=== dfii_init_sequencer ===
Figure 1. Layout detail (dfii_init_sequencer).
Region (44, 18) to (84, 58) um. Cells in gray, sequential cells in the stronger gray; small squares are vias.
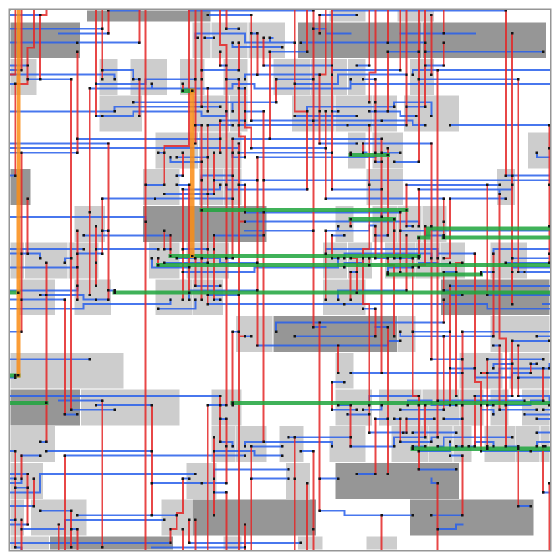

File: src/rtl/dfii_init_sequencer.sv
// DDR3 bring-up sequencer: replays the DFII init writes as a
// Wishbone classic master, then hands the PHY to hardware control.
module dfii_init_sequencer #(
  parameter logic [29:0] BASE_ADR   = 30'h2400,
  parameter logic [31:0] MR0_VAL    = 32'h320,
  parameter logic [31:0] MR1_VAL    = 32'h6,
  parameter logic [31:0] MR2_VAL    = 32'h200,
  parameter logic [31:0] MR3_VAL    = 32'h0,
  parameter int unsigned T_RESET    = 50000,
  parameter int unsigned T_CKE      = 50000,
  parameter int unsigned T_MOD      = 200,
  parameter int unsigned T_ZQ       = 200,
  parameter int unsigned WB_TIMEOUT = 1024
) (
  input  logic        clk,
  input  logic        rst_n,
  input  logic        start,
  output logic        busy,
  output logic        done,
  output logic        error,
  output logic [4:0]  err_step,
  output logic        wb_cyc,
  output logic        wb_stb,
  output logic        wb_we,
  output logic [29:0] wb_adr,
  output logic [31:0] wb_dat_w,
  output logic [3:0]  wb_sel,
  input  logic        wb_ack,
  input  logic        wb_err
);

  typedef enum logic [2:0] {
    S_IDLE, S_WRITE, S_GAP, S_WAIT, S_DONE, S_ERROR
  } state_t;

  localparam logic [2:0] OFF_CTRL  = 3'd0;
  localparam logic [2:0] OFF_CMD   = 3'd1;
  localparam logic [2:0] OFF_ISSUE = 3'd2;
  localparam logic [2:0] OFF_ADDR  = 3'd3;
  localparam logic [2:0] OFF_BADDR = 3'd4;

  localparam logic [4:0]  LAST_STEP = 5'd25;
  localparam logic [31:0] TO_LAST   = 32'(WB_TIMEOUT - 1);

  state_t      state;
  logic [4:0]  step;
  logic [4:0]  nxt_step;
  logic [2:0]  nxt_off;
  logic [31:0] nxt_dat;
  logic [31:0] cur_dly;
  logic [31:0] wcnt;
  logic [31:0] tcnt;
  logic        idle_like;
  logic        launch;

  assign idle_like = (state == S_IDLE) || (state == S_DONE) ||
                     (state == S_ERROR);

  assign launch = (idle_like && start) || (state == S_GAP) ||
                  (state == S_WAIT && wcnt == 32'd0);

  // Write table for the step about to be presented on the bus
  always_comb begin
    nxt_step = idle_like ? 5'd0 : step + 5'd1;
    nxt_off  = OFF_CTRL;
    nxt_dat  = 32'h0;
    case (nxt_step)
      5'd0:  begin nxt_off = OFF_CTRL;  nxt_dat = 32'h0E;  end
      5'd1:  begin nxt_off = OFF_ADDR;  nxt_dat = 32'h0;   end
      5'd2:  begin nxt_off = OFF_BADDR; nxt_dat = 32'h0;   end
      5'd3:  begin nxt_off = OFF_CTRL;  nxt_dat = 32'h0C;  end
      5'd4:  begin nxt_off = OFF_CTRL;  nxt_dat = 32'h0E;  end
      5'd5:  begin nxt_off = OFF_ADDR;  nxt_dat = MR2_VAL; end
      5'd6:  begin nxt_off = OFF_BADDR; nxt_dat = 32'h2;   end
      5'd9:  begin nxt_off = OFF_ADDR;  nxt_dat = MR3_VAL; end
      5'd10: begin nxt_off = OFF_BADDR; nxt_dat = 32'h3;   end
      5'd13: begin nxt_off = OFF_ADDR;  nxt_dat = MR1_VAL; end
      5'd14: begin nxt_off = OFF_BADDR; nxt_dat = 32'h1;   end
      5'd17: begin nxt_off = OFF_ADDR;  nxt_dat = MR0_VAL; end
      5'd18: begin nxt_off = OFF_BADDR; nxt_dat = 32'h0;   end
      5'd7, 5'd11, 5'd15, 5'd19: begin
        nxt_off = OFF_CMD;
        nxt_dat = 32'h0F;
      end
      5'd8, 5'd12, 5'd16, 5'd20, 5'd24: begin
        nxt_off = OFF_ISSUE;
        nxt_dat = 32'h01;
      end
      5'd21: begin nxt_off = OFF_ADDR;  nxt_dat = 32'h400; end
      5'd22: begin nxt_off = OFF_BADDR; nxt_dat = 32'h0;   end
      5'd23: begin nxt_off = OFF_CMD;   nxt_dat = 32'h03;  end
      default: begin nxt_off = OFF_CTRL; nxt_dat = 32'h01; end
    endcase
  end

  always_comb begin
    cur_dly = 32'd0;
    case (step)
      5'd3:    cur_dly = T_RESET;
      5'd4:    cur_dly = T_CKE;
      5'd20:   cur_dly = T_MOD;
      5'd24:   cur_dly = T_ZQ;
      default: cur_dly = 32'd0;
    endcase
  end

  always_ff @(posedge clk or negedge rst_n) begin
    if (!rst_n) begin
      state    <= S_IDLE;
      step     <= 5'd0;
      wcnt     <= 32'd0;
      tcnt     <= 32'd0;
      busy     <= 1'b0;
      done     <= 1'b0;
      error    <= 1'b0;
      err_step <= 5'd0;
      wb_cyc   <= 1'b0;
      wb_stb   <= 1'b0;
      wb_we    <= 1'b0;
      wb_adr   <= 30'd0;
      wb_dat_w <= 32'd0;
      wb_sel   <= 4'h0;
    end else if (launch) begin
      state    <= S_WRITE;
      step     <= nxt_step;
      tcnt     <= 32'd0;
      busy     <= 1'b1;
      done     <= 1'b0;
      error    <= 1'b0;
      err_step <= 5'd0;
      wb_cyc   <= 1'b1;
      wb_stb   <= 1'b1;
      wb_we    <= 1'b1;
      wb_sel   <= 4'hF;
      wb_adr   <= BASE_ADR + {27'd0, nxt_off};
      wb_dat_w <= nxt_dat;
    end else begin
      unique case (state)
        S_WRITE: begin
          // err beats ack; a response in the last allowed cycle still counts
          if (wb_err || (!wb_ack && tcnt == TO_LAST)) begin
            state    <= S_ERROR;
            error    <= 1'b1;
            err_step <= step;
            busy     <= 1'b0;
            wb_cyc   <= 1'b0;
            wb_stb   <= 1'b0;
            wb_we    <= 1'b0;
            wb_sel   <= 4'h0;
          end else if (wb_ack) begin
            wb_cyc <= 1'b0;
            wb_stb <= 1'b0;
            wb_we  <= 1'b0;
            wb_sel <= 4'h0;
            if (step == LAST_STEP) begin
              state <= S_DONE;
              done  <= 1'b1;
              busy  <= 1'b0;
            end else if (cur_dly != 32'd0) begin
              state <= S_WAIT;
              wcnt  <= cur_dly;
            end else begin
              state <= S_GAP;
            end
          end else begin
            tcnt <= tcnt + 32'd1;
          end
        end
        S_WAIT:  wcnt <= wcnt - 32'd1;
        default: ;
      endcase
    end
  end

endmodule

File: config.mk
export PLATFORM = sky130hd
export DESIGN_NAME = dfii_init_sequencer
export DESIGN_NICKNAME = d
export VERILOG_FILES = /design/src/rtl/dfii_init_sequencer.sv
export SDC_FILE = /design/constraint.sdc
export NUM_CORES = 1
export LEC_CHECK = 0
export CORE_UTILIZATION = 37
export DETAILED_ROUTE_END_ITERATION = 10
export PLACE_DENSITY = 0.57
export SETUP_SLACK_MARGIN = 0.3
export SKIP_CTS_REPAIR_TIMING = 1
export SLEW_MARGIN = 10
export SYNTH_ARGS = -nofsm -noshare
export SYNTH_HDL_FRONTEND = slang
export SYNTH_SLANG_ARGS = --single-unit
File: constraint.sdc
create_clock -name clk -period 3.2 [get_ports clk]
set_input_delay 0.48 -clock clk [delete_from_list [all_inputs] [get_ports clk]]
set_output_delay 0.48 -clock clk [all_outputs]
set_load 0.05 [all_outputs]
=== mig_decouple_gate ===
[src/rtl/mig_decouple_gate.sv]
// AXI-Stream migration gate between the NIC datapath and a reconfigurable partition.
// Quiesces at a packet boundary, decouples, then holds or drops inbound packets until released.
module mig_decouple_gate #(
   parameter int AXIS_DATA_WIDTH  = 512,
   parameter int AXIS_TUSER_WIDTH = 256,
   parameter int NUM_PORTS        = 8,
   parameter int SRC_PORT_LSB     = 16,
   parameter int DECOUPLE_WIDTH   = 4,
   parameter int CNT_WIDTH        = 32
) (
   input  logic                          axis_aclk,
   input  logic                          axis_resetn,
   input  logic [AXIS_DATA_WIDTH-1:0]    s_axis_tdata,
   input  logic [AXIS_DATA_WIDTH/8-1:0]  s_axis_tkeep,
   input  logic [AXIS_TUSER_WIDTH-1:0]   s_axis_tuser,
   input  logic                          s_axis_tvalid,
   input  logic                          s_axis_tlast,
   output logic                          s_axis_tready,
   output logic [AXIS_DATA_WIDTH-1:0]    m_axis_tdata,
   output logic [AXIS_DATA_WIDTH/8-1:0]  m_axis_tkeep,
   output logic [AXIS_TUSER_WIDTH-1:0]   m_axis_tuser,
   output logic                          m_axis_tvalid,
   output logic                          m_axis_tlast,
   input  logic                          m_axis_tready,
   input  logic                          migration_start,
   input  logic                          migration_ready,
   input  logic [1:0]                    buffering_type,
   input  logic [NUM_PORTS-1:0]          buffering_port,
   output logic                          migration_progress,
   output logic [DECOUPLE_WIDTH-1:0]     decouple,
   output logic [CNT_WIDTH-1:0]          drop_count,
   input  logic                          drop_count_clr
);

   typedef enum logic [1:0] {IDLE, DRAIN, HOLD, RESUME} state_t;

   state_t state, state_nxt;
   logic   in_pkt;
   logic   drop_pkt;
   logic   pass;
   logic   drop_rdy;
   logic   drop_sel;
   logic   accept;
   logic   sop_drop;

   assign drop_sel = (buffering_type == 2'b11) ||
                     ((buffering_type == 2'b01) &&
                      (|(s_axis_tuser[SRC_PORT_LSB +: NUM_PORTS] & buffering_port)));

   // In HOLD the only packets ever accepted are dropped ones, so a mid-packet
   // beat there always belongs to a latched drop.
   always_comb begin
      state_nxt = state;
      pass      = 1'b0;
      drop_rdy  = 1'b0;
      case (state)
         IDLE: begin
            pass = 1'b1;
            if (migration_start) state_nxt = DRAIN;
         end
         DRAIN: begin
            pass = in_pkt;
            if (!in_pkt) state_nxt = HOLD;
         end
         HOLD: begin
            drop_rdy = in_pkt ? drop_pkt : drop_sel;
            if (migration_ready) state_nxt = RESUME;
         end
         RESUME: begin
            drop_rdy = drop_pkt;
            if (!drop_pkt) state_nxt = IDLE;
         end
         default: state_nxt = IDLE;
      endcase
   end

   assign m_axis_tdata  = s_axis_tdata;
   assign m_axis_tkeep  = s_axis_tkeep;
   assign m_axis_tuser  = s_axis_tuser;
   assign m_axis_tlast  = s_axis_tlast;
   assign m_axis_tvalid = s_axis_tvalid && pass;
   assign s_axis_tready = pass ? m_axis_tready : drop_rdy;

   assign accept   = s_axis_tvalid && s_axis_tready;
   assign sop_drop = accept && (state == HOLD) && !in_pkt;

   always_ff @(posedge axis_aclk or negedge axis_resetn) begin
      if (!axis_resetn) begin
         state              <= IDLE;
         in_pkt             <= 1'b0;
         drop_pkt           <= 1'b0;
         migration_progress <= 1'b0;
         decouple           <= '0;
         drop_count         <= '0;
      end else begin
         state <= state_nxt;
         if (accept) in_pkt <= !s_axis_tlast;

         if (sop_drop)
            drop_pkt <= !s_axis_tlast;
         else if (accept && s_axis_tlast)
            drop_pkt <= 1'b0;

         if ((state == IDLE) && migration_start)
            migration_progress <= 1'b1;
         else if ((state == RESUME) && !drop_pkt)
            migration_progress <= 1'b0;

         if ((state == DRAIN) && !in_pkt)
            decouple <= {DECOUPLE_WIDTH{1'b1}};
         else if ((state == HOLD) && migration_ready)
            decouple <= '0;

         // Clear has priority over a coincident increment; the count sticks at all-ones.
         if (drop_count_clr)
            drop_count <= '0;
         else if (sop_drop && (drop_count != {CNT_WIDTH{1'b1}}))
            drop_count <= drop_count + CNT_WIDTH'(1);
      end
   end

endmodule

[config.mk]
export PLATFORM = sky130hd
export DESIGN_NAME = mig_decouple_gate
export DESIGN_NICKNAME = d
export VERILOG_FILES = /design/src/rtl/mig_decouple_gate.sv
export SDC_FILE = /design/constraint.sdc
export NUM_CORES = 1
export LEC_CHECK = 0
export CAP_MARGIN = 25
export CORE_AREA = 3 3 661 663
export CTS_BUF_LIST = sky130_fd_sc_hd__clkbuf_8
export CTS_CLUSTER_DIAMETER = 150
export DETAILED_ROUTE_END_ITERATION = 12
export DIE_AREA = 0 0 664 666
export PLACE_DENSITY_LB_ADDON = 0.12
export SLEW_MARGIN = 20
export SYNTH_ARGS = -nofsm -noshare
export SYNTH_HDL_FRONTEND = slang
export SYNTH_SLANG_ARGS = --single-unit
[constraint.sdc]
create_clock -name axis_aclk -period 4.23 [get_ports axis_aclk]
set_input_delay 0.6345 -clock axis_aclk [delete_from_list [all_inputs] [get_ports axis_aclk]]
set_output_delay 0.6345 -clock axis_aclk [all_outputs]
set_load 0.005 [all_outputs]
=== alu_issue_stage ===
### src/rtl/alu_issue_stage.sv
// alu_issue_stage: register stage feeding the 32-bit ALU.
// Decodes ALUOp/funct into the ALU op code, resolves EX/MEM and MEM/WB
// forwarding for both operands, selects the sign-extended immediate for B,
// and holds the result under a valid/ready handshake.
module alu_issue_stage #(
    parameter int CNT_W = 8
) (
    input  logic             clk,
    input  logic             rst,
    input  logic             flush,
    input  logic             in_valid,
    output logic             in_ready,
    input  logic [1:0]       in_aluop,
    input  logic [5:0]       in_funct,
    input  logic [4:0]       in_rs,
    input  logic [4:0]       in_rt,
    input  logic [31:0]      in_rs_val,
    input  logic [31:0]      in_rt_val,
    input  logic [15:0]      in_imm,
    input  logic             in_alusrc,
    input  logic [4:0]       in_rd,
    input  logic             in_regwrite,
    input  logic             mem_regwrite,
    input  logic [4:0]       mem_rd,
    input  logic [31:0]      mem_val,
    input  logic             wb_regwrite,
    input  logic [4:0]       wb_rd,
    input  logic [31:0]      wb_val,
    output logic             out_valid,
    input  logic             out_ready,
    output logic [31:0]      out_a,
    output logic [31:0]      out_b,
    output logic [3:0]       out_op,
    output logic [4:0]       out_rd,
    output logic             out_regwrite,
    output logic             out_illegal,
    output logic [CNT_W-1:0] illegal_cnt
);

    // Everything the ALU sees for one instruction, held as one register.
    typedef struct packed {
        logic [31:0] a;
        logic [31:0] b;
        logic [3:0]  op;
        logic [4:0]  rd;
        logic        regwrite;
        logic        illegal;
    } issue_t;

    issue_t           cur;
    issue_t           nxt;
    logic             vld;
    logic [CNT_W-1:0] cnt;
    logic             accept;
    logic [3:0]       dec_op;
    logic             dec_illegal;
    logic [31:0]      fwd_rs;
    logic [31:0]      fwd_rt;

    // MEM wins over WB; register 0 is hardwired and never forwarded.
    function automatic logic [31:0] fwd(input logic [4:0] src, input logic [31:0] rf_val,
                                        input logic m_we, input logic [4:0] m_rd, input logic [31:0] m_val,
                                        input logic w_we, input logic [4:0] w_rd, input logic [31:0] w_val);
        if (m_we && m_rd != 5'd0 && m_rd == src)
            return m_val;
        else if (w_we && w_rd != 5'd0 && w_rd == src)
            return w_val;
        else
            return rf_val;
    endfunction

    // The stage can take a new instruction when empty or when the current one leaves.
    assign in_ready = !vld || out_ready;
    assign accept   = in_valid && in_ready;

    // ALUOp/funct to ALU op code; anything unrecognised decodes to 1111 and is flagged.
    always_comb begin
        dec_op      = 4'b1111;
        dec_illegal = 1'b1;
        case (in_aluop)
            2'b00: begin dec_op = 4'b0010; dec_illegal = 1'b0; end
            2'b01: begin dec_op = 4'b0110; dec_illegal = 1'b0; end
            2'b10: begin
                case (in_funct)
                    6'b100000: begin dec_op = 4'b0010; dec_illegal = 1'b0; end
                    6'b100010: begin dec_op = 4'b0110; dec_illegal = 1'b0; end
                    6'b100100: begin dec_op = 4'b0000; dec_illegal = 1'b0; end
                    6'b100101: begin dec_op = 4'b0001; dec_illegal = 1'b0; end
                    6'b101010: begin dec_op = 4'b0111; dec_illegal = 1'b0; end
                    6'b100111: begin dec_op = 4'b1100; dec_illegal = 1'b0; end
                    default:   begin dec_op = 4'b1111; dec_illegal = 1'b1; end
                endcase
            end
            default: begin dec_op = 4'b1111; dec_illegal = 1'b1; end
        endcase
    end

    // Operand resolution and assembly of the value loaded on accept.
    always_comb begin
        fwd_rs       = fwd(in_rs, in_rs_val, mem_regwrite, mem_rd, mem_val, wb_regwrite, wb_rd, wb_val);
        fwd_rt       = fwd(in_rt, in_rt_val, mem_regwrite, mem_rd, mem_val, wb_regwrite, wb_rd, wb_val);
        nxt          = '0;
        nxt.a        = fwd_rs;
        nxt.b        = in_alusrc ? {{16{in_imm[15]}}, in_imm} : fwd_rt;
        nxt.op       = dec_op;
        nxt.rd       = in_rd;
        nxt.regwrite = in_regwrite && !dec_illegal;
        nxt.illegal  = dec_illegal;
    end

    // Output register and illegal counter; flush drops both the held and the incoming instruction.
    always_ff @(posedge clk) begin
        if (rst) begin
            vld <= 1'b0;
            cur <= '0;
            cnt <= '0;
        end else if (flush) begin
            vld <= 1'b0;
        end else if (accept) begin
            vld <= 1'b1;
            cur <= nxt;
            if (nxt.illegal && cnt != {CNT_W{1'b1}})
                cnt <= cnt + CNT_W'(1);
        end else if (out_ready) begin
            vld <= 1'b0;
        end
    end

    assign out_valid    = vld;
    assign out_a        = cur.a;
    assign out_b        = cur.b;
    assign out_op       = cur.op;
    assign out_rd       = cur.rd;
    assign out_regwrite = cur.regwrite;
    assign out_illegal  = cur.illegal;
    assign illegal_cnt  = cnt;

endmodule

### config.mk
export PLATFORM = sky130hd
export DESIGN_NAME = alu_issue_stage
export DESIGN_NICKNAME = d
export VERILOG_FILES = /design/src/rtl/alu_issue_stage.sv
export SDC_FILE = /design/constraint.sdc
export NUM_CORES = 1
export LEC_CHECK = 0
export CAP_MARGIN = 15
export CORE_UTILIZATION = 43
export DETAILED_ROUTE_END_ITERATION = 12
export HOLD_SLACK_MARGIN = 0.02
export PLACE_DENSITY = 0.9
export SYNTH_ARGS = -nofsm -noshare
export SYNTH_HDL_FRONTEND = slang
export SYNTH_SLANG_ARGS = --single-unit
### constraint.sdc
create_clock -name clk -period 5.1 [get_ports clk]
set_input_delay 1.02 -clock clk [delete_from_list [all_inputs] [get_ports clk]]
set_output_delay 1.02 -clock clk [all_outputs]
set_load 0.02 [all_outputs]
=== alu_arbiter ===
<file path="src/rtl/alu_arbiter.sv">
// Round-robin arbiter sharing one combinational ALU between two requesters.
// The result and compare flags go into a single registered response slot.
//
// state | meaning
// EMPTY | response slot holds nothing, rsp_valid=0
// FULL  | response slot holds a result, rsp_valid=1
module alu_arbiter #(
  parameter int CNT_W = 16
) (
  input  logic             clk,
  input  logic             rst,
  input  logic             req0_valid,
  output logic             req0_ready,
  input  logic [2:0]       req0_ctrl,
  input  logic [31:0]      req0_a,
  input  logic [31:0]      req0_b,
  input  logic             req1_valid,
  output logic             req1_ready,
  input  logic [2:0]       req1_ctrl,
  input  logic [31:0]      req1_a,
  input  logic [31:0]      req1_b,
  output logic             rsp_valid,
  input  logic             rsp_ready,
  output logic             rsp_id,
  output logic [31:0]      rsp_data,
  output logic             rsp_zero,
  output logic             rsp_lt,
  output logic             rsp_ltu,
  output logic [CNT_W-1:0] cnt0,
  output logic [CNT_W-1:0] cnt1
);

  localparam logic [2:0] OP_ADD = 3'd0;
  localparam logic [2:0] OP_SUB = 3'd1;
  localparam logic [2:0] OP_AND = 3'd2;
  localparam logic [2:0] OP_OR  = 3'd3;
  localparam logic [2:0] OP_XOR = 3'd4;
  localparam logic [2:0] OP_SLL = 3'd5;
  localparam logic [2:0] OP_SRA = 3'd6;
  localparam logic [2:0] OP_SRL = 3'd7;

  typedef enum logic {EMPTY, FULL} state_t;

  state_t      state;
  logic        last_grant;
  logic        slot_free;
  logic        gnt0;
  logic        gnt1;
  logic        accept;
  logic        sel;
  logic [2:0]  op_ctrl;
  logic [31:0] op_a;
  logic [31:0] op_b;
  logic [31:0] op_bm;
  logic [31:0] alu_y;

  assign slot_free = !rsp_valid || rsp_ready;

  // On contention the requester that did not win last time gets the slot.
  assign gnt0 = req0_valid && (!req1_valid || last_grant);
  assign gnt1 = req1_valid && (!req0_valid || !last_grant);

  // Ready is suppressed in a reset cycle so nothing is accepted and then lost.
  assign req0_ready = gnt0 && slot_free && !rst;
  assign req1_ready = gnt1 && slot_free && !rst;
  assign accept     = req0_ready || req1_ready;
  assign sel        = req1_ready;

  assign op_ctrl = sel ? req1_ctrl : req0_ctrl;
  assign op_a    = sel ? req1_a    : req0_a;
  assign op_b    = sel ? req1_b    : req0_b;

  always_comb begin
    op_bm = op_b;
    if (op_ctrl == OP_SLL || op_ctrl == OP_SRA || op_ctrl == OP_SRL)
      op_bm = {27'b0, op_b[4:0]};
  end

  always_comb begin
    alu_y = '0;
    case (op_ctrl)
      OP_ADD:  alu_y = op_a + op_bm;
      OP_SUB:  alu_y = op_a - op_bm;
      OP_AND:  alu_y = op_a & op_bm;
      OP_OR:   alu_y = op_a | op_bm;
      OP_XOR:  alu_y = op_a ^ op_bm;
      OP_SLL:  alu_y = op_a << op_bm[4:0];
      OP_SRA:  alu_y = $unsigned($signed(op_a) >>> op_bm[4:0]);
      OP_SRL:  alu_y = op_a >> op_bm[4:0];
      default: alu_y = '0;
    endcase
  end

  always_ff @(posedge clk) begin
    if (rst) begin
      state      <= EMPTY;
      rsp_valid  <= 1'b0;
      rsp_id     <= 1'b0;
      rsp_data   <= '0;
      rsp_zero   <= 1'b0;
      rsp_lt     <= 1'b0;
      rsp_ltu    <= 1'b0;
      last_grant <= 1'b1;
      cnt0       <= '0;
      cnt1       <= '0;
    end else begin
      case (state)
        EMPTY: begin
          if (accept) begin
            state     <= FULL;
            rsp_valid <= 1'b1;
          end
        end
        FULL: begin
          if (rsp_ready && !accept) begin
            state     <= EMPTY;
            rsp_valid <= 1'b0;
          end
        end
        default: begin
          state     <= EMPTY;
          rsp_valid <= 1'b0;
        end
      endcase

      if (accept) begin
        rsp_id     <= sel;
        last_grant <= sel;
        rsp_data   <= alu_y;
        // Flags always see the unmasked operand B, whatever the op.
        rsp_zero   <= (op_a == op_b);
        rsp_lt     <= ($signed(op_a) < $signed(op_b));
        rsp_ltu    <= (op_a < op_b);
        if (!sel && cnt0 != '1) cnt0 <= cnt0 + 1'b1;
        if (sel && cnt1 != '1)  cnt1 <= cnt1 + 1'b1;
      end
    end
  end

endmodule
</file>
<file path="config.mk">
export PLATFORM = sky130hd
export DESIGN_NAME = alu_arbiter
export DESIGN_NICKNAME = d
export VERILOG_FILES = /design/src/rtl/alu_arbiter.sv
export SDC_FILE = /design/constraint.sdc
export NUM_CORES = 1
export LEC_CHECK = 0
export CORE_MARGIN = 5
export CORE_UTILIZATION = 61
export DETAILED_ROUTE_END_ITERATION = 6
export PLACE_DENSITY = 0.9
export SYNTH_ARGS = -nofsm -noshare
export SYNTH_HDL_FRONTEND = slang
export SYNTH_SLANG_ARGS = --single-unit
export TNS_END_PERCENT = 1
</file>
<file path="constraint.sdc">
create_clock -name clk -period 12.45 [get_ports clk]
set_input_delay 1.245 -clock clk [delete_from_list [all_inputs] [get_ports clk]]
set_output_delay 1.245 -clock clk [all_outputs]
set_load 0.01 [all_outputs]
</file>
=== codeword_deserializer ===
## config.mk

```make
export PLATFORM = sky130hd
export DESIGN_NAME = codeword_deserializer
export DESIGN_NICKNAME = d
export VERILOG_FILES = /design/src/rtl/codeword_deserializer.sv
export SDC_FILE = /design/constraint.sdc
export NUM_CORES = 1
export LEC_CHECK = 0
export CAP_MARGIN = 20
export CORE_ASPECT_RATIO = 1.2
export CORE_MARGIN = 2
export CORE_UTILIZATION = 54
export CTS_CLUSTER_DIAMETER = 200
export DETAILED_ROUTE_END_ITERATION = 8
export PLACE_DENSITY = 0.76
export SLEW_MARGIN = 20
export SYNTH_ARGS = -nofsm -noshare
export SYNTH_HDL_FRONTEND = slang
export SYNTH_SLANG_ARGS = --single-unit
```

## constraint.sdc

```tcl
create_clock -name clk -period 2.8 [get_ports clk]
set_input_delay 0.56 -clock clk [delete_from_list [all_inputs] [get_ports clk]]
set_output_delay 0.56 -clock clk [all_outputs]
set_load 0.05 [all_outputs]
```

## src/rtl/codeword_deserializer.sv

```systemverilog
// codeword_deserializer: oversampled UART-style receiver for 11-bit
// Hamming codewords, framed start(0) / 11 bits LSB first / stop(1).
// Ports:
//   clk, rst_n     clock and async active-low reset
//   rx_line        asynchronous idle-high serial input
//   code_word      recovered {p3,p2,p1,data[7:0]}, bit 0 received first
//   code_valid     code_word holds an undelivered codeword
//   code_ready     consumer accepts when code_valid && code_ready
//   framing_error  one-cycle pulse, stop bit sampled low
//   overrun        one-cycle pulse, word completed while holding reg full
//   busy           receiver is inside a frame
module codeword_deserializer #(
    parameter int CLKS_PER_BIT = 4,
    parameter int SYNC_STAGES  = 2
) (
    input  logic        clk,
    input  logic        rst_n,
    input  logic        rx_line,
    output logic [10:0] code_word,
    output logic        code_valid,
    input  logic        code_ready,
    output logic        framing_error,
    output logic        overrun,
    output logic        busy
);

    localparam int HALF = CLKS_PER_BIT / 2;
    localparam int CW   = $clog2(CLKS_PER_BIT);
    localparam logic [CW-1:0] BAUD_LAST = CW'(CLKS_PER_BIT - 1);
    localparam logic [CW-1:0] BAUD_MID  = CW'(HALF - 1);
    localparam logic [3:0]    LAST_BIT  = 4'd10;

    typedef enum logic [1:0] {
        S_IDLE,
        S_START,
        S_DATA,
        S_STOP
    } state_t;

    state_t              r_state;
    state_t              w_next;
    logic [SYNC_STAGES-1:0] r_sync;
    logic [CW-1:0]       r_baud;
    logic [3:0]          r_bit_idx;
    logic [10:0]         r_shift;
    logic [10:0]         r_code_word;
    logic                r_code_valid;
    logic                r_framing_error;
    logic                r_overrun;

    logic                w_rx_s;
    logic                w_busy;
    logic                w_start_samp;
    logic                w_bit_samp;
    logic                w_stop_samp;
    logic                w_good;
    logic                w_load;

    // Synchronizer flops idle high so reset never looks like a start bit.
    always_ff @(posedge clk or negedge rst_n) begin
        if (!rst_n) begin
            r_sync <= '1;
        end else begin
            r_sync <= {r_sync[SYNC_STAGES-2:0], rx_line};
        end
    end

    assign w_rx_s = r_sync[SYNC_STAGES-1];

    // FSM: state register
    always_ff @(posedge clk or negedge rst_n) begin
        if (!rst_n) begin
            r_state <= S_IDLE;
        end else begin
            r_state <= w_next;
        end
    end

    // FSM: next state
    always_comb begin
        w_next = r_state;
        unique case (r_state)
            S_IDLE:  if (!w_rx_s) w_next = S_START;
            S_START: if (w_start_samp) w_next = w_rx_s ? S_IDLE : S_DATA;
            S_DATA:  if (w_bit_samp && r_bit_idx == LAST_BIT) w_next = S_STOP;
            S_STOP:  if (w_stop_samp) w_next = S_IDLE;
            default: w_next = S_IDLE;
        endcase
    end

    // FSM: outputs and sample strobes
    always_comb begin
        w_busy       = (r_state != S_IDLE);
        w_start_samp = (r_state == S_START) && (r_baud == BAUD_MID);
        w_bit_samp   = (r_state == S_DATA)  && (r_baud == BAUD_LAST);
        w_stop_samp  = (r_state == S_STOP)  && (r_baud == BAUD_LAST);
    end

    // Baud/bit counters and shift register
    always_ff @(posedge clk or negedge rst_n) begin
        if (!rst_n) begin
            r_baud    <= '0;
            r_bit_idx <= '0;
            r_shift   <= '0;
        end else begin
            unique case (r_state)
                S_IDLE: begin
                    r_baud <= '0;
                end
                S_START: begin
                    r_baud    <= w_start_samp ? '0 : r_baud + 1'b1;
                    r_bit_idx <= '0;
                end
                S_DATA: begin
                    if (w_bit_samp) begin
                        r_baud             <= '0;
                        r_shift[r_bit_idx] <= w_rx_s;
                        if (r_bit_idx != LAST_BIT) begin
                            r_bit_idx <= r_bit_idx + 4'd1;
                        end
                    end else begin
                        r_baud <= r_baud + 1'b1;
                    end
                end
                S_STOP: begin
                    r_baud <= w_stop_samp ? '0 : r_baud + 1'b1;
                end
                default: r_baud <= '0;
            endcase
        end
    end

    // A good stop loads the holding register if it is empty or being
    // drained in this same cycle; otherwise the new word is dropped.
    assign w_good = w_stop_samp && w_rx_s;
    assign w_load = w_good && (!r_code_valid || code_ready);

    always_ff @(posedge clk or negedge rst_n) begin
        if (!rst_n) begin
            r_code_word     <= '0;
            r_code_valid    <= 1'b0;
            r_framing_error <= 1'b0;
            r_overrun       <= 1'b0;
        end else begin
            r_framing_error <= w_stop_samp && !w_rx_s;
            r_overrun       <= w_good && !w_load;
            if (w_load) begin
                r_code_word  <= r_shift;
                r_code_valid <= 1'b1;
            end else if (r_code_valid && code_ready) begin
                r_code_valid <= 1'b0;
            end
        end
    end

    assign code_word     = r_code_word;
    assign code_valid    = r_code_valid;
    assign framing_error = r_framing_error;
    assign overrun       = r_overrun;
    assign busy          = w_busy;

endmodule

```

Figure 2. Placement view (dfii_init_sequencer).
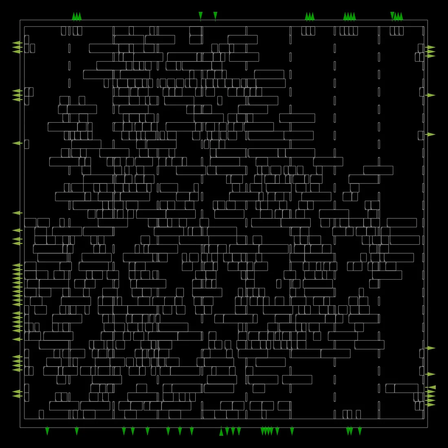
TAP cells: 211
sequential share of cell area: 35.6%

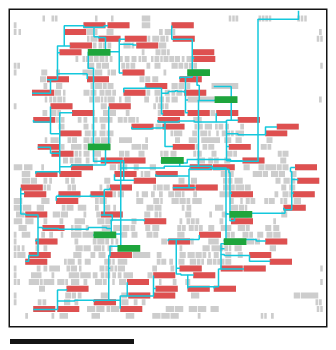
Figure 3: dfii_init_sequencer, clock wires, drivers and flops.
The bar under the picture is 50 um long.
[green] cells driving clock nets | count: 9
[cyan] clock wires | length: 1,340 um
[red] flip-flops | count: 92
flops lie: widely spread
routed clock nets: 10
clock power share: 19.7%
Worst Clk Skew: 6.22 ps
worst skew pair latency: 350 ps
clock network power: 1.17 mW

## Picture notes: Figure 1
[orange] met4
[blue] met1
[red] met2
[green] met3
most frequent: dfrtp_1 (10), nor2_1 (8)
sequential cells in the window: 10
netlist names of flops here include: wcnt (7)
cells with their middle in the window: 90

==> changes_impl.md, dfii_init_sequencer <==
### Implementation results

- Status: finished, final reports clean
- Worst flop-to-flop path startpoint: wcnt[0]
- CP peak stage delay: slightly above 500 ps
- Critical path arrival: between 3000 and 4000 ps
- Most common cell in the netlist: dfrtp_1
- Final nets: about 670
- Via/cell ratio: around 5.6
- Sequential Power Share: between 20% and 30%
- DRC: 0
- Worst slew margin: around two fifths
- Gate Count Post-Synth: about 640
- ANT nets after route: 0
- CP Launch Type: flip-flop
- Post-synth design cell area: between 0.005 and 0.006 mm2
- Total clock sinks: a little over 90
- Cell Pwr Density: just over 900 mW/mm2
- Gr busiest metal: met2
- Crit-path cells: inv_1, ha_1, or4b_4, or3_1, or3_1, or4_1, a21oi_1
- Mux share: ~1.6%
- First-pass GRT wire length: around 23 mm
- Setup crit end kind: flip-flop
- DR iter-0 viols: approximately 280
[dfii_init_sequencer: worst max path at each step]
stage	end	slack [ps]	depth (start not counted)	startpoint
floorplan	wcnt[20]	670	8	wcnt[0]
global placement	tcnt[24]	260	6	wb_ack
detailed placement	tcnt[24]	200	6	wb_ack
CTS	wb_dat_w[0]	420	7	wcnt[0]
global route	wcnt[26]	310	7	step[0]
finish	wcnt[20]	470	7	wcnt[0]
[dfii_init_sequencer: through the flow]
stage,cells,area [um2],utilization [%]
floorplan,684,5980,-
global placement,854,6140,40.2
detailed placement,854,6140,40.2
CTS,870,6460,42.3
global route,870,6470,42.4
finish,870,6470,42.4
[dfii_init_sequencer: state kept, by name, indices dropped and copies added, names as in the netlist]
| register | count |
|---|---|
| err_step | 5 |
| wb_adr | 4 |
| wb_dat_w | 7 |
| done | 1 |
| state | 3 |
| wcnt | 32 |
| wb_sel | 1 |
| busy | 1 |
| tcnt | 32 |
| error | 1 |
| step | 5 |
[dfii_init_sequencer: worst reg2reg max path: stages, from the launching register on]
cell	delay, ps
dfrtp_1	400
inv_1	100
ha_1	220
or4b_4	510
or3_1	500
or3_1	370
or4_1	400
a21oi_1	160
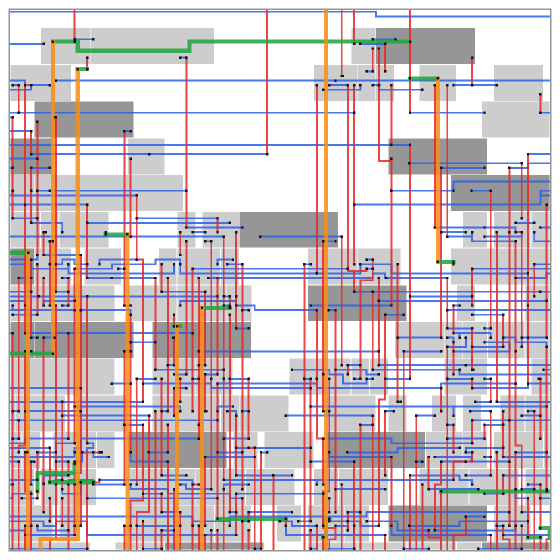
Figure 4: alu_issue_stage, layout detail.
Region (35, 13) to (75, 53) um. Cells in gray, sequential cells in the stronger gray; small squares are vias.
[orange] met4
[red] met2
[blue] met1
[green] met3
cells with their middle in the window: 105
most frequent: clkdlybuf4s50_1 (20), nand2_1 (14), dfxtp_1 (11)
sequential cells in the window: 11
netlist names of flops here include: out_b (7), out_a (4)

==> changes_impl.md, alu_issue_stage <==
### Implementation results

- Status: finished, final reports clean
- Routability congestion estimate: 0.894
- Static leakage: roughly 2.7 nW
- FP Util: 44.9%
- Cell family with most CP delay: buffers and inverters
- Top logic family: AND-OR/OR-AND gates
- Top cell by count, worst path: clkdlybuf4s50_1
- Grt ovf: 0
- Initial antenna violation count: 0
- Maximum vdd drop: 0.151 mV
- First-pass DRT Iterations: 5
- Fraction of registers with async set/reset: 0%
- Post-layout min period: 3520 ps
- Total clock sinks: 84
- Simple share: a little over an eighth
- Final nets: ~1,000
- Final HPWL DP: around 14 mm
- Worst slew margin: between 20% and 30%
- Wire length per cell: between 15 and 20 um
- Post-synth design cell area: a little under 0.005 mm2
- Min-delay worst type: reg -> reg
- Critical path type: in -> out
- Max Cap Viol: 0
- Critical path arrival: 2500 ps
- Synth Seq Share: around 34%
- Area fraction in compound gates: 28.3%
- CP required: a little over 4000 ps
## alu_issue_stage: path summary, 6_finish.rpt
kind          startpoint        endpoint  slack, ps  cells after the start
max            out_ready        in_ready       1580                      4
min          out_illegal     out_illegal        460                      2
max reg2reg    out_valid  illegal_cnt[6]       3000                      6
min reg2reg  out_illegal     out_illegal        460                      2
## alu_issue_stage: per-layer routing
| metal | GRT usage (%) | wire (um) | up-vias |
|---|---|---|---|
| met1 | 33.1 | 7020 | 2711 |
| met5 | 0 | 0 | - |
| li1 | - | - | 2680 |
| met3 | 4.92 | 1400 | 77 |
| met4 | 19.9 | 890 | 0 |
| met2 | 55.2 | 9430 | 349 |
## alu_issue_stage: power by group through the flow
stage                     registers [mW]  clock network, mW  logic (mW)
final                              0.735              0.677       0.536
after global routing               0.739              0.712       0.565
after detailed placement           0.748                  0       0.529
after global placement             0.745                  0       0.513
after floorplan                    0.803                  0       0.167
after CTS                          0.734              0.683       0.532
## alu_issue_stage: area by class of cell
type                    instances  area [um2]
inverters                      23        86.3
repair buffers                279        2770
flip-flops and latches         84        1680
clock inverters                 3        45.0
well taps                     140         175
multi-input cells             425        2960
fillers                       771        3050
clock buffers                  12         267
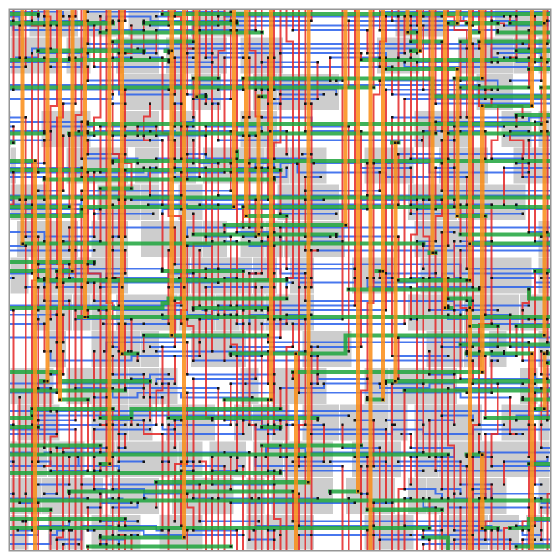
Figure 5: alu_arbiter, layout detail.
Region (63, 30) to (103, 70) um. Cells in gray, sequential cells in the stronger gray; small squares are vias.
[green] met3
[blue] met1
[orange] met4
[red] met2
cells with their middle in the window: 134
sequential cells in the window: 0
most frequent: ha_1 (18), mux2i_1 (15), o21ai_0 (13)

==> changes_impl.md, alu_arbiter <==
### Implementation results

- Root Buffer: clkbuf_16
- Final WS setup: about 4900 ps
- Initial antenna violation count: 1
- Setup Buffers After CTS: 0
- Sequential Power Share: between 10% and 20%
- Failing checks: DRC
- Setup Viol. Count Final: 0
- Reg-to-reg endpoint: rsp_data[31]
- Post-layout min period: 7560 ps
- Xor/xnor share: under 10%
- Routability congestion estimate: 1.16
- Longest Clk Path Bufs: 2
- Worst skew pair latency: ~330 ps
- Cell type with the largest total area: mux2i_1
- Antenna cells: 0
- DRC: 20
- Routed wire length: 72.0 mm
- Design Power: about 1.5 mW
- CTS tree: yes
- Crit-path cells: buf_2, buf_4, a21oi_4, nand3_4, buf_4, mux2i_2, ha_1, nand2_1, nor4_4, o211ai_4, o21bai_1, o21ai_0, a21boi_0, ha_1, nand3_1, nand2b_1, nor3b_1, o31ai_1, a21oi_1, nor2_1, a2111oi_0, o32a_1, nand2_1
- Max-slew violation count: 0
- EDFF count, synth: 0
- CP Launch Type: input port
- Status: complete, but fails checks
- Total track usage: 49.1%
- Routed wl met2: 30.1 mm
- Total clock sinks: around 71
- DR iter-0 viols: 3,200
- Worst Clk Skew: 6.43 ps
- Hold Crit Start: state
- Grt ovf: 0
- Fin area: around 0.017 mm2
- Sw Pwr: roughly 0.73 mW
- Post-synth cell types: 93
- Max Cap Viol: 0
- Vias in the first global route: 16,800
- Htree depth: 3
- Core region area: roughly 0.024 mm2
-- alu_arbiter: registers in the layout, indices dropped and copies added, names as in the netlist --
signal,count
cnt1,16
rsp_zero,1
rsp_id,1
rsp_ltu,1
cnt0,16
rsp_valid,1
last_grant,1
state,1
rsp_lt,1
rsp_data,32
-- alu_arbiter: cell type report --
cell class                      instances  area, um2
Tap cell                              324        405
Multi-Input combinational cell       1665      12400
Clock buffer                           12        246
Fill cell                            1953       6900
Timing Repair Buffer                  241       2320
Sequential cell                        71       1420
Clock inverter                          4       45.0
Inverter                               87        329
-- alu_arbiter: worst max-delay path: cells and delay by family --
| family | cells | cell delay, ps |
|---|---|---|
| muxes | 1 | 490 |
| AOI/OAI and AO/OA | 9 | 1960 |
| and+or+nand+nor | 8 | 1770 |
| buffers and inverters | 3 | 1570 |
| adders and majority gates | 2 | 670 |
-- alu_arbiter: worst max-delay path by stage --
stage               depth (start not counted)        from      endpoint  slack [ps]
finish                                     23         rst  rsp_data[31]        4890
global route                               23         rst  rsp_data[31]        4480
CTS                                        23         rst  rsp_data[31]        5030
detailed placement                         23         rst  rsp_data[31]        4720
global placement                           23         rst  rsp_data[31]        4900
floorplan                                  24  req1_valid  rsp_data[31]        6820
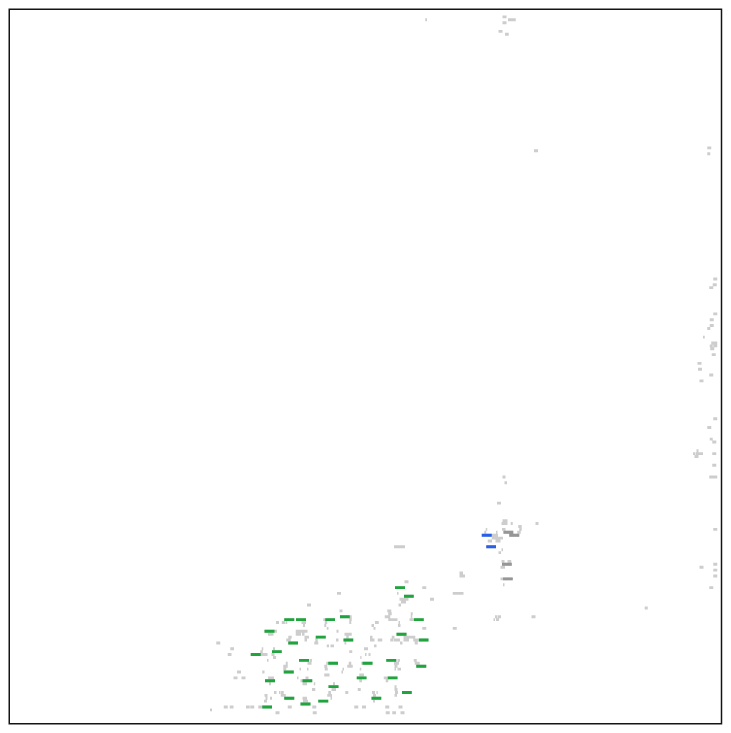
Figure 6: mig_decouple_gate, register map, names as in the netlist.
Other sequential cells in the stronger gray, the rest of the logic in the fainter gray.
[green] drop_count | flops: 32 | where: bottom center
[blue] state | flops: 2
not colored: 4

==> changes_impl.md, mig_decouple_gate <==
### Implementation results

- Cell Area, Placed: between 0.01 and 0.015 mm2
- Maximum vdd drop: ~0.18 mV
- Max Cap Viol: 0
- Clk tree area frac: between 1 and 1.5%
- Fill cells: 51,300
- Yosys Chip Area: between 0.008 and 0.009 mm2
- Status: finished, final reports clean
- Longest Clk Path Bufs: 2
- Top sig layer: met5
- CP max FO: 21
- Post-layout min period: approximately 3500 ps
- Seq. cell area: about 950 um2
- Cell Pwr Density: around 140 mW/mm2
- Final nets: ~1,200
- Post-Synth Adder-Cell Area: less than 1%
- Die x size: approximately 660 um
- Combinational share of cell area: a little under an eighth
- Met1 Wirelength: roughly 18 mm
- Num CTS Buffers: 5
- ANT nets after route: 0
- Tool warnings: 29
- Final WS setup: roughly 770 ps
- Worst setup path start: state[0]
- Placed instance count: 6,022
- Die Y: 666 um
- Setup crit end kind: flip-flop
- Gr busiest metal: met3
- Post-CTS resize count: 0
- Gate Count Post-Synth: around 1,100
- Mean Syn Cell Area: between 7 and 8 um2
- Wire length per cell: around 35 um
- CP Launch Type: flip-flop
- FP Util: 1.97%
- TAP cells: around 5,700
- Routed wl met2: ~94 mm
- Design Power: 1.47 mW
- # Cells Yosys: 1,076
- #FFs+latches synth: 38
- Total clock sinks: 38
- Worst Clk Skew: 19.5 ps
- FF-to-FF setup slack: 770 ps
- Met2 usage: between 10% and 20%
[mig_decouple_gate: worst max-delay path, stage by stage, from the launching register on]
cell     delay, ps
dfrtp_1        410
inv_1           80
ha_1           260
a21oi_1        640
o221a_1        470
buf_4          260
nand3_2        410
nor4_1         420
mux2_2         370
[mig_decouple_gate: synth_stat cells (all sizes together)]
master  instances
o21ai          12
or4            16
nand4           8
nor2           12
dfrtp          38
mux2            2
a221oi          1
o221ai          1
and2            3
nand4b          1
mux2i           3
a22oi           5
a31oi           2
xor2            1
and3            8
nand3          10
nor4b           1
and3b           1
nor2b           2
clkbuf          4
o31ai          16
nor4            1
nand2b          1
inv             9
a22o            2
o221a           1
nand2          18
or3            10
a41o            1
ha              5
xnor2           1
and4            5
buf           845
a21oi          30
[mig_decouple_gate: power by group]
group | leakage [nW] | switching [mW] | internal (mW) | total, mW
logic | 0.677 | 0.319 | 0.209 | 0.528
clock network | 0.0684 | 0.212 | 0.237 | 0.449
registers | 0.519 | 0.0977 | 0.392 | 0.490
total | 1.26 | 0.629 | 0.839 | 1.47
[mig_decouple_gate: sequential cells by signal, indices dropped and copies added (netlist names)]
register / count
state: 2
drop_pkt: 1
decouple: 1
drop_count: 32
migration_progress: 1
in_pkt: 1
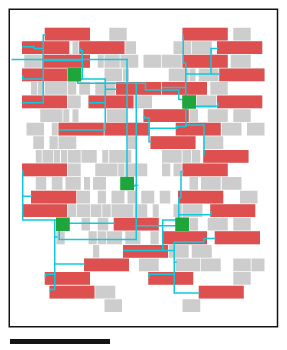
Figure 7: codeword_deserializer, clock wires, drivers and flops.
The bar under the picture is 20 um long.
[red] flip-flops | count: 35
[cyan] clock wires | length: 398 um
[green] cells driving clock nets | count: 5
routed clock nets: 6
flops lie: widely spread

==> changes_impl.md, codeword_deserializer <==
### Implementation results

- Multi-input gate count: about 82
- FF-to-FF setup slack: between 800 and 900 ps
- Cell type with the largest total area: dfrtp_1
- Mux share: between 10% and 20%
- Reg-to-reg endpoint: code_word[10]
- CTS Hold Bufs: 0
- Comb gate area: 629 um2
- Status: finished, final reports clean
- Clk tree area frac: about 3.3%
- Die x size: between 50 and 60 um
- Clock buffers: 7
- Initial antenna violation count: 0
- ANT nets after route: 0
- Num CTS Buffers: 5
- Max Clk Rate: just over 0.4 GHz
- Largest net degree at the start of global routing: 36
codeword_deserializer: sequential cells by signal (all words and copies together), names as in the netlist, 2 cells and up, named ones only:
signal     flops
r_baud         2
r_sync         2
code_word     11
r_bit_idx      4
r_shift       11
codeword_deserializer: kinds of logic (layout without fill, tap and decap cells):
group | count (synthesis) | in the layout
AOI/OAI and AO/OA | 8 | 8
adders and majority gates | 6 | 6
DFF | 35 | 35
muxes | 22 | 22
buffers and inverters | 10 | 31
and+or+nand+nor | 46 | 46
codeword_deserializer: metal layers:
layer / vias up / wire length, um / track usage [%]
met2: 22 / 1260 / 29.5
met1: 486 / 1100 / 22.6
met3: 10 / 133 / 7.11
li1: 481 / - / -
met4: 0 / 80 / 10.9
met5: - / 0 / 0
codeword_deserializer: stage by stage:
step,hold slack [ps],setup WS (ps),instances
6_report,362,395,182
5_1_grt,368,310,182
4_1_cts,363,376,182
3_5_place_dp,349,571,174
3_3_place_gp,346,648,174
2_1_floorplan,264,1230,127
codeword_deserializer: power by group:
part,switching [mW],total (mW),internal [mW]
Sequential,0.0677,0.634,0.567
Combinational,0.169,0.294,0.125
Clock,0.157,0.279,0.122
Total,0.394,1.21,0.813

## Gallery

Signal wires on met3.
Plate I
The bar under the picture is 200 um long.
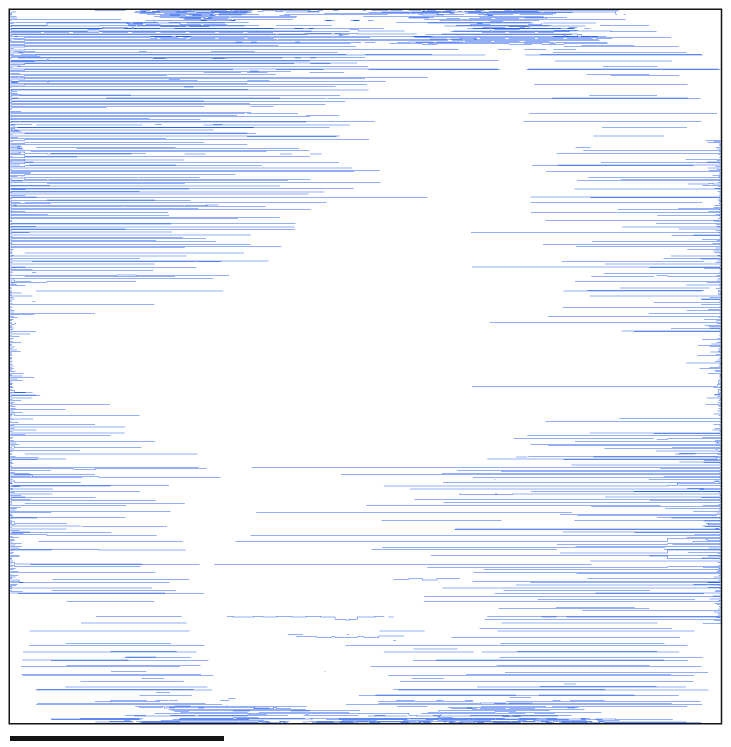
Plate II
The bar under the picture is 20 um long.
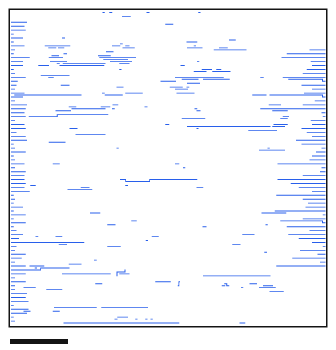
Plate III
The bar under the picture is 50 um long.
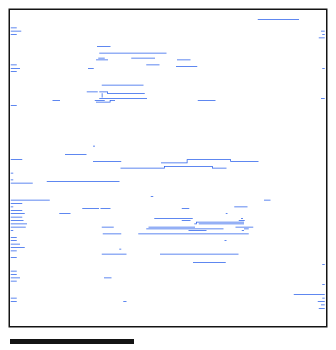
Plate IV
The bar under the picture is 50 um long.
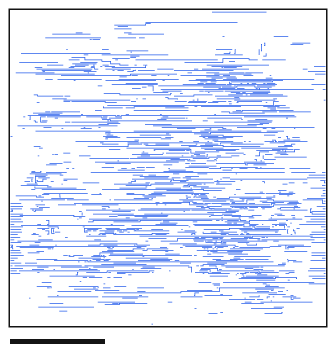
Plate V
The bar under the picture is 20 um long.
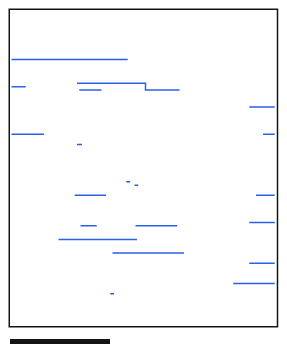
- Plate II = alu_issue_stage
- Plate I = mig_decouple_gate
- Plate V = codeword_deserializer
- Plate III = dfii_init_sequencer
- Plate IV = alu_arbiter

Key to Plate I:
wire length on this layer: 87.7 mm
main direction: horizontal
longest straight run: 455 um


=== intersection_scheduler ===
Figure 8. Register map, names as in the netlist (intersection_scheduler).
Other sequential cells in the stronger gray, the rest of the logic in the fainter gray.
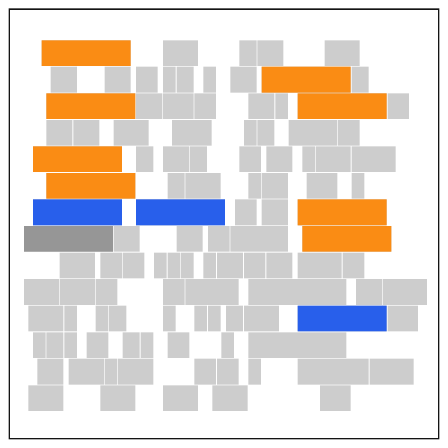

File: src/rtl/traffic_pkg.sv
// traffic_pkg: shared state encoding and light-head constants for the intersection scheduler
package traffic_pkg;
    typedef enum logic [2:0] {
        MAIN_GREEN  = 3'd0,
        MAIN_YELLOW = 3'd1,
        ALL_RED_A   = 3'd2,
        PED_WALK    = 3'd3,
        SIDE_GREEN  = 3'd4,
        SIDE_YELLOW = 3'd5,
        ALL_RED_B   = 3'd6
    } state_t;
    localparam logic [2:0] RED = 3'b100;
    localparam logic [2:0] YEL = 3'b010;
    localparam logic [2:0] GRN = 3'b001;
endpackage

File: src/rtl/phase_timer.sv
// phase_timer: saturating phase counter with synchronous clear and a threshold compare
module phase_timer #(
    parameter int CNT_W = 8
) (
    input  logic             clk,
    input  logic             reset_n,
    input  logic             clr,
    input  logic [CNT_W-1:0] n,
    output logic [CNT_W-1:0] count,
    output logic             at_least
);
    always_ff @(posedge clk or negedge reset_n)
        if (!reset_n) count <= '0;
        else          count <= clr ? '0 : (&count ? count : count + 1'b1);
    assign at_least = count >= n;
endmodule

File: src/rtl/intersection_scheduler.sv
// intersection_scheduler: main/side light sequencer with on-demand side and pedestrian phases
module intersection_scheduler
    import traffic_pkg::*;
#(
    parameter int CNT_W       = 8,
    parameter int T_MIN_GREEN = 8,
    parameter int T_MAX_SIDE  = 20,
    parameter int T_YELLOW    = 3,
    parameter int T_ALL_RED   = 2,
    parameter int T_WALK      = 6
) (
    input  logic       clk,
    input  logic       reset_n,
    input  logic       side_car,
    input  logic       ped_req,
    output logic [2:0] main_lights,
    output logic [2:0] side_lights,
    output logic       walk,
    output logic       ped_ack
);
    state_t           state, state_nxt;
    logic [CNT_W-1:0] count, thresh;
    logic             at_least, ped_pending;
    phase_timer #(.CNT_W(CNT_W)) u_timer (
        .clk      (clk),
        .reset_n  (reset_n),
        .clr      (state_nxt != state),
        .n        (thresh),
        .count    (count),
        .at_least (at_least)
    );
    always_comb begin
        state_nxt   = state;
        thresh      = '0;
        main_lights = RED;
        side_lights = RED;
        walk        = 1'b0;
        case (state)
            MAIN_GREEN: begin
                main_lights = GRN;
                thresh      = CNT_W'(T_MIN_GREEN - 1);
                if (at_least && (side_car || ped_pending)) state_nxt = MAIN_YELLOW;
            end
            MAIN_YELLOW: begin
                main_lights = YEL;
                thresh      = CNT_W'(T_YELLOW - 1);
                if (at_least) state_nxt = ALL_RED_A;
            end
            ALL_RED_A: begin
                thresh = CNT_W'(T_ALL_RED - 1);
                if (at_least) state_nxt = ped_pending ? PED_WALK : SIDE_GREEN;
            end
            PED_WALK: begin
                walk   = 1'b1;
                thresh = CNT_W'(T_WALK - 1);
                if (at_least) state_nxt = side_car ? SIDE_GREEN : ALL_RED_B;
            end
            SIDE_GREEN: begin
                side_lights = GRN;
                thresh      = CNT_W'(T_MIN_GREEN - 1);
                if (count == CNT_W'(T_MAX_SIDE - 1) || (at_least && !side_car)) state_nxt = SIDE_YELLOW;
            end
            SIDE_YELLOW: begin
                side_lights = YEL;
                thresh      = CNT_W'(T_YELLOW - 1);
                if (at_least) state_nxt = ALL_RED_B;
            end
            ALL_RED_B: begin
                thresh = CNT_W'(T_ALL_RED - 1);
                if (at_least) state_nxt = MAIN_GREEN;
            end
            default: state_nxt = MAIN_GREEN;
        endcase
    end
    always_ff @(posedge clk or negedge reset_n)
        if (!reset_n) begin
            state       <= MAIN_GREEN;
            ped_pending <= 1'b0;
        end else begin
            state <= state_nxt;
            // walk requests are dropped; the pending flag retires when the walk phase ends
            if (state == PED_WALK) ped_pending <= (state_nxt == PED_WALK) ? ped_pending : 1'b0;
            else if (ped_req)      ped_pending <= 1'b1;
        end
    assign ped_ack = ped_pending;
endmodule
File: config.mk
export PLATFORM = sky130hd
export DESIGN_NAME = intersection_scheduler
export DESIGN_NICKNAME = d
export VERILOG_FILES = /design/src/rtl/traffic_pkg.sv /design/src/rtl/phase_timer.sv /design/src/rtl/intersection_scheduler.sv
export SDC_FILE = /design/constraint.sdc
export NUM_CORES = 1
export LEC_CHECK = 0
export CORE_UTILIZATION = 53
export CTS_CLUSTER_DIAMETER = 100
export DETAILED_ROUTE_END_ITERATION = 8
export PLACE_DENSITY = 0.77
export SLEW_MARGIN = 0
export SYNTH_ARGS = -nofsm -noshare
export SYNTH_HDL_FRONTEND = slang
export SYNTH_SLANG_ARGS = --single-unit
File: constraint.sdc
create_clock -name clk -period 3.4 [get_ports clk]
set_input_delay 1.02 -clock clk [delete_from_list [all_inputs] [get_ports clk]]
set_output_delay 1.02 -clock clk [all_outputs]
set_load 0.02 [all_outputs]
=== keycode_sequencer ===
[config.mk]
export PLATFORM = sky130hd
export DESIGN_NAME = keycode_sequencer
export DESIGN_NICKNAME = d
export VERILOG_FILES = /design/src/rtl/keycode_sequencer.sv
export SDC_FILE = /design/constraint.sdc
export NUM_CORES = 1
export LEC_CHECK = 0
export CAP_MARGIN = 5
export CORE_UTILIZATION = 54
export DETAILED_ROUTE_END_ITERATION = 8
export PLACE_DENSITY = 0.72
export REMOVE_ABC_BUFFERS = 1
export SYNTH_ARGS = -nofsm -noshare
export SYNTH_HDL_FRONTEND = slang
export SYNTH_SLANG_ARGS = --single-unit
[constraint.sdc]
create_clock -name frame_clk -period 3.9 [get_ports frame_clk]
set_clock_uncertainty 0.2 [all_clocks]
set_input_delay 0.39 -clock frame_clk [delete_from_list [all_inputs] [get_ports frame_clk]]
set_output_delay 0.39 -clock frame_clk [all_outputs]
set_load 0.02 [all_outputs]
[src/rtl/keycode_sequencer.sv]
// Scripted keycode player: stores {keycode, hold} entries and replays them one
// frame per clock, with optional blank gap frames between entries and looping.
module keycode_sequencer #(
  parameter int DEPTH      = 8,
  parameter int GAP_FRAMES = 1
) (
  input  logic                     frame_clk,
  input  logic                     Reset,
  input  logic                     wr_valid,
  output logic                     wr_ready,
  input  logic [7:0]               wr_keycode,
  input  logic [7:0]               wr_hold,
  input  logic                     clear,
  input  logic                     start,
  input  logic                     stop,
  input  logic                     loop,
  output logic [7:0]               keycode,
  output logic                     busy,
  output logic                     done,
  output logic [$clog2(DEPTH):0]   count
);

  localparam int CW = $clog2(DEPTH) + 1;
  localparam int IW = (DEPTH > 1) ? $clog2(DEPTH) : 1;
  // Shared hold/gap timer; wide enough for a full 255-frame hold or the gap.
  localparam int TW = (GAP_FRAMES > 255) ? $clog2(GAP_FRAMES + 1) : 8;

  typedef enum logic [1:0] {IDLE = 2'd0, PLAY = 2'd1, GAP = 2'd2} state_t;

  function automatic logic [TW-1:0] hold_frames(input logic [7:0] hold);
    if (hold == 8'd0) begin
      hold_frames = TW'(1'b1);
    end else begin
      hold_frames = TW'(hold);
    end
  endfunction

  state_t        state_r, state_s, eoe_state_s;
  logic [IW-1:0] idx_r, idx_s, eoe_idx_s, nxt_idx_s;
  logic [TW-1:0] timer_r, timer_s, eoe_timer_s;
  logic [CW-1:0] count_r;
  logic [7:0]    keycode_r, keycode_s;
  logic          busy_r, done_r, done_s, eoe_done_s;
  logic          last_s, wr_ready_s;
  logic [7:0]    mem_kc_r   [DEPTH];
  logic [7:0]    mem_hold_r [DEPTH];

  // Write acceptance: only while idle, not full, and not being cleared.
  always_comb begin
    wr_ready_s = (state_r == IDLE) && (count_r < CW'(DEPTH)) && !clear;
  end

  // End-of-entry decision: advance, wrap on loop, or finish with done.
  always_comb begin
    last_s      = (CW'(idx_r) + CW'(1'b1)) >= count_r;
    nxt_idx_s   = last_s ? {IW{1'b0}} : (idx_r + IW'(1'b1));
    eoe_state_s = PLAY;
    eoe_idx_s   = nxt_idx_s;
    eoe_timer_s = hold_frames(mem_hold_r[nxt_idx_s]);
    eoe_done_s  = 1'b0;
    if (last_s && !loop) begin
      eoe_state_s = IDLE;
      eoe_idx_s   = {IW{1'b0}};
      eoe_timer_s = {TW{1'b0}};
      eoe_done_s  = 1'b1;
    end else begin
      eoe_done_s  = 1'b0;
    end
  end

  // Playback FSM next state; stop outranks start and end-of-entry.
  always_comb begin
    state_s = state_r;
    idx_s   = idx_r;
    timer_s = timer_r;
    done_s  = 1'b0;
    case (state_r)
      IDLE: begin
        if (start && !stop && !clear && (count_r != {CW{1'b0}})) begin
          state_s = PLAY;
          idx_s   = {IW{1'b0}};
          timer_s = hold_frames(mem_hold_r[0]);
        end else begin
          timer_s = {TW{1'b0}};
        end
      end
      PLAY: begin
        if (stop) begin
          state_s = IDLE;
          idx_s   = {IW{1'b0}};
          timer_s = {TW{1'b0}};
        end else if (timer_r <= TW'(1'b1)) begin
          if (GAP_FRAMES != 0) begin
            state_s = GAP;
            timer_s = TW'(GAP_FRAMES);
          end else begin
            state_s = eoe_state_s;
            idx_s   = eoe_idx_s;
            timer_s = eoe_timer_s;
            done_s  = eoe_done_s;
          end
        end else begin
          timer_s = timer_r - TW'(1'b1);
        end
      end
      GAP: begin
        if (stop) begin
          state_s = IDLE;
          idx_s   = {IW{1'b0}};
          timer_s = {TW{1'b0}};
        end else if (timer_r <= TW'(1'b1)) begin
          state_s = eoe_state_s;
          idx_s   = eoe_idx_s;
          timer_s = eoe_timer_s;
          done_s  = eoe_done_s;
        end else begin
          timer_s = timer_r - TW'(1'b1);
        end
      end
      default: begin
        state_s = IDLE;
        idx_s   = {IW{1'b0}};
        timer_s = {TW{1'b0}};
      end
    endcase
  end

  // Keycode for the coming frame, derived from the next state.
  always_comb begin
    if (state_s == PLAY) begin
      keycode_s = mem_kc_r[idx_s];
    end else begin
      keycode_s = 8'h00;
    end
  end

  // FSM and registered outputs.
  always_ff @(posedge frame_clk) begin
    if (Reset) begin
      state_r   <= IDLE;
      idx_r     <= {IW{1'b0}};
      timer_r   <= {TW{1'b0}};
      keycode_r <= 8'h00;
      busy_r    <= 1'b0;
      done_r    <= 1'b0;
    end else begin
      state_r   <= state_s;
      idx_r     <= idx_s;
      timer_r   <= timer_s;
      keycode_r <= keycode_s;
      busy_r    <= (state_s != IDLE);
      done_r    <= done_s;
    end
  end

  // Entry count; clear only acts while idle and beats a same-cycle write.
  always_ff @(posedge frame_clk) begin
    if (Reset) begin
      count_r <= {CW{1'b0}};
    end else if ((state_r == IDLE) && clear) begin
      count_r <= {CW{1'b0}};
    end else if (wr_valid && wr_ready_s) begin
      count_r <= count_r + CW'(1'b1);
    end else begin
      count_r <= count_r;
    end
  end

  // Script storage; contents survive playback and need no reset.
  always_ff @(posedge frame_clk) begin
    if (!Reset && wr_valid && wr_ready_s) begin
      mem_kc_r[count_r[IW-1:0]]   <= wr_keycode;
      mem_hold_r[count_r[IW-1:0]] <= wr_hold;
    end
  end

  assign wr_ready = wr_ready_s;
  assign keycode  = keycode_r;
  assign busy     = busy_r;
  assign done     = done_r;
  assign count    = count_r;

endmodule

=== ram_arbiter_flat ===
### src/rtl/ram_arb_pkg.sv
// Shared types for the two-requester RAM arbiter: FSM states, grant owner
// encoding and the address-width helper.
package ram_arb_pkg;

    typedef enum logic {
        ST_INIT = 1'b0,
        ST_ARB  = 1'b1
    } state_t;

    typedef enum logic [1:0] {
        OWN_NONE = 2'd0,
        OWN_A    = 2'd1,
        OWN_B    = 2'd2
    } owner_t;

    // Address width for a RAM of the given depth; never below one bit.
    function automatic int addr_w(input int depth);
        return (depth > 1) ? $clog2(depth) : 1;
    endfunction

endpackage

### src/rtl/ram_arbiter_if.sv
// Requester A/B handshakes plus the single-port RAM side of the arbiter.
// slave = arbiter view, master = requesters + RAM view.
interface ram_arbiter_if #(
    parameter int SIZE  = 8,
    parameter int DEPTH = 256
);
    import ram_arb_pkg::*;

    localparam int AW = addr_w(DEPTH);

    logic            a_req;
    logic            a_lock;
    logic            a_we;
    logic [AW-1:0]   a_addr;
    logic [SIZE-1:0] a_wdata;
    logic            a_ready;
    logic            a_rvalid;
    logic [SIZE-1:0] a_rdata;

    logic            b_req;
    logic            b_lock;
    logic            b_we;
    logic [AW-1:0]   b_addr;
    logic [SIZE-1:0] b_wdata;
    logic            b_ready;
    logic            b_rvalid;
    logic [SIZE-1:0] b_rdata;

    logic [AW-1:0]   ram_address;
    logic [SIZE-1:0] ram_write_data;
    logic            ram_write_en;
    logic [SIZE-1:0] ram_read_data;

    modport slave (
        input  a_req, a_lock, a_we, a_addr, a_wdata,
        output a_ready, a_rvalid, a_rdata,
        input  b_req, b_lock, b_we, b_addr, b_wdata,
        output b_ready, b_rvalid, b_rdata,
        output ram_address, ram_write_data, ram_write_en,
        input  ram_read_data
    );

    modport master (
        output a_req, a_lock, a_we, a_addr, a_wdata,
        input  a_ready, a_rvalid, a_rdata,
        output b_req, b_lock, b_we, b_addr, b_wdata,
        input  b_ready, b_rvalid, b_rdata,
        input  ram_address, ram_write_data, ram_write_en,
        output ram_read_data
    );

endinterface

### src/rtl/ram_arbiter_rr_grant2.sv
// Combinational 2-way grant: a held lock wins, then a lone requester,
// then round-robin against the previous winner.
module rr_grant2
    import ram_arb_pkg::*;
(
    input  logic   en,
    input  logic   a_req,
    input  logic   b_req,
    input  owner_t lock_owner,
    input  owner_t last_grant,
    output logic   grant_a,
    output logic   grant_b
);

    always_comb begin
        grant_a = 1'b0;
        grant_b = 1'b0;
        if (en) begin
            if (lock_owner == OWN_A && a_req) begin
                grant_a = 1'b1;
            end else if (lock_owner == OWN_B && b_req) begin
                grant_b = 1'b1;
            end else if (a_req && b_req) begin
                // Contention: the side that did not win last time goes now.
                grant_a = (last_grant != OWN_A);
                grant_b = (last_grant == OWN_A);
            end else begin
                grant_a = a_req;
                grant_b = b_req;
            end
        end
    end

endmodule

### src/rtl/ram_arbiter.sv
// Arbiter/sequencer for one single-port synchronous RAM shared by two
// requesters; optional clear-after-reset, one access per cycle, 1-cycle reads.
module ram_arbiter
    import ram_arb_pkg::*;
#(
    parameter int              SIZE           = 8,
    parameter int              DEPTH          = 256,
    parameter bit              CLEAR_ON_RESET = 1'b1,
    parameter logic [SIZE-1:0] INIT_VALUE     = '0
) (
    input  logic           clk,
    input  logic           rst_n,
    ram_arbiter_if.slave   bus,
    output logic           init_done
);

    localparam int AW = addr_w(DEPTH);
    localparam logic [AW-1:0] LAST_ADDR = AW'(DEPTH - 1);

    state_t          state, state_n;
    logic [AW-1:0]   count, count_n;
    owner_t          last_grant;
    owner_t          lock_owner;
    logic            rd_pending;
    owner_t          rd_owner;
    logic [AW-1:0]   addr_q;

    logic            grant_a, grant_b;
    logic            ready_a, ready_b;
    logic [AW-1:0]   address_c;
    logic [SIZE-1:0] wdata_c;
    logic            we_c;

    rr_grant2 u_grant (
        .en         (state == ST_ARB),
        .a_req      (bus.a_req),
        .b_req      (bus.b_req),
        .lock_owner (lock_owner),
        .last_grant (last_grant),
        .grant_a    (grant_a),
        .grant_b    (grant_b)
    );

    always_ff @(posedge clk or negedge rst_n) begin
        if (!rst_n) begin
            state <= CLEAR_ON_RESET ? ST_INIT : ST_ARB;
            count <= '0;
        end else begin
            state <= state_n;
            count <= count_n;
        end
    end

    always_comb begin
        state_n   = state;
        count_n   = count;
        address_c = addr_q;
        wdata_c   = '0;
        we_c      = 1'b0;
        ready_a   = 1'b0;
        ready_b   = 1'b0;
        case (state)
            ST_INIT: begin
                we_c      = 1'b1;
                address_c = count;
                wdata_c   = INIT_VALUE;
                count_n   = count + 1'b1;
                if (count == LAST_ADDR) begin
                    state_n = ST_ARB;
                    count_n = '0;
                end
            end
            ST_ARB: begin
                if (grant_a) begin
                    ready_a   = 1'b1;
                    we_c      = bus.a_we;
                    address_c = bus.a_addr;
                    wdata_c   = bus.a_wdata;
                end else if (grant_b) begin
                    ready_b   = 1'b1;
                    we_c      = bus.b_we;
                    address_c = bus.b_addr;
                    wdata_c   = bus.b_wdata;
                end
            end
            default: state_n = ST_INIT;
        endcase
        // Reset forces every output quiet even though INIT drives the bus.
        if (!rst_n) begin
            address_c = '0;
            wdata_c   = '0;
            we_c      = 1'b0;
            ready_a   = 1'b0;
            ready_b   = 1'b0;
        end
    end

    always_ff @(posedge clk or negedge rst_n) begin
        if (!rst_n) begin
            last_grant <= OWN_B;
            lock_owner <= OWN_NONE;
            rd_pending <= 1'b0;
            rd_owner   <= OWN_NONE;
            addr_q     <= '0;
        end else begin
            addr_q     <= address_c;
            rd_pending <= (grant_a && !bus.a_we) || (grant_b && !bus.b_we);
            if (grant_a) begin
                rd_owner   <= OWN_A;
                last_grant <= OWN_A;
                lock_owner <= bus.a_lock ? OWN_A : OWN_NONE;
            end else if (grant_b) begin
                rd_owner   <= OWN_B;
                last_grant <= OWN_B;
                lock_owner <= bus.b_lock ? OWN_B : OWN_NONE;
            end else begin
                rd_owner   <= OWN_NONE;
                lock_owner <= OWN_NONE;
            end
        end
    end

    assign bus.a_ready        = ready_a;
    assign bus.b_ready        = ready_b;
    assign bus.ram_address    = address_c;
    assign bus.ram_write_data = wdata_c;
    assign bus.ram_write_en   = we_c;

    // RAM output is only meaningful the cycle after a read grant.
    assign bus.a_rvalid = rd_pending && (rd_owner == OWN_A);
    assign bus.b_rvalid = rd_pending && (rd_owner == OWN_B);
    assign bus.a_rdata  = bus.a_rvalid ? bus.ram_read_data : '0;
    assign bus.b_rdata  = bus.b_rvalid ? bus.ram_read_data : '0;

    assign init_done = rst_n && (state == ST_ARB);

endmodule

### src/flat_wrapper.sv
// flat-port wrapper written by rule: the top's interface ports become plain ports
module ram_arbiter_flat import ram_arb_pkg::*;
#(
    parameter int              SIZE           = 8,
    parameter int              DEPTH          = 256,
    parameter bit              CLEAR_ON_RESET = 1'b1,
    parameter logic [SIZE-1:0] INIT_VALUE     = '0
)
  (clk, rst_n, init_done, bus_a_req, bus_a_lock, bus_a_we, bus_a_addr, bus_a_wdata, bus_a_ready, bus_a_rvalid, bus_a_rdata, bus_b_req, bus_b_lock, bus_b_we, bus_b_addr, bus_b_wdata, bus_b_ready, bus_b_rvalid, bus_b_rdata, bus_ram_address, bus_ram_write_data, bus_ram_write_en, bus_ram_read_data);
  ram_arbiter_if #(.SIZE(SIZE), .DEPTH(DEPTH)) bus_i ();
  input  logic clk;
  input  logic rst_n;
  output logic init_done;
  input wire logic [$bits(bus_i.a_req)-1:0] bus_a_req;
  input wire logic [$bits(bus_i.a_lock)-1:0] bus_a_lock;
  input wire logic [$bits(bus_i.a_we)-1:0] bus_a_we;
  input wire logic [$bits(bus_i.a_addr)-1:0] bus_a_addr;
  input wire logic [$bits(bus_i.a_wdata)-1:0] bus_a_wdata;
  output wire logic [$bits(bus_i.a_ready)-1:0] bus_a_ready;
  output wire logic [$bits(bus_i.a_rvalid)-1:0] bus_a_rvalid;
  output wire logic [$bits(bus_i.a_rdata)-1:0] bus_a_rdata;
  input wire logic [$bits(bus_i.b_req)-1:0] bus_b_req;
  input wire logic [$bits(bus_i.b_lock)-1:0] bus_b_lock;
  input wire logic [$bits(bus_i.b_we)-1:0] bus_b_we;
  input wire logic [$bits(bus_i.b_addr)-1:0] bus_b_addr;
  input wire logic [$bits(bus_i.b_wdata)-1:0] bus_b_wdata;
  output wire logic [$bits(bus_i.b_ready)-1:0] bus_b_ready;
  output wire logic [$bits(bus_i.b_rvalid)-1:0] bus_b_rvalid;
  output wire logic [$bits(bus_i.b_rdata)-1:0] bus_b_rdata;
  output wire logic [$bits(bus_i.ram_address)-1:0] bus_ram_address;
  output wire logic [$bits(bus_i.ram_write_data)-1:0] bus_ram_write_data;
  output wire logic [$bits(bus_i.ram_write_en)-1:0] bus_ram_write_en;
  input wire logic [$bits(bus_i.ram_read_data)-1:0] bus_ram_read_data;
  assign bus_i.a_req = bus_a_req;
  assign bus_i.a_lock = bus_a_lock;
  assign bus_i.a_we = bus_a_we;
  assign bus_i.a_addr = bus_a_addr;
  assign bus_i.a_wdata = bus_a_wdata;
  assign bus_a_ready = bus_i.a_ready;
  assign bus_a_rvalid = bus_i.a_rvalid;
  assign bus_a_rdata = bus_i.a_rdata;
  assign bus_i.b_req = bus_b_req;
  assign bus_i.b_lock = bus_b_lock;
  assign bus_i.b_we = bus_b_we;
  assign bus_i.b_addr = bus_b_addr;
  assign bus_i.b_wdata = bus_b_wdata;
  assign bus_b_ready = bus_i.b_ready;
  assign bus_b_rvalid = bus_i.b_rvalid;
  assign bus_b_rdata = bus_i.b_rdata;
  assign bus_ram_address = bus_i.ram_address;
  assign bus_ram_write_data = bus_i.ram_write_data;
  assign bus_ram_write_en = bus_i.ram_write_en;
  assign bus_i.ram_read_data = bus_ram_read_data;
  ram_arbiter #(.SIZE(SIZE), .DEPTH(DEPTH), .CLEAR_ON_RESET(CLEAR_ON_RESET), .INIT_VALUE(INIT_VALUE)) u_core (.clk(clk), .rst_n(rst_n), .bus(bus_i), .init_done(init_done));
endmodule
### config.mk
export PLATFORM = sky130hd
export DESIGN_NAME = ram_arbiter_flat
export DESIGN_NICKNAME = d
export VERILOG_FILES = /design/src/rtl/ram_arb_pkg.sv /design/src/rtl/ram_arbiter_if.sv /design/src/rtl/ram_arbiter_rr_grant2.sv /design/src/rtl/ram_arbiter.sv /design/src/flat_wrapper.sv
export SDC_FILE = /design/constraint.sdc
export NUM_CORES = 1
export LEC_CHECK = 0
export CAP_MARGIN = 30
export CORE_MARGIN = 1
export CORE_UTILIZATION = 37
export DETAILED_ROUTE_END_ITERATION = 8
export GPL_TIMING_DRIVEN = 0
export MAX_ROUTING_LAYER = met4
export PLACE_DENSITY = 0.8
export RECOVER_POWER = 25
export SYNTH_ARGS = -nofsm -noshare
export SYNTH_HDL_FRONTEND = slang
export SYNTH_HIERARCHICAL = 1
export SYNTH_SLANG_ARGS = --single-unit
export TNS_END_PERCENT = 30
### constraint.sdc
create_clock -name clk -period 3.7 [get_ports clk]
set_input_delay 0.74 -clock clk [delete_from_list [all_inputs] [get_ports clk]]
set_output_delay 0.74 -clock clk [all_outputs]
set_load 0.005 [all_outputs]
Figure 9. Signal wires on met3 (intersection_scheduler).
The bar under the picture is 10 um long.
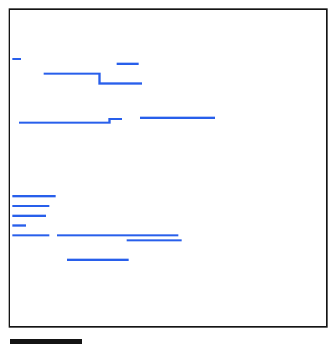
main direction: horizontal
nets with wire on the layer: 11

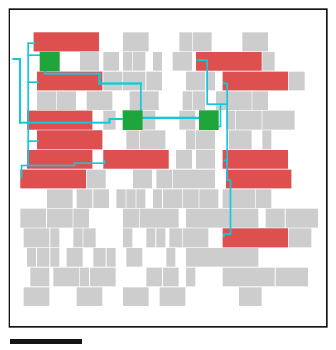
Figure 10: intersection_scheduler, clock wires, drivers and flops.
The bar under the picture is 10 um long.
[red] flip-flops | count: 12
[green] cells driving clock nets | count: 3
[cyan] clock wires | length: 134 um
routed clock nets: 4
clock network power: 0.110 mW
clock power share: 9.4%
worst skew pair latency: 270 ps

About Figure 8:
[blue] state | flops: 3
[orange] u_timer.count | flops: 8
sequential share of cell area: 27.9%
Power Sequential: 0.275 mW
fin util: 68.3%
Seq. cell area: 300 um2

==> changes_impl.md, intersection_scheduler <==
### Implementation results

- Die x size: ~44 um
- Num CTS Buffers: 3
- Grt ovf: 0
- Top sig layer: met4
- Worst Clk Skew: approximately 4.2 ps
- Post-CTS resize count: 0
- Final HPWL DP: 1.50 mm
- Synth Seq Share: about 32%
- Cell family with most CP delay: buffers and inverters
- #FFs+latches synth: 12
- Min-delay worst type: reg -> reg
- Clk slew on worst S/H paths: roughly 70 ps
- Final nets: ~120
- Switching Fraction: 49.3%
- Area fraction in compound gates: between 30% and 40%
- M3 GR Usage: between 6 and 7%
- Dominant logic cell type in the layout: dfrtp_1
- Critical path type: reg -> out
- Chip area: about 0.0019 mm2
- Wire length per cell: roughly 16 um
- Status: finished, final reports clean
- Post-synth design cell area: approximately 930 um2
- Total track usage: 24.5%
- First-pass DRT Iterations: 4
- Biggest area cells: dfrtp_1 32%, a211oi_1 7.3%, a2111oi_4 5.9%
- CTS Hold Bufs: 0
==> intersection_scheduler: state kept, by name, summed over array words and instances, names as in the netlist <==
signal / cells
state: 3
u_timer.count: 8
ped_ack: 1
==> intersection_scheduler: final cells by class <==
| type | count | area (um2) |
|---|---|---|
| Multi-Input combinational cell | 78 | 587 |
| Sequential cell | 12 | 300 |
| Timing Repair Buffer | 11 | 110 |
| Inverter | 6 | 22.5 |
| Fill cell | 143 | 500 |
| Tap cell | 16 | 20.0 |
| Clock buffer | 4 | 36.3 |
==> intersection_scheduler: worst register-to-register path, cell delays in order, from the launching register on <==
cell      delay (ps)
dfrtp_1          520
inv_1            200
nor2_1           270
nor2_1            90
ha_1             290
o21a_1           300
a211oi_4         130
a221oi_2         610
a211oi_1         120
==> intersection_scheduler: through the flow <==
stage	instances	instance area, um2	util [%]	worst slack, ps	hold WS, ps
2_1_floorplan	99	928	-	855	558
6_report	127	1080	68.3	463	663
4_1_cts	127	1080	68.3	478	645
5_1_grt	127	1080	68.3	391	677
3_5_place_dp	123	1040	66.0	757	633
3_3_place_gp	123	1040	66.0	777	633
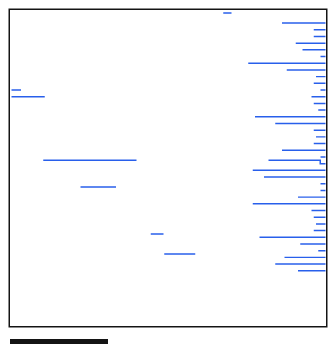
Figure 11: ram_arbiter_flat, signal wires on met3.
The bar under the picture is 20 um long.
wire length on this layer: 249 um
longest straight run: 18.6 um

==> changes_impl.md, ram_arbiter_flat <==
### Implementation results

- Core region area: roughly 0.0037 mm2
- Die x size: ~64 um
- Share of cells above drive strength 1: approximately an eighth
- Top logic family: simple AND/OR/NAND/NOR gates
- Vias in the first global route: roughly 1,300
- Unrepaired setup endpoints after global routing: no
- Static leakage: a little over 1 nW
- Initial antenna violation count: 0
- Chip area: approximately 0.004 mm2
- Total clock sinks: 24
- Synth warnings: 6
- Top flop regs: u_core/addr_q: 8 flops, u_core/count: 8 flops
- Synth cell count leaders: 23 x dfrtp_1, 18 x and2_1, 14 x nand2_1, 13 x nor2_1
- Worst R2R Path Depth: 7
- Status: finished, final reports clean
- Final WS setup: 226 ps
- CTS tree: yes
- Cell type with the largest total area: dfrtp_1
- CP peak stage delay: ~550 ps
- Max-slew violation count: 0
- CP Depth: 7
- Wire length per cell: between 10 and 15 um
- Root Buffer: clkbuf_8
- FP Util: between 30% and 40%
- Area share of the largest cell type after synthesis: between 40% and 50%
- Ratio of final minimum period to clock period: 93.9%
- Simple share: roughly a quarter
- #FFs+latches synth: 24
- Grt ovf: 0
- Top cell by count, worst path: clkdlybuf4s50_1
- I/O Pins: about 86
- FF-to-FF setup slack: around 1700 ps
- Mean Syn Cell Area: 9.67 um2
- Mux share: between 10% and 20%
- Routability congestion estimate: roughly 0.76
- Yosys Chip Area: between 0.001 and 0.0015 mm2
- Routed wire length: about 3.8 mm
- DRC: 0
- Setup crit end kind: output pin
- Fill cells: about 320
## ram_arbiter_flat: report_power, final
| group | internal (mW) | switching, mW | total (mW) |
|---|---|---|---|
| registers | 0.263 | 0.000294 | 0.264 |
| clock network | 0.0948 | 0.0775 | 0.172 |
| logic | 0.0508 | 0.0174 | 0.0682 |
| total | 0.409 | 0.0952 | 0.504 |
## ram_arbiter_flat: repair_timing
item,4_1_cts,5_1_grt
resized,2,6
setup buffers,0,1
gates cloned,0,1
endpoints found under the setup margin,19,17
## ram_arbiter_flat: cells by family (layout without fill, tap and decap cells)
| logic type | count (synthesis) | after routing |
|---|---|---|
| compound gates | 28 | 28 |
| xor+xnor | 4 | 4 |
| fa+ha+maj | 2 | 2 |
| buf+inv | 13 | 105 |
| flops | 24 | 24 |
| mux | 17 | 17 |
| simple gates | 60 | 60 |
## ram_arbiter_flat: final cells by class
type / count / area, um2 / share of cell area [%]
well taps: 48 / 60.1 / 2.47
flip-flops and latches: 24 / 602 / 24.8
multi-input cells: 111 / 779 / 32.1
repair buffers: 88 / 873 / 36.0
plain buffers: 8 / 40.0 / 1.65
clock buffers: 4 / 55.1 / 2.27
inverters: 5 / 18.8 / 0.773
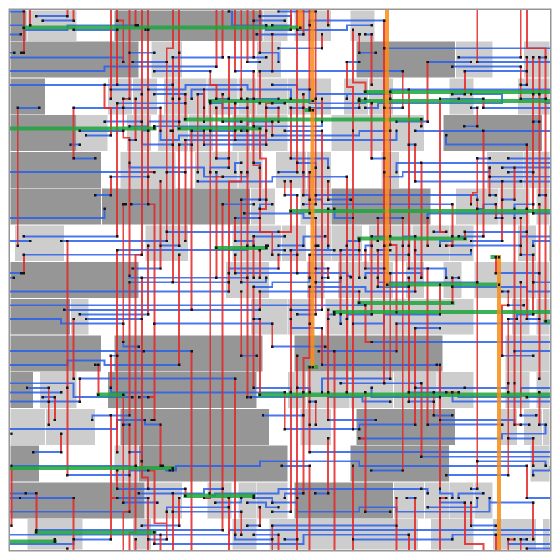
Figure 12: keycode_sequencer, layout detail.
Region (36, 14) to (76, 54) um. Cells in gray, sequential cells in the stronger gray; small squares are vias.
[red] met2
[blue] met1
[orange] met4
[green] met3
netlist names of flops here include: mem_hold_r (13), timer_r (6)
cells with their middle in the window: 109
most frequent: edfxtp_1 (13), a21oi_1 (11), nor2_1 (9)
sequential cells in the window: 19

==> changes_impl.md, keycode_sequencer <==
### Implementation results

- Antenna cells: 0
- EDFF count, synth: 128
- Longest Clk Path Bufs: 2
- First-pass DRT Iterations: 7
- Yosys Chip Area: roughly 0.0065 mm2
- Failing checks: DRC
- DRC: 5
- Switching Fraction: 19.5%
- CTS Hold Bufs: 0
- Post-Synth Adder-Cell Area: 1.73%
- FP Util: between 50% and 60%
- Setup TNS: 0 ps
- Share of cells above drive strength 1: between 10 and 15%
- Gate Count Post-Synth: roughly 480
- Max Clk Rate: 0.297 GHz
- Design Power: 3.61 mW
- Worst flop-to-flop path startpoint: idx_r[1]
- Top cells excl fill/tap: 128 x edfxtp_1, 53 x nand2_1, 37 x clkdlybuf4s50_1
- DP Worst Slack: a little under 600 ps
- Post-synth cell types: 64
- Area grow syn2layout: 18.8%
- Status: complete, but fails checks
- Area share of the largest cell type after synthesis: between 50 and 60%
- Sw Pwr: approximately 0.70 mW
- Max Cap Viol: 0
- Final nets: around 560
==> keycode_sequencer: synthesized netlist by cell type (11+ instances only) <==
| cell type | n |
|---|---|
| a21o_1 | 12 |
| a21oi_1 | 26 |
| dfxtp_1 | 27 |
| edfxtp_1 | 128 |
| mux2i_1 | 15 |
| nand2_1 | 53 |
| nor2_1 | 31 |
| o21ai_0 | 14 |
| o221ai_1 | 11 |
==> keycode_sequencer: registers in the layout, summed over array words and instances (netlist names) <==
signal / cells
mem_hold_r: 64
keycode: 8
mem_kc_r: 64
count: 4
timer_r: 8
idx_r: 3
state_r: 2
done: 1
busy: 1
==> keycode_sequencer: cell type report <==
class                      instances  area (um2)
sequential                       155        4380
fill                             840        3870
multi-input combinational        289        2010
timing repair buffer              54         510
clock buffer                      18         429
clock inverter                    14         193
tap                              143         179
inverter                           9        33.8
==> keycode_sequencer: metal layers <==
layer  routed length, um  share of wire, %  GRT usage [%]  up-vias
met1                6230                44           33.1     2071
li1                    -                 -              -     1947
met5                   0                 0              0        -
met2                6800                48           37.5      158
met4                 302               2.1           11.4        0
met3                 918               6.4           5.33       29

==> layout pictures side by side <==
Wiring by layer.
panel A
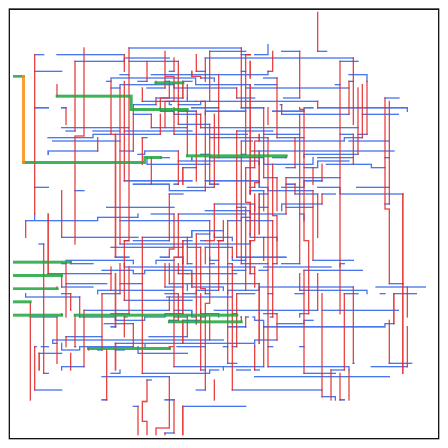
panel B
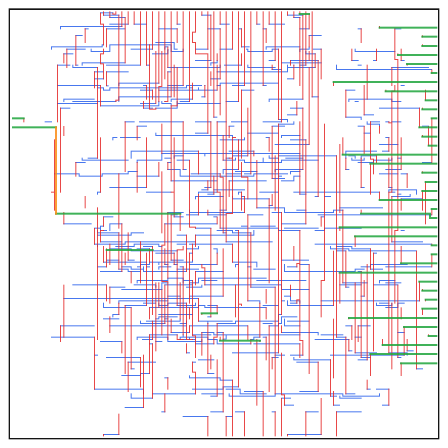
panel C
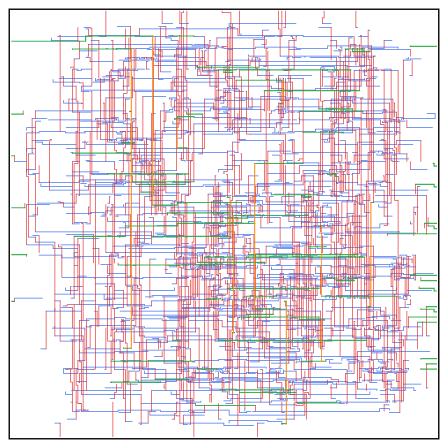
Panel B comes from ram_arbiter_flat.
Panel A comes from intersection_scheduler.
Panel C comes from keycode_sequencer.
The one with the least wire is panel A.
The one with the most wire is panel C.

Key to panel A:
[green] met3 | wire length: 96.6 um
[red] met2 | wire length: 937 um
[blue] met1 | wire length: 1,000 um
[orange] met4 | wire length: 8.80 um


=== mel_filterbank_mac_flat ===
Figure 13. Wiring by layer (mel_filterbank_mac_flat).
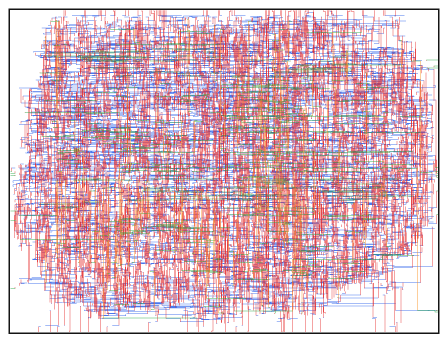

**src/rtl/mfcc_pkg.sv**
```systemverilog
// Shared constants, FSM encoding and output beat type for the MFCC mel-filterbank stage.
package mfcc_pkg;
    localparam int N_BINS = 256;
    localparam int N_FILT = 26;
    localparam int P_W    = 32;
    localparam int ACC_W  = 48;
    localparam int ROM_AW = 9;
    localparam int ROM_DW = 8;
    localparam int IDX_W  = 5;

    localparam int BIN_W  = ROM_AW - 1;
    localparam int PROD_W = P_W + 9;

    // ROM address MSB selects the weight half or the filter-index half
    localparam logic ROM_HALF_W = 1'b0;
    localparam logic ROM_HALF_F = 1'b1;

    typedef enum logic [2:0] {
        ST_IDLE,
        ST_FETCH_W,
        ST_FETCH_F,
        ST_MAC,
        ST_FLUSH
    } state_t;

    typedef struct packed {
        logic [ACC_W-1:0] data;
        logic [IDX_W-1:0] idx;
        logic             last;
    } out_beat_t;
endpackage

```
**src/rtl/mel_filterbank_mac_if.sv**
```systemverilog
// Sample stream in, coefficient ROM read port, filter-energy stream out.
interface mel_filterbank_mac_if;
    import mfcc_pkg::*;

    logic              in_valid;
    logic              in_ready;
    logic [P_W-1:0]    in_data;
    logic              in_last;
    logic [ROM_AW-1:0] rom_addr;
    logic [ROM_DW-1:0] rom_rd_data;
    logic              out_valid;
    logic              out_ready;
    logic [ACC_W-1:0]  out_data;
    logic [IDX_W-1:0]  out_idx;
    logic              out_last;
    logic              frame_err;

    modport master (
        output in_valid, in_data, in_last, rom_rd_data, out_ready,
        input  in_ready, rom_addr, out_valid, out_data, out_idx, out_last, frame_err
    );

    modport slave (
        input  in_valid, in_data, in_last, rom_rd_data, out_ready,
        output in_ready, rom_addr, out_valid, out_data, out_idx, out_last, frame_err
    );
endinterface

```
**src/rtl/mel_mac_unit.sv**
```systemverilog
// Rising/falling-edge accumulators; on a filter advance the rising sum becomes the falling sum.
module mel_mac_unit
    import mfcc_pkg::*;
(
    input  logic              clk,
    input  logic              rst_n,
    input  logic              clr,
    input  logic              en,
    input  logic              advance,
    input  logic              add_rise,
    input  logic              add_fall,
    input  logic [P_W-1:0]    p,
    input  logic [ROM_DW-1:0] w,
    output logic [ACC_W-1:0]  acc_rise,
    output logic [ACC_W-1:0]  acc_fall
);
    logic [8:0]        w_rise, w_fall;
    logic [PROD_W-1:0] prod_rise, prod_fall;
    logic [ACC_W-1:0]  base_rise, base_fall;
    logic [ACC_W-1:0]  term_rise, term_fall;

    // 256 - w is 1..256, so the falling weight needs the ninth bit
    assign w_rise    = {1'b0, w};
    assign w_fall    = 9'd256 - w_rise;
    assign prod_rise = PROD_W'(p) * PROD_W'(w_rise);
    assign prod_fall = PROD_W'(p) * PROD_W'(w_fall);

    assign base_rise = advance ? '0 : acc_rise;
    assign base_fall = advance ? acc_rise : acc_fall;
    assign term_rise = add_rise ? {{(ACC_W-PROD_W){1'b0}}, prod_rise} : '0;
    assign term_fall = add_fall ? {{(ACC_W-PROD_W){1'b0}}, prod_fall} : '0;

    always_ff @(posedge clk or negedge rst_n) begin
        if (!rst_n) begin
            acc_rise <= '0;
            acc_fall <= '0;
        end else if (clr) begin
            acc_rise <= '0;
            acc_fall <= '0;
        end else if (en) begin
            acc_rise <= base_rise + term_rise;
            acc_fall <= base_fall + term_fall;
        end
    end
endmodule

```
**src/rtl/mel_filterbank_mac.sv**
```systemverilog
// Per-bin ROM fetch + mel MAC; emits exactly N_FILT filter energies per frame.
module mel_filterbank_mac
    import mfcc_pkg::*;
(
    input  logic                 clk,
    input  logic                 rst_n,
    mel_filterbank_mac_if.slave  bus
);
    state_t            state_q, state_d;
    logic [BIN_W-1:0]  bin_q;
    logic [IDX_W-1:0]  cur_f_q, next_out_q, cur_f_nx;
    logic [P_W-1:0]    p_q;
    logic              last_q;
    logic [ROM_DW-1:0] w_q, f_q;
    logic              in_ready_q, out_valid_q, frame_err_q;
    out_beat_t         out_q, beat_d;
    logic [ACC_W-1:0]  acc_rise, acc_fall;

    logic accept, f_skip, advance, emit_mac, slot_free, frame_end, bin_is_last;
    logic mac_go, load_out, flush_exit, frame_err_d;

    assign accept      = bus.in_valid && in_ready_q;
    assign f_skip      = f_q > ROM_DW'(N_FILT);
    // any upward jump is taken as a single step so emission order stays contiguous
    assign advance     = !f_skip && (f_q > ROM_DW'(cur_f_q));
    assign cur_f_nx    = advance ? cur_f_q + 1'b1 : cur_f_q;
    assign emit_mac    = advance && (cur_f_q != '0);
    assign slot_free   = !out_valid_q || bus.out_ready;
    assign bin_is_last = bin_q == BIN_W'(N_BINS-1);
    assign frame_end   = last_q || bin_is_last;
    assign frame_err_d = mac_go && frame_end && (last_q != bin_is_last);

    always_ff @(posedge clk or negedge rst_n) begin
        if (!rst_n) state_q <= ST_IDLE;
        else        state_q <= state_d;
    end

    always_comb begin
        state_d    = state_q;
        load_out   = 1'b0;
        beat_d     = '0;
        mac_go     = 1'b0;
        flush_exit = 1'b0;
        case (state_q)
            ST_IDLE:    if (accept) state_d = ST_FETCH_W;
            ST_FETCH_W: state_d = ST_FETCH_F;
            ST_FETCH_F: state_d = ST_MAC;
            ST_MAC: begin
                if (!(emit_mac && !slot_free)) begin
                    mac_go      = 1'b1;
                    load_out    = emit_mac;
                    beat_d.data = acc_fall;
                    beat_d.idx  = next_out_q;
                    beat_d.last = next_out_q == IDX_W'(N_FILT-1);
                    state_d     = frame_end ? ST_FLUSH : ST_IDLE;
                end
            end
            ST_FLUSH: begin
                if (slot_free) begin
                    load_out    = 1'b1;
                    beat_d.idx  = next_out_q;
                    beat_d.last = next_out_q == IDX_W'(N_FILT-1);
                    // pending falling sum first, then rising sum, then zeros
                    if (cur_f_q != '0 && next_out_q == cur_f_q - 1'b1)
                        beat_d.data = acc_fall;
                    else if (next_out_q == cur_f_q)
                        beat_d.data = acc_rise;
                    if (next_out_q == IDX_W'(N_FILT-1)) begin
                        flush_exit = 1'b1;
                        state_d    = ST_IDLE;
                    end
                end
            end
            default: state_d = ST_IDLE;
        endcase
    end

    always_ff @(posedge clk or negedge rst_n) begin
        if (!rst_n) begin
            bin_q       <= '0;
            cur_f_q     <= '0;
            next_out_q  <= '0;
            p_q         <= '0;
            last_q      <= 1'b0;
            w_q         <= '0;
            f_q         <= '0;
            in_ready_q  <= 1'b0;
            out_valid_q <= 1'b0;
            out_q       <= '0;
            frame_err_q <= 1'b0;
        end else begin
            in_ready_q  <= state_d == ST_IDLE;
            frame_err_q <= frame_err_d;
            if (accept) begin
                p_q    <= bus.in_data;
                last_q <= bus.in_last;
            end
            if (state_q == ST_FETCH_W) w_q <= bus.rom_rd_data;
            if (state_q == ST_FETCH_F) f_q <= bus.rom_rd_data;
            if (mac_go) begin
                cur_f_q <= cur_f_nx;
                if (!frame_end) bin_q <= bin_q + 1'b1;
            end
            if (load_out) next_out_q <= next_out_q + 1'b1;
            if (flush_exit) begin
                bin_q      <= '0;
                cur_f_q    <= '0;
                next_out_q <= '0;
            end
            if (load_out) begin
                out_q       <= beat_d;
                out_valid_q <= 1'b1;
            end else if (bus.out_ready) begin
                out_valid_q <= 1'b0;
            end
        end
    end

    mel_mac_unit u_mac (
        .clk      (clk),
        .rst_n    (rst_n),
        .clr      (flush_exit),
        .en       (mac_go && !f_skip),
        .advance  (advance),
        .add_rise (cur_f_nx < IDX_W'(N_FILT)),
        .add_fall (cur_f_nx != '0),
        .p        (p_q),
        .w        (w_q),
        .acc_rise (acc_rise),
        .acc_fall (acc_fall)
    );

    assign bus.in_ready  = in_ready_q;
    assign bus.rom_addr  = {(state_q == ST_FETCH_W) ? ROM_HALF_F : ROM_HALF_W, bin_q};
    assign bus.out_valid = out_valid_q;
    assign bus.out_data  = out_q.data;
    assign bus.out_idx   = out_q.idx;
    assign bus.out_last  = out_q.last;
    assign bus.frame_err = frame_err_q;
endmodule

```
**src/flat_wrapper.sv**
```systemverilog
// flat-port wrapper written by rule: the top's interface ports become plain ports
module mel_filterbank_mac_flat import mfcc_pkg::*;
  (clk, rst_n, bus_in_valid, bus_in_data, bus_in_last, bus_rom_rd_data, bus_out_ready, bus_in_ready, bus_rom_addr, bus_out_valid, bus_out_data, bus_out_idx, bus_out_last, bus_frame_err);
  mel_filterbank_mac_if bus_i ();
  input  logic clk;
  input  logic rst_n;
  input wire logic [$bits(bus_i.in_valid)-1:0] bus_in_valid;
  input wire logic [$bits(bus_i.in_data)-1:0] bus_in_data;
  input wire logic [$bits(bus_i.in_last)-1:0] bus_in_last;
  input wire logic [$bits(bus_i.rom_rd_data)-1:0] bus_rom_rd_data;
  input wire logic [$bits(bus_i.out_ready)-1:0] bus_out_ready;
  output wire logic [$bits(bus_i.in_ready)-1:0] bus_in_ready;
  output wire logic [$bits(bus_i.rom_addr)-1:0] bus_rom_addr;
  output wire logic [$bits(bus_i.out_valid)-1:0] bus_out_valid;
  output wire logic [$bits(bus_i.out_data)-1:0] bus_out_data;
  output wire logic [$bits(bus_i.out_idx)-1:0] bus_out_idx;
  output wire logic [$bits(bus_i.out_last)-1:0] bus_out_last;
  output wire logic [$bits(bus_i.frame_err)-1:0] bus_frame_err;
  assign bus_i.in_valid = bus_in_valid;
  assign bus_i.in_data = bus_in_data;
  assign bus_i.in_last = bus_in_last;
  assign bus_i.rom_rd_data = bus_rom_rd_data;
  assign bus_i.out_ready = bus_out_ready;
  assign bus_in_ready = bus_i.in_ready;
  assign bus_rom_addr = bus_i.rom_addr;
  assign bus_out_valid = bus_i.out_valid;
  assign bus_out_data = bus_i.out_data;
  assign bus_out_idx = bus_i.out_idx;
  assign bus_out_last = bus_i.out_last;
  assign bus_frame_err = bus_i.frame_err;
  mel_filterbank_mac u_core (.clk(clk), .rst_n(rst_n), .bus(bus_i));
endmodule
```
**config.mk**
```make
export PLATFORM = sky130hd
export DESIGN_NAME = mel_filterbank_mac_flat
export DESIGN_NICKNAME = d
export VERILOG_FILES = /design/src/rtl/mfcc_pkg.sv /design/src/rtl/mel_filterbank_mac_if.sv /design/src/rtl/mel_mac_unit.sv /design/src/rtl/mel_filterbank_mac.sv /design/src/flat_wrapper.sv
export SDC_FILE = /design/constraint.sdc
export NUM_CORES = 2
export LEC_CHECK = 0
export CELL_PAD_IN_SITES_DETAIL_PLACEMENT = 1
export CELL_PAD_IN_SITES_GLOBAL_PLACEMENT = 1
export CORE_ASPECT_RATIO = 0.75
export CORE_MARGIN = 2
export CORE_UTILIZATION = 50
export CTS_BUF_LIST = sky130_fd_sc_hd__clkbuf_2 sky130_fd_sc_hd__clkbuf_4 sky130_fd_sc_hd__clkbuf_8
export CTS_CLUSTER_SIZE = 24
export DETAILED_ROUTE_END_ITERATION = 8
export PLACE_DENSITY = 0.89
export SLEW_MARGIN = 10
export SYNTH_ARGS = -nofsm -noshare
export SYNTH_HDL_FRONTEND = slang
export SYNTH_SLANG_ARGS = --single-unit
```
**constraint.sdc**
```tcl
create_clock -name clk -period 8.9 [get_ports clk]
set_clock_uncertainty 0.1 [all_clocks]
set_input_delay 1.78 -clock clk [delete_from_list [all_inputs] [get_ports clk]]
set_output_delay 1.78 -clock clk [all_outputs]
set_load 0.02 [all_outputs]
```
=== grover_controller ===
`src/rtl/grover_controller.sv`:
```
// Grover search controller over an 8-entry signed amplitude register file.
// Sequence: INIT -> (ORACLE -> SUM -> DIFFUSE) x num_iter -> ARGMAX -> DONE.
module grover_controller #(
   parameter logic signed [7:0] INIT_AMP = 8'sd32,
   parameter int unsigned       NUM_BIT  = 3
) (
   input  logic                      clk,
   input  logic                      rst_n,
   input  logic                      start,
   input  logic [NUM_BIT-1:0]        target,
   input  logic [1:0]                num_iter,
   input  logic [NUM_BIT-1:0]        rd_addr,
   output logic signed [7:0]         rd_data,
   output logic                      busy,
   output logic                      done,
   output logic [NUM_BIT-1:0]        result
);

   localparam int unsigned AMP_W    = 8;
   localparam int unsigned SUM_W    = 12;
   localparam int unsigned MEAN_W   = 10;
   localparam int unsigned DIFF_W   = 11;
   localparam int unsigned ITER_W   = 2;
   localparam int unsigned NUM_SAMP = 1 << NUM_BIT;

   localparam logic signed [AMP_W-1:0]  AMP_MAX = AMP_W'(127);
   localparam logic signed [AMP_W-1:0]  AMP_MIN = AMP_W'(128);
   localparam logic signed [DIFF_W-1:0] SAT_HI  = DIFF_W'(127);
   localparam logic signed [DIFF_W-1:0] SAT_LO  = -DIFF_W'(128);
   localparam logic [NUM_BIT-1:0]       K_LAST  = NUM_BIT'(NUM_SAMP - 1);

   typedef enum logic [2:0] {
      S_IDLE    = 3'd0,
      S_INIT    = 3'd1,
      S_ORACLE  = 3'd2,
      S_SUM     = 3'd3,
      S_DIFFUSE = 3'd4,
      S_ARGMAX  = 3'd5,
      S_DONE    = 3'd6
   } state_t;

   state_t                    r_state;
   state_t                    w_state_next;

   logic signed [AMP_W-1:0]   r_amp [NUM_SAMP];
   logic signed [SUM_W-1:0]   r_sum;
   logic signed [MEAN_W-1:0]  r_two_mean;
   logic [ITER_W-1:0]         r_iter_cnt;
   logic [NUM_BIT-1:0]        r_k;
   logic [NUM_BIT-1:0]        r_target;
   logic [ITER_W-1:0]         r_num_iter;
   logic [NUM_BIT-1:0]        r_best_idx;
   logic signed [AMP_W-1:0]   r_best_val;
   logic [NUM_BIT-1:0]        r_result;
   logic                      r_busy;
   logic                      r_done;

   logic                      w_last_k;
   logic                      w_more_iter;
   logic signed [AMP_W-1:0]   w_amp_k;
   logic signed [AMP_W-1:0]   w_amp_tgt;
   logic signed [AMP_W-1:0]   w_oracle_val;
   logic signed [SUM_W-1:0]   w_sum_base;
   logic signed [SUM_W-1:0]   w_sum_next;
   logic signed [DIFF_W-1:0]  w_diff;
   logic                      w_take;

   // Clamp a wide signed value into the 8-bit amplitude range
   function automatic logic signed [AMP_W-1:0] sat8(input logic signed [DIFF_W-1:0] x);
      logic signed [AMP_W-1:0] y;
      if (x > SAT_HI) begin
         y = AMP_MAX;
      end else if (x < SAT_LO) begin
         y = AMP_MIN;
      end else begin
         y = x[AMP_W-1:0];
      end
      return y;
   endfunction

   // Shared datapath terms: current sample, oracle negation, running sum, diffusion, argmax
   always_comb begin
      w_last_k     = (r_k == K_LAST);
      w_more_iter  = ((3'({1'b0, r_iter_cnt}) + 3'd1) < 3'({1'b0, r_num_iter}));
      w_amp_k      = r_amp[r_k];
      w_amp_tgt    = r_amp[r_target];
      w_oracle_val = (w_amp_tgt == AMP_MIN) ? AMP_MAX : -w_amp_tgt;
      w_sum_base   = (r_k == '0) ? '0 : r_sum;
      w_sum_next   = w_sum_base + $signed({{(SUM_W-AMP_W){w_amp_k[AMP_W-1]}}, w_amp_k});
      w_diff       = $signed({{(DIFF_W-MEAN_W){r_two_mean[MEAN_W-1]}}, r_two_mean})
                   - $signed({{(DIFF_W-AMP_W){w_amp_k[AMP_W-1]}}, w_amp_k});
      w_take       = (r_k == '0) || (w_amp_k > r_best_val);
   end

   // State register
   always_ff @(posedge clk or negedge rst_n) begin
      if (!rst_n) begin
         r_state <= S_IDLE;
      end else begin
         r_state <= w_state_next;
      end
   end

   // Next-state decode
   always_comb begin
      w_state_next = r_state;
      case (r_state)
         S_IDLE:    if (start) w_state_next = S_INIT;
         S_INIT:    w_state_next = (r_num_iter != '0) ? S_ORACLE : S_ARGMAX;
         S_ORACLE:  w_state_next = S_SUM;
         S_SUM:     if (w_last_k) w_state_next = S_DIFFUSE;
         S_DIFFUSE: if (w_last_k) w_state_next = w_more_iter ? S_ORACLE : S_ARGMAX;
         S_ARGMAX:  if (w_last_k) w_state_next = S_DONE;
         S_DONE:    w_state_next = S_IDLE;
         default:   w_state_next = S_IDLE;
      endcase
   end

   // Search parameters captured on an accepted start; frozen while busy
   always_ff @(posedge clk or negedge rst_n) begin
      if (!rst_n) begin
         r_target   <= '0;
         r_num_iter <= '0;
      end else if ((r_state == S_IDLE) && start) begin
         r_target   <= target;
         r_num_iter <= num_iter;
      end
   end

   // Sample index walks 0..7 through SUM, DIFFUSE and ARGMAX, parked at 0 elsewhere
   always_ff @(posedge clk or negedge rst_n) begin
      if (!rst_n) begin
         r_k <= '0;
      end else if ((r_state == S_SUM) || (r_state == S_DIFFUSE) || (r_state == S_ARGMAX)) begin
         r_k <= r_k + NUM_BIT'(1);
      end else begin
         r_k <= '0;
      end
   end

   // Iteration counter
   always_ff @(posedge clk or negedge rst_n) begin
      if (!rst_n) begin
         r_iter_cnt <= '0;
      end else if (r_state == S_INIT) begin
         r_iter_cnt <= '0;
      end else if ((r_state == S_DIFFUSE) && w_last_k) begin
         r_iter_cnt <= r_iter_cnt + ITER_W'(1);
      end
   end

   // Amplitude sum and its doubled mean, frozen at the last SUM step
   always_ff @(posedge clk or negedge rst_n) begin
      if (!rst_n) begin
         r_sum      <= '0;
         r_two_mean <= '0;
      end else if (r_state == S_SUM) begin
         r_sum <= w_sum_next;
         if (w_last_k) begin
            r_two_mean <= w_sum_next[SUM_W-1:SUM_W-MEAN_W];
         end
      end
   end

   // Amplitude register file: written only by INIT, ORACLE and DIFFUSE
   always_ff @(posedge clk or negedge rst_n) begin
      if (!rst_n) begin
         for (int i = 0; i < NUM_SAMP; i++) begin
            r_amp[i] <= '0;
         end
      end else begin
         case (r_state)
            S_INIT: begin
               for (int i = 0; i < NUM_SAMP; i++) begin
                  r_amp[i] <= INIT_AMP;
               end
            end
            S_ORACLE:  r_amp[r_target] <= w_oracle_val;
            S_DIFFUSE: r_amp[r_k]      <= sat8(w_diff);
            default:   ;
         endcase
      end
   end

   // Running maximum; strict compare keeps the lowest index on ties
   always_ff @(posedge clk or negedge rst_n) begin
      if (!rst_n) begin
         r_best_idx <= '0;
         r_best_val <= '0;
      end else if ((r_state == S_ARGMAX) && w_take) begin
         r_best_idx <= r_k;
         r_best_val <= w_amp_k;
      end
   end

   // Result captured on the edge that enters DONE, held until the next search ends
   always_ff @(posedge clk or negedge rst_n) begin
      if (!rst_n) begin
         r_result <= '0;
      end else if ((r_state == S_ARGMAX) && w_last_k) begin
         r_result <= w_take ? r_k : r_best_idx;
      end
   end

   // Status flags registered from the next state so they align with the state
   always_ff @(posedge clk or negedge rst_n) begin
      if (!rst_n) begin
         r_busy <= 1'b0;
         r_done <= 1'b0;
      end else begin
         r_busy <= (w_state_next != S_IDLE);
         r_done <= (w_state_next == S_DONE);
      end
   end

   assign rd_data = r_amp[rd_addr];
   assign busy    = r_busy;
   assign done    = r_done;
   assign result  = r_result;

endmodule
```
`config.mk`:
```
export PLATFORM = sky130hd
export DESIGN_NAME = grover_controller
export DESIGN_NICKNAME = d
export VERILOG_FILES = /design/src/rtl/grover_controller.sv
export SDC_FILE = /design/constraint.sdc
export NUM_CORES = 1
export LEC_CHECK = 0
export CORE_MARGIN = 5
export CORE_UTILIZATION = 50
export CTS_CLUSTER_SIZE = 10
export DETAILED_ROUTE_END_ITERATION = 8
export PLACE_DENSITY = 0.7
export SYNTH_ARGS = -nofsm -noshare
export SYNTH_HDL_FRONTEND = slang
export SYNTH_SLANG_ARGS = --single-unit
```
`constraint.sdc`:
```
create_clock -name clk -period 5.76 [get_ports clk]
set_input_delay 0.576 -clock clk [delete_from_list [all_inputs] [get_ports clk]]
set_output_delay 0.576 -clock clk [all_outputs]
set_load 0.1 [all_outputs]
```
Figure 14. Clock wires, drivers and flops (mel_filterbank_mac_flat).
The bar under the picture is 100 um long.
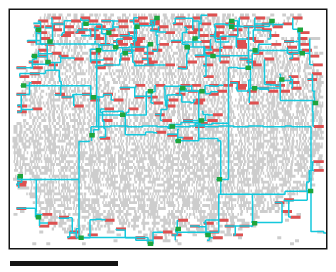
[green] cells driving clock nets | count: 44
[cyan] clock wires | length: 4,800 um
[red] flip-flops | count: 223
flops lie: widely spread
routed clock nets: 45
worst skew pair latency: 700 ps

Notes on Figure 13 above:
[red] met2 | wire length: 52.7 mm
[orange] met4 | wire length: 5,190 um
[green] met3 | wire length: 6,360 um
[blue] met1 | wire length: 42.5 mm
total track usage: 33.1%
routed wire length: 107 mm
wire length per cell: 23.1 um
via count of the routed design: 28,000

==> changes_impl.md, mel_filterbank_mac_flat <==
### Implementation results

- Hold Crit Start: u_core.bus.out_idx[3]
- Routed wl met2: 52.7 mm
- Top sig layer: met4
- Initial antenna violation count: 3
- I/O Pins: 111
- CP peak stage delay: 550 ps
- Synth Seq Share: between 10% and 20%
- Met1 Wirelength: roughly 42 mm
- WL met3: about 6.4 mm
- Max Cap Viol: 0
- Tool warnings: 31
- Die Y: between 200 and 250 um
- Max Clk Rate: approximately 0.12 GHz
- Post-layout min period: just under 9000 ps
- Syn_nets: around 4,400
- Setup Buffers After CTS: 5
- FP Util: approximately half
- Cell type with the largest total area: fa_1
- CTS tree: yes
- Hold Path Cell Cnt: 2
- Status: finished, final reports clean
- Clk slew on worst S/H paths: 60 ps
- Setup Viol. Count Final: 0
- Critical path type: reg -> reg
- Core region area: ~0.062 mm2
- Setup crit end kind: flip-flop
- Min-delay worst type: reg -> reg
- Share of cells above drive strength 1: 7.95%
- Met2 usage: 56.5%
- Final Non-Filler Cells: ~4,600
- Num CTS Buffers: 44
mel_filterbank_mac_flat: cell usage in the layout (no fill, tap or decap), types with 10 or more instances in the layout:
master           netlist  layout
nand2_1              567     564
or3_1                 17      15
o21a_1                20      20
o211ai_1              11      11
buf_4                  0      64
clkbuf_8               0      56
a21oi_1              173     163
fa_1                 393     393
inv_1                437     436
nor2b_1               17      16
nor3_1                38      33
nand4_1               28      28
a221oi_1              53      53
o21ai_0              141     137
clkdlybuf4s50_1        0     109
ha_2                   0      10
nand3_1              104     104
xnor2_1               93      89
o21ai_1               13      16
a211oi_1              19      17
or2_2                 11      11
and3_1                16      15
and2_1               321     321
mux2_2                47      47
xor2_1                62      60
ha_1                 214     202
nor2_1               252     247
dfrtp_1              223     218
a21o_1                76      76
o31ai_1               20      17
a31oi_1               18      15
nand2b_1              12      12
o21bai_1              26      26
mel_filterbank_mac_flat: final cells by class:
type | count | area share, %
Multi-Input combinational cell | 2874 | 68.4
Timing Repair Buffer | 185 | 4.98
Clock inverter | 14 | 0.478
Clock buffer | 65 | 2.41
Antenna cell | 2 | 0.0144
Inverter | 437 | 4.71
Tap cell | 810 | 2.91
Sequential cell | 223 | 16.0
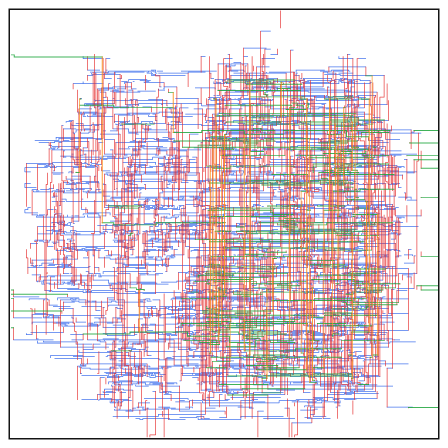
Figure 15: grover_controller, wiring by layer.
[orange] met4 | wire length: 1,500 um
[green] met3 | wire length: 2,900 um
[red] met2 | wire length: 11,200 um
[blue] met1 | wire length: 10,600 um
via count of the routed design: 7,638
wire length per cell: 23.1 um
routed wire length: 26.2 mm
total track usage: 27.5%

==> changes_impl.md, grover_controller <==
### Implementation results

- Via/cell ratio: between 6 and 7
- Final nets: around 950
- Setup crit end kind: flip-flop
- Final Non-Filler Cells: around 1,100
- DRC: 0
- CP max FO: 11
- Status: finished, final reports clean
- Cell family with most CP delay: AND-OR/OR-AND gates
- Tool warnings: 28
- Min-delay worst type: in -> async
- Area fraction in compound gates: roughly a quarter
- Area grow syn2layout: 13.0%
- Post-layout min period: about 5000 ps
- Chip area: 0.0192 mm2
- Root Buffer: clkbuf_16
- Initial antenna violation count: 0
- #FFs+latches synth: about 120
- I/O Pins: 24
- Synth warnings: 0
- Grt ovf: 0
- Max-slew violation count: 0
- Final WS setup: between 700 and 800 ps
- Most common cell in the netlist: dfrtp_1
- CTS Hold Bufs: 0
- Crit-path cells: clkinv_1, nor3_2, buf_4, a22oi_1, nand3_1, inv_1, ha_1, nor2b_1, o2111ai_1, nand3_1, nand2_1, mux2i_1, a21oi_1, o21ba_1, a211oi_1, a221o_1
- Longest Clk Path Bufs: 2
- First-pass DRT Iterations: 5
- Vias in the first global route: about 7,200
- ANT nets after route: 0
- Routability congestion estimate: between 0.9 and 1
- Critical path arrival: about 5300 ps
- Htree depth: 4
- DP Worst Slack: slightly above 900 ps
- Setup Viol. Count Final: 0
## grover_controller: flip-flops by register name, indices dropped and copies added, names as in the netlist, 2 cells and up
register    flops
r_amp          64
r_best_idx      3
r_best_val      8
r_iter_cnt      2
r_k             3
r_num_iter      2
r_state         3
r_sum          12
r_target        3
r_two_mean     10
result          3
## grover_controller: per-layer routing
metal / up-vias / wire [um]
met1: 3629 / 10600
met3: 98 / 2900
met5: - / 0
met4: 0 / 1500
li1: 3427 / -
met2: 484 / 11200
## grover_controller: layout make-up
class                   count  area (um2)
clock buffers              24         512
clock inverters             8         145
fillers                  1435        7060
inverters                  31         116
multi-input cells         694        5050
flip-flops and latches    115        2880
well taps                 220         275
repair buffers             42         370
## grover_controller: worst paths after layout
check,endpoint,start,cells after the start
min in group clk,r_sum[9],r_sum[9],2
min reg2reg,r_sum[9],r_sum[9],2
min,r_amp[13],rst_n,1
max in group asynchronous,r_best_val[4],rst_n,2
max,r_amp[20],r_k[2],16
max reg2reg,r_amp[20],r_k[2],16

=== tx_frame_gen ===
Figure 16. Wiring by layer (tx_frame_gen).
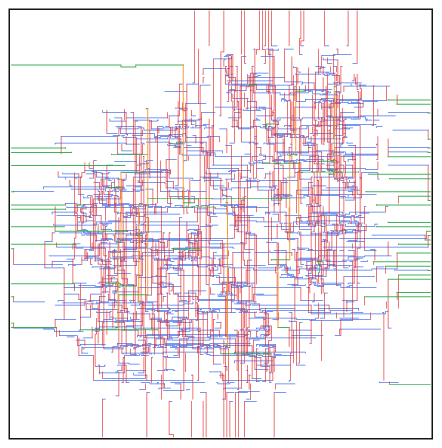
Figure 17. Signal wires on met3 (tx_frame_gen).
The bar under the picture is 50 um long.
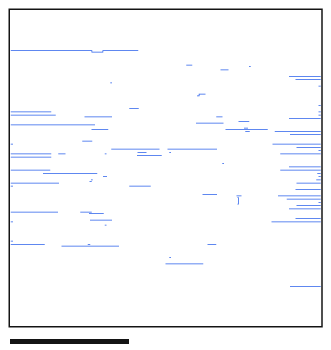
`src/rtl/tx_frame_gen.sv`:
```
// tx_frame_gen: upstream test-traffic source for the 16-bit GTX TX path.
// Frames are HEADER, sequence number, PAYLOAD_LEN payload words (PRBS-15 or
// counting pattern) and, when TX_FRAME_GEN_CRC_EN is defined, a CRC-16-CCITT
// trailer. Without the macro the frame ends on the last payload word.
// The FSM state runs one cycle ahead of data_o: every output is a register
// loaded from the word the current state decides to emit.
module tx_frame_gen #(
  parameter int unsigned PAYLOAD_LEN = 62,
  parameter logic [15:0] HEADER_WORD = 16'hA55A,
  parameter logic [15:0] IDLE_WORD   = 16'h0000
) (
  input  logic        gt0_txusrclk2,
  input  logic        gt0_tx_fsm_reset_done,
  input  logic        en_i,
  input  logic        mode_i,
  input  logic        inject_err_i,
  output logic [15:0] data_o,
  output logic        sof_o,
  output logic        eof_o,
  output logic [15:0] seq_o,
  output logic [31:0] frame_cnt_o
);

  typedef enum logic [2:0] {
    S_IDLE,
    S_HEAD,
    S_SEQ,
`ifdef TX_FRAME_GEN_CRC_EN
    S_CRC,
`endif
    S_PAYLOAD
  } state_t;

  localparam logic [9:0]  LAST_IDX = 10'(PAYLOAD_LEN - 1);
  localparam logic [14:0] PRBS_SEED = 15'h7FFF;

  state_t      state, state_n;
  logic [9:0]  idx, idx_n;
  logic        mode_q, mode_n;
  logic [14:0] lfsr, lfsr_n;
  logic        arm, arm_n;
  logic [15:0] data_n;
  logic        sof_n, eof_n;
  logic [15:0] payload_word;
  logic [30:0] prbs_res;
`ifdef TX_FRAME_GEN_CRC_EN
  logic [15:0] crc, crc_n;
`endif

  // Advance the PRBS-15 (x^15+x^14+1) sixteen steps; first generated bit is the MSB.
  // Returns {word, next_lfsr}.
  function automatic logic [30:0] prbs_step(input logic [14:0] s);
    logic [15:0] w;
    logic [14:0] t;
    logic        b;
    w = '0;
    t = s;
    for (int i = 15; i >= 0; i--) begin
      b    = t[14] ^ t[13];
      w[i] = b;
      t    = {t[13:0], b};
    end
    return {w, t};
  endfunction

`ifdef TX_FRAME_GEN_CRC_EN
  // CRC-16-CCITT over one 16-bit word, MSB first, unrolled into one cycle.
  function automatic logic [15:0] crc16_word(input logic [15:0] c_in, input logic [15:0] d);
    logic [15:0] c;
    c = c_in;
    for (int i = 15; i >= 0; i--) begin
      if (c[15] ^ d[i]) c = {c[14:0], 1'b0} ^ 16'h1021;
      else              c = {c[14:0], 1'b0};
    end
    return c;
  endfunction
`endif

  // State, payload index, pattern generators and output registers.
  always_ff @(posedge gt0_txusrclk2 or negedge gt0_tx_fsm_reset_done) begin
    if (!gt0_tx_fsm_reset_done) begin
      state  <= S_IDLE;
      idx    <= '0;
      mode_q <= 1'b0;
      lfsr   <= PRBS_SEED;
      arm    <= 1'b0;
      data_o <= IDLE_WORD;
      sof_o  <= 1'b0;
      eof_o  <= 1'b0;
`ifdef TX_FRAME_GEN_CRC_EN
      crc    <= 16'hFFFF;
`endif
    end else begin
      state  <= state_n;
      idx    <= idx_n;
      mode_q <= mode_n;
      lfsr   <= lfsr_n;
      arm    <= arm_n;
      data_o <= data_n;
      sof_o  <= sof_n;
      eof_o  <= eof_n;
`ifdef TX_FRAME_GEN_CRC_EN
      crc    <= crc_n;
`endif
    end
  end

  // Sequence number and frame count step as the last frame word leaves data_o.
  always_ff @(posedge gt0_txusrclk2 or negedge gt0_tx_fsm_reset_done) begin
    if (!gt0_tx_fsm_reset_done) begin
      seq_o       <= '0;
      frame_cnt_o <= '0;
    end else if (eof_o) begin
      seq_o       <= seq_o + 16'd1;
      frame_cnt_o <= frame_cnt_o + 32'd1;
    end
  end

  // Next-state and next-output decode; the error flag is consumed by a payload word.
  always_comb begin
    state_n      = state;
    idx_n        = idx;
    mode_n       = mode_q;
    lfsr_n       = lfsr;
    arm_n        = arm | inject_err_i;
    data_n       = IDLE_WORD;
    sof_n        = 1'b0;
    eof_n        = 1'b0;
    prbs_res     = prbs_step(lfsr);
    payload_word = mode_q ? {6'd0, idx} : prbs_res[30:15];
`ifdef TX_FRAME_GEN_CRC_EN
    crc_n        = crc;
`endif
    case (state)
      S_IDLE: begin
        if (en_i) state_n = S_HEAD;
      end
      S_HEAD: begin
        data_n  = HEADER_WORD;
        sof_n   = 1'b1;
        mode_n  = mode_i;
        state_n = S_SEQ;
`ifdef TX_FRAME_GEN_CRC_EN
        crc_n   = 16'hFFFF;
`endif
      end
      S_SEQ: begin
        data_n  = seq_o;
        idx_n   = '0;
        state_n = S_PAYLOAD;
`ifdef TX_FRAME_GEN_CRC_EN
        crc_n   = crc16_word(crc, seq_o);
`endif
      end
      S_PAYLOAD: begin
        if (!mode_q) lfsr_n = prbs_res[14:0];
        if (arm | inject_err_i) begin
          data_n = payload_word ^ 16'h0001;
          arm_n  = 1'b0;
        end else begin
          data_n = payload_word;
        end
        idx_n = idx + 10'd1;
`ifdef TX_FRAME_GEN_CRC_EN
        crc_n = crc16_word(crc, payload_word);
        if (idx == LAST_IDX) state_n = S_CRC;
`else
        if (idx == LAST_IDX) begin
          eof_n   = 1'b1;
          state_n = en_i ? S_HEAD : S_IDLE;
        end
`endif
      end
`ifdef TX_FRAME_GEN_CRC_EN
      S_CRC: begin
        data_n  = crc;
        eof_n   = 1'b1;
        state_n = en_i ? S_HEAD : S_IDLE;
      end
`endif
      default: state_n = S_IDLE;
    endcase
  end

endmodule

```
`config.mk`:
```
export PLATFORM = sky130hd
export DESIGN_NAME = tx_frame_gen
export DESIGN_NICKNAME = d
export VERILOG_FILES = /design/src/rtl/tx_frame_gen.sv
export SDC_FILE = /design/constraint.sdc
export NUM_CORES = 1
export LEC_CHECK = 0
export ABC_AREA = 1
export CAP_MARGIN = 10
export CORE_AREA = 10 10 121 123
export CTS_CLUSTER_SIZE = 30
export DETAILED_ROUTE_END_ITERATION = 12
export DIE_AREA = 0 0 131 133
export SYNTH_ARGS = -nofsm -noshare
export SYNTH_HDL_FRONTEND = slang
export SYNTH_SLANG_ARGS = --single-unit
```
`constraint.sdc`:
```
create_clock -name gt0_txusrclk2 -period 2.15 [get_ports gt0_txusrclk2]
set_input_delay 0.43 -clock gt0_txusrclk2 [delete_from_list [all_inputs] [get_ports gt0_txusrclk2]]
set_output_delay 0.43 -clock gt0_txusrclk2 [all_outputs]
set_load 0.005 [all_outputs]
```
==> changes_impl.md <==
### Implementation results

- Status: finished, final reports clean
- DP Worst Slack: roughly 300 ps
- Max Cap Viol: 0
- Tool warnings: 31
- Post-layout min period: 1970 ps
- Initial antenna violation count: 0
- Fin area: ~0.0060 mm2
- Post-CTS resize count: 0
- Die x size: ~130 um
- Worst Clk Skew: ~8.4 ps
- Seq. cell area: 0.00240 mm2
- Top logic family: simple AND/OR/NAND/NOR gates
- Biggest area cells: dfrtp_1 42%, nand2_1 12%, dfstp_2 8.2%
- Sequential share of cell area: 39.8%
- Unrepaired setup endpoints after global routing: no
- Mux share: 0%
- ANT nets after route: 0
- CTS tree: yes
- Final Non-Filler Cells: around 840
- Cell Area, Placed: 0.00572 mm2
- Sw Pwr: between 0.7 and 0.8 mW
Notes on Figure 16 above:
[orange] met4 | wire length: 340 um
[red] met2 | wire length: 5,750 um
[green] met3 | wire length: 740 um
[blue] met1 | wire length: 5,360 um

Notes on Figure 17 above:
wire length on this layer: 740 um
main direction: horizontal
nets with wire on the layer: 64
share of all routed wire: 6.1%
longest straight run: 35.2 um
routed wire length: 12.2 mm
via count of the routed design: 4,067
M3 GR Usage: 3.68%

-- layer usage --
layer | vias up | global-route usage [%] | routed length (um)
met5 | - | 0 | 0
li1 | 2019 | - | -
met1 | 1922 | 18.3 | 5360
met2 | 100 | 23.5 | 5750
met4 | 0 | 6.80 | 340
met3 | 26 | 3.68 | 740
-- path summary, 6_finish.rpt --
check                                  end  slack, ps                   from  cells after the start
hold reg to reg                   lfsr[11]        500               lfsr[11]                      2
hold / removal                    lfsr[11]        500               lfsr[11]                      2
setup reg to reg           frame_cnt_o[25]        330                  eof_o                      6
setup / recovery                     eof_o        180                  eof_o                      1
min in group asynchronous       data_o[12]        520  gt0_tx_fsm_reset_done                      2
max in group asynchronous          lfsr[3]       1000  gt0_tx_fsm_reset_done                      3
-- flip-flops by register name, indices dropped and copies added (netlist names) --
name and flops:
frame_cnt_o 32, data_o 16, seq_o 16, lfsr 15
idx 10, state 2, arm 1, eof_o 1
mode_q 1, sof_o 1
-- power groups by stage --
stage               logic, mW  registers (mW)  clock network (mW)
floorplan             0.00308            1.82                   0
global placement       0.0567            1.82                   0
detailed placement     0.0566            1.82                   0
CTS                    0.0585            1.79                1.64
global route           0.0649            1.79                1.72
finish                 0.0548            1.79                1.61


==> screenshots <==
Wiring by layer.
picture 1
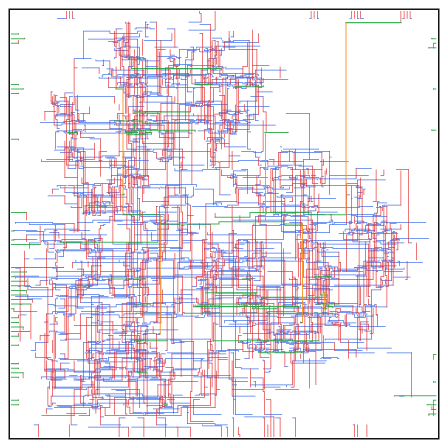
picture 2
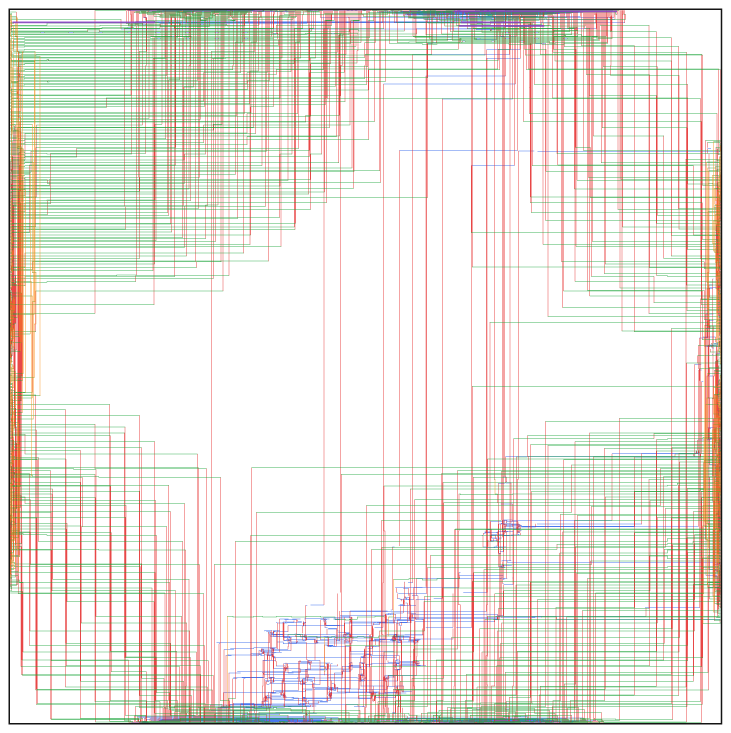
picture 3
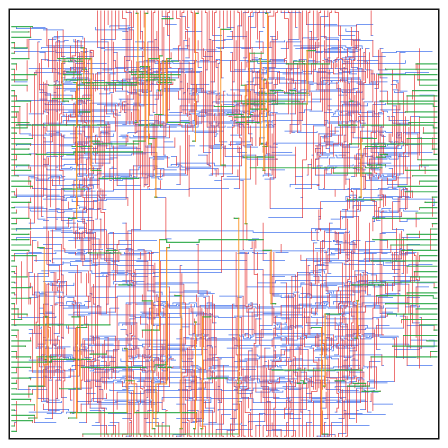
picture 4
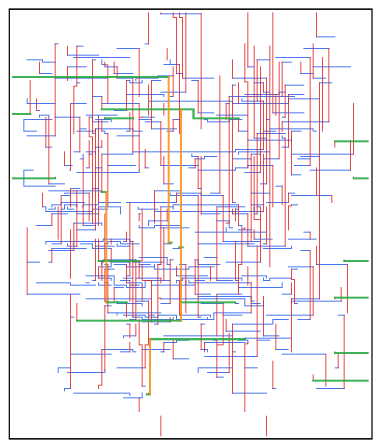
picture 5
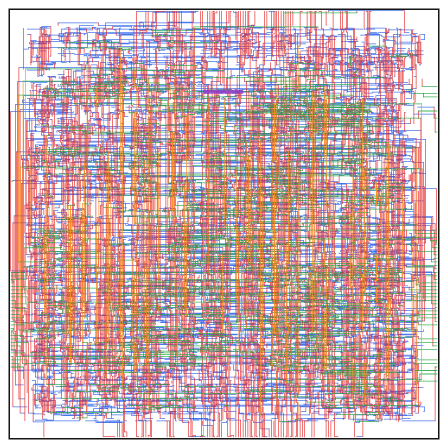
- least wire: picture 4
- most wire: picture 2
- picture 1 = dfii_init_sequencer
- picture 4 = codeword_deserializer
- picture 5 = alu_arbiter
- picture 3 = alu_issue_stage
- picture 2 = mig_decouple_gate


==> screenshots <==
Clock wires, drivers and flops.
(a)
The bar under the picture is 20 um long.
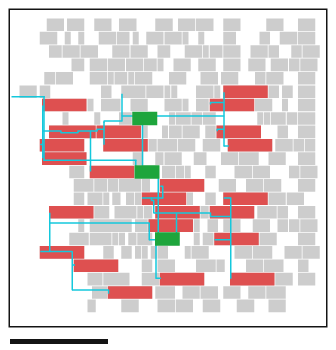
(b)
The bar under the picture is 20 um long.
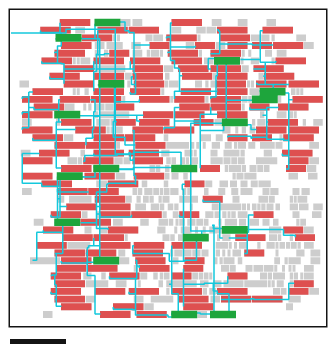
(c)
The bar under the picture is 200 um long.
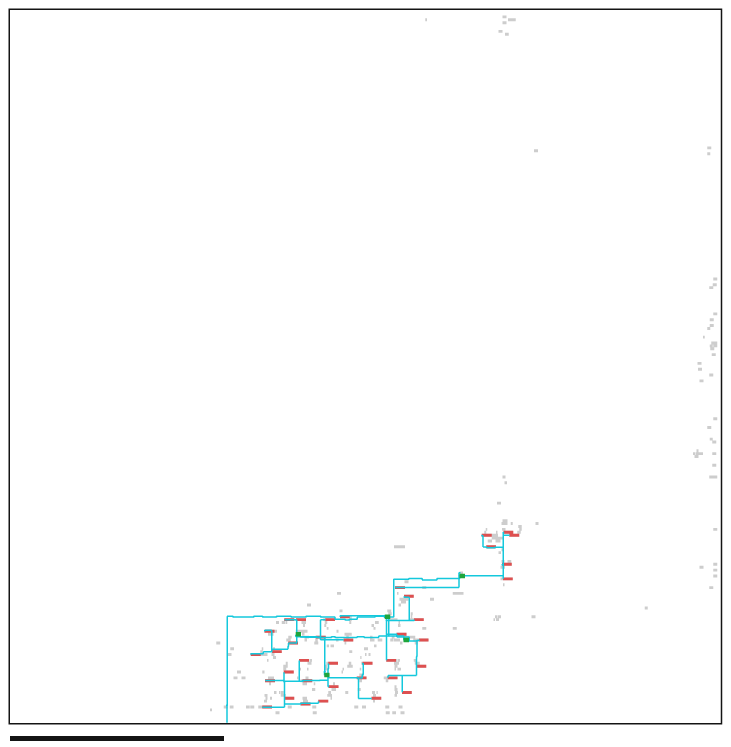
(d)
The bar under the picture is 20 um long.
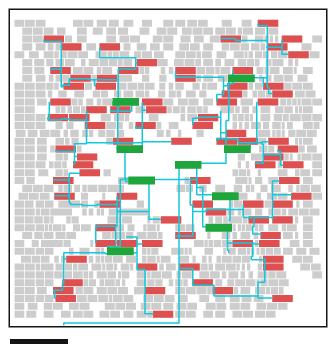
(e)
The bar under the picture is 50 um long.
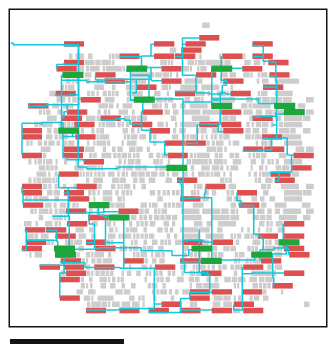
(f)
The bar under the picture is 50 um long.
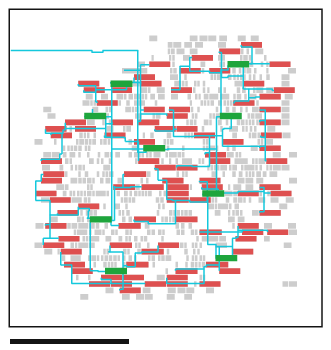
The one with the fewest sequential cells is (a).
The one with the smallest die is (a).
ram_arbiter_flat is (a).
alu_issue_stage is (d).
keycode_sequencer is (b).
tx_frame_gen is (f).
grover_controller is (e).
mig_decouple_gate is (c).

No activity file was given, so power comes from the tool's default toggle rates.
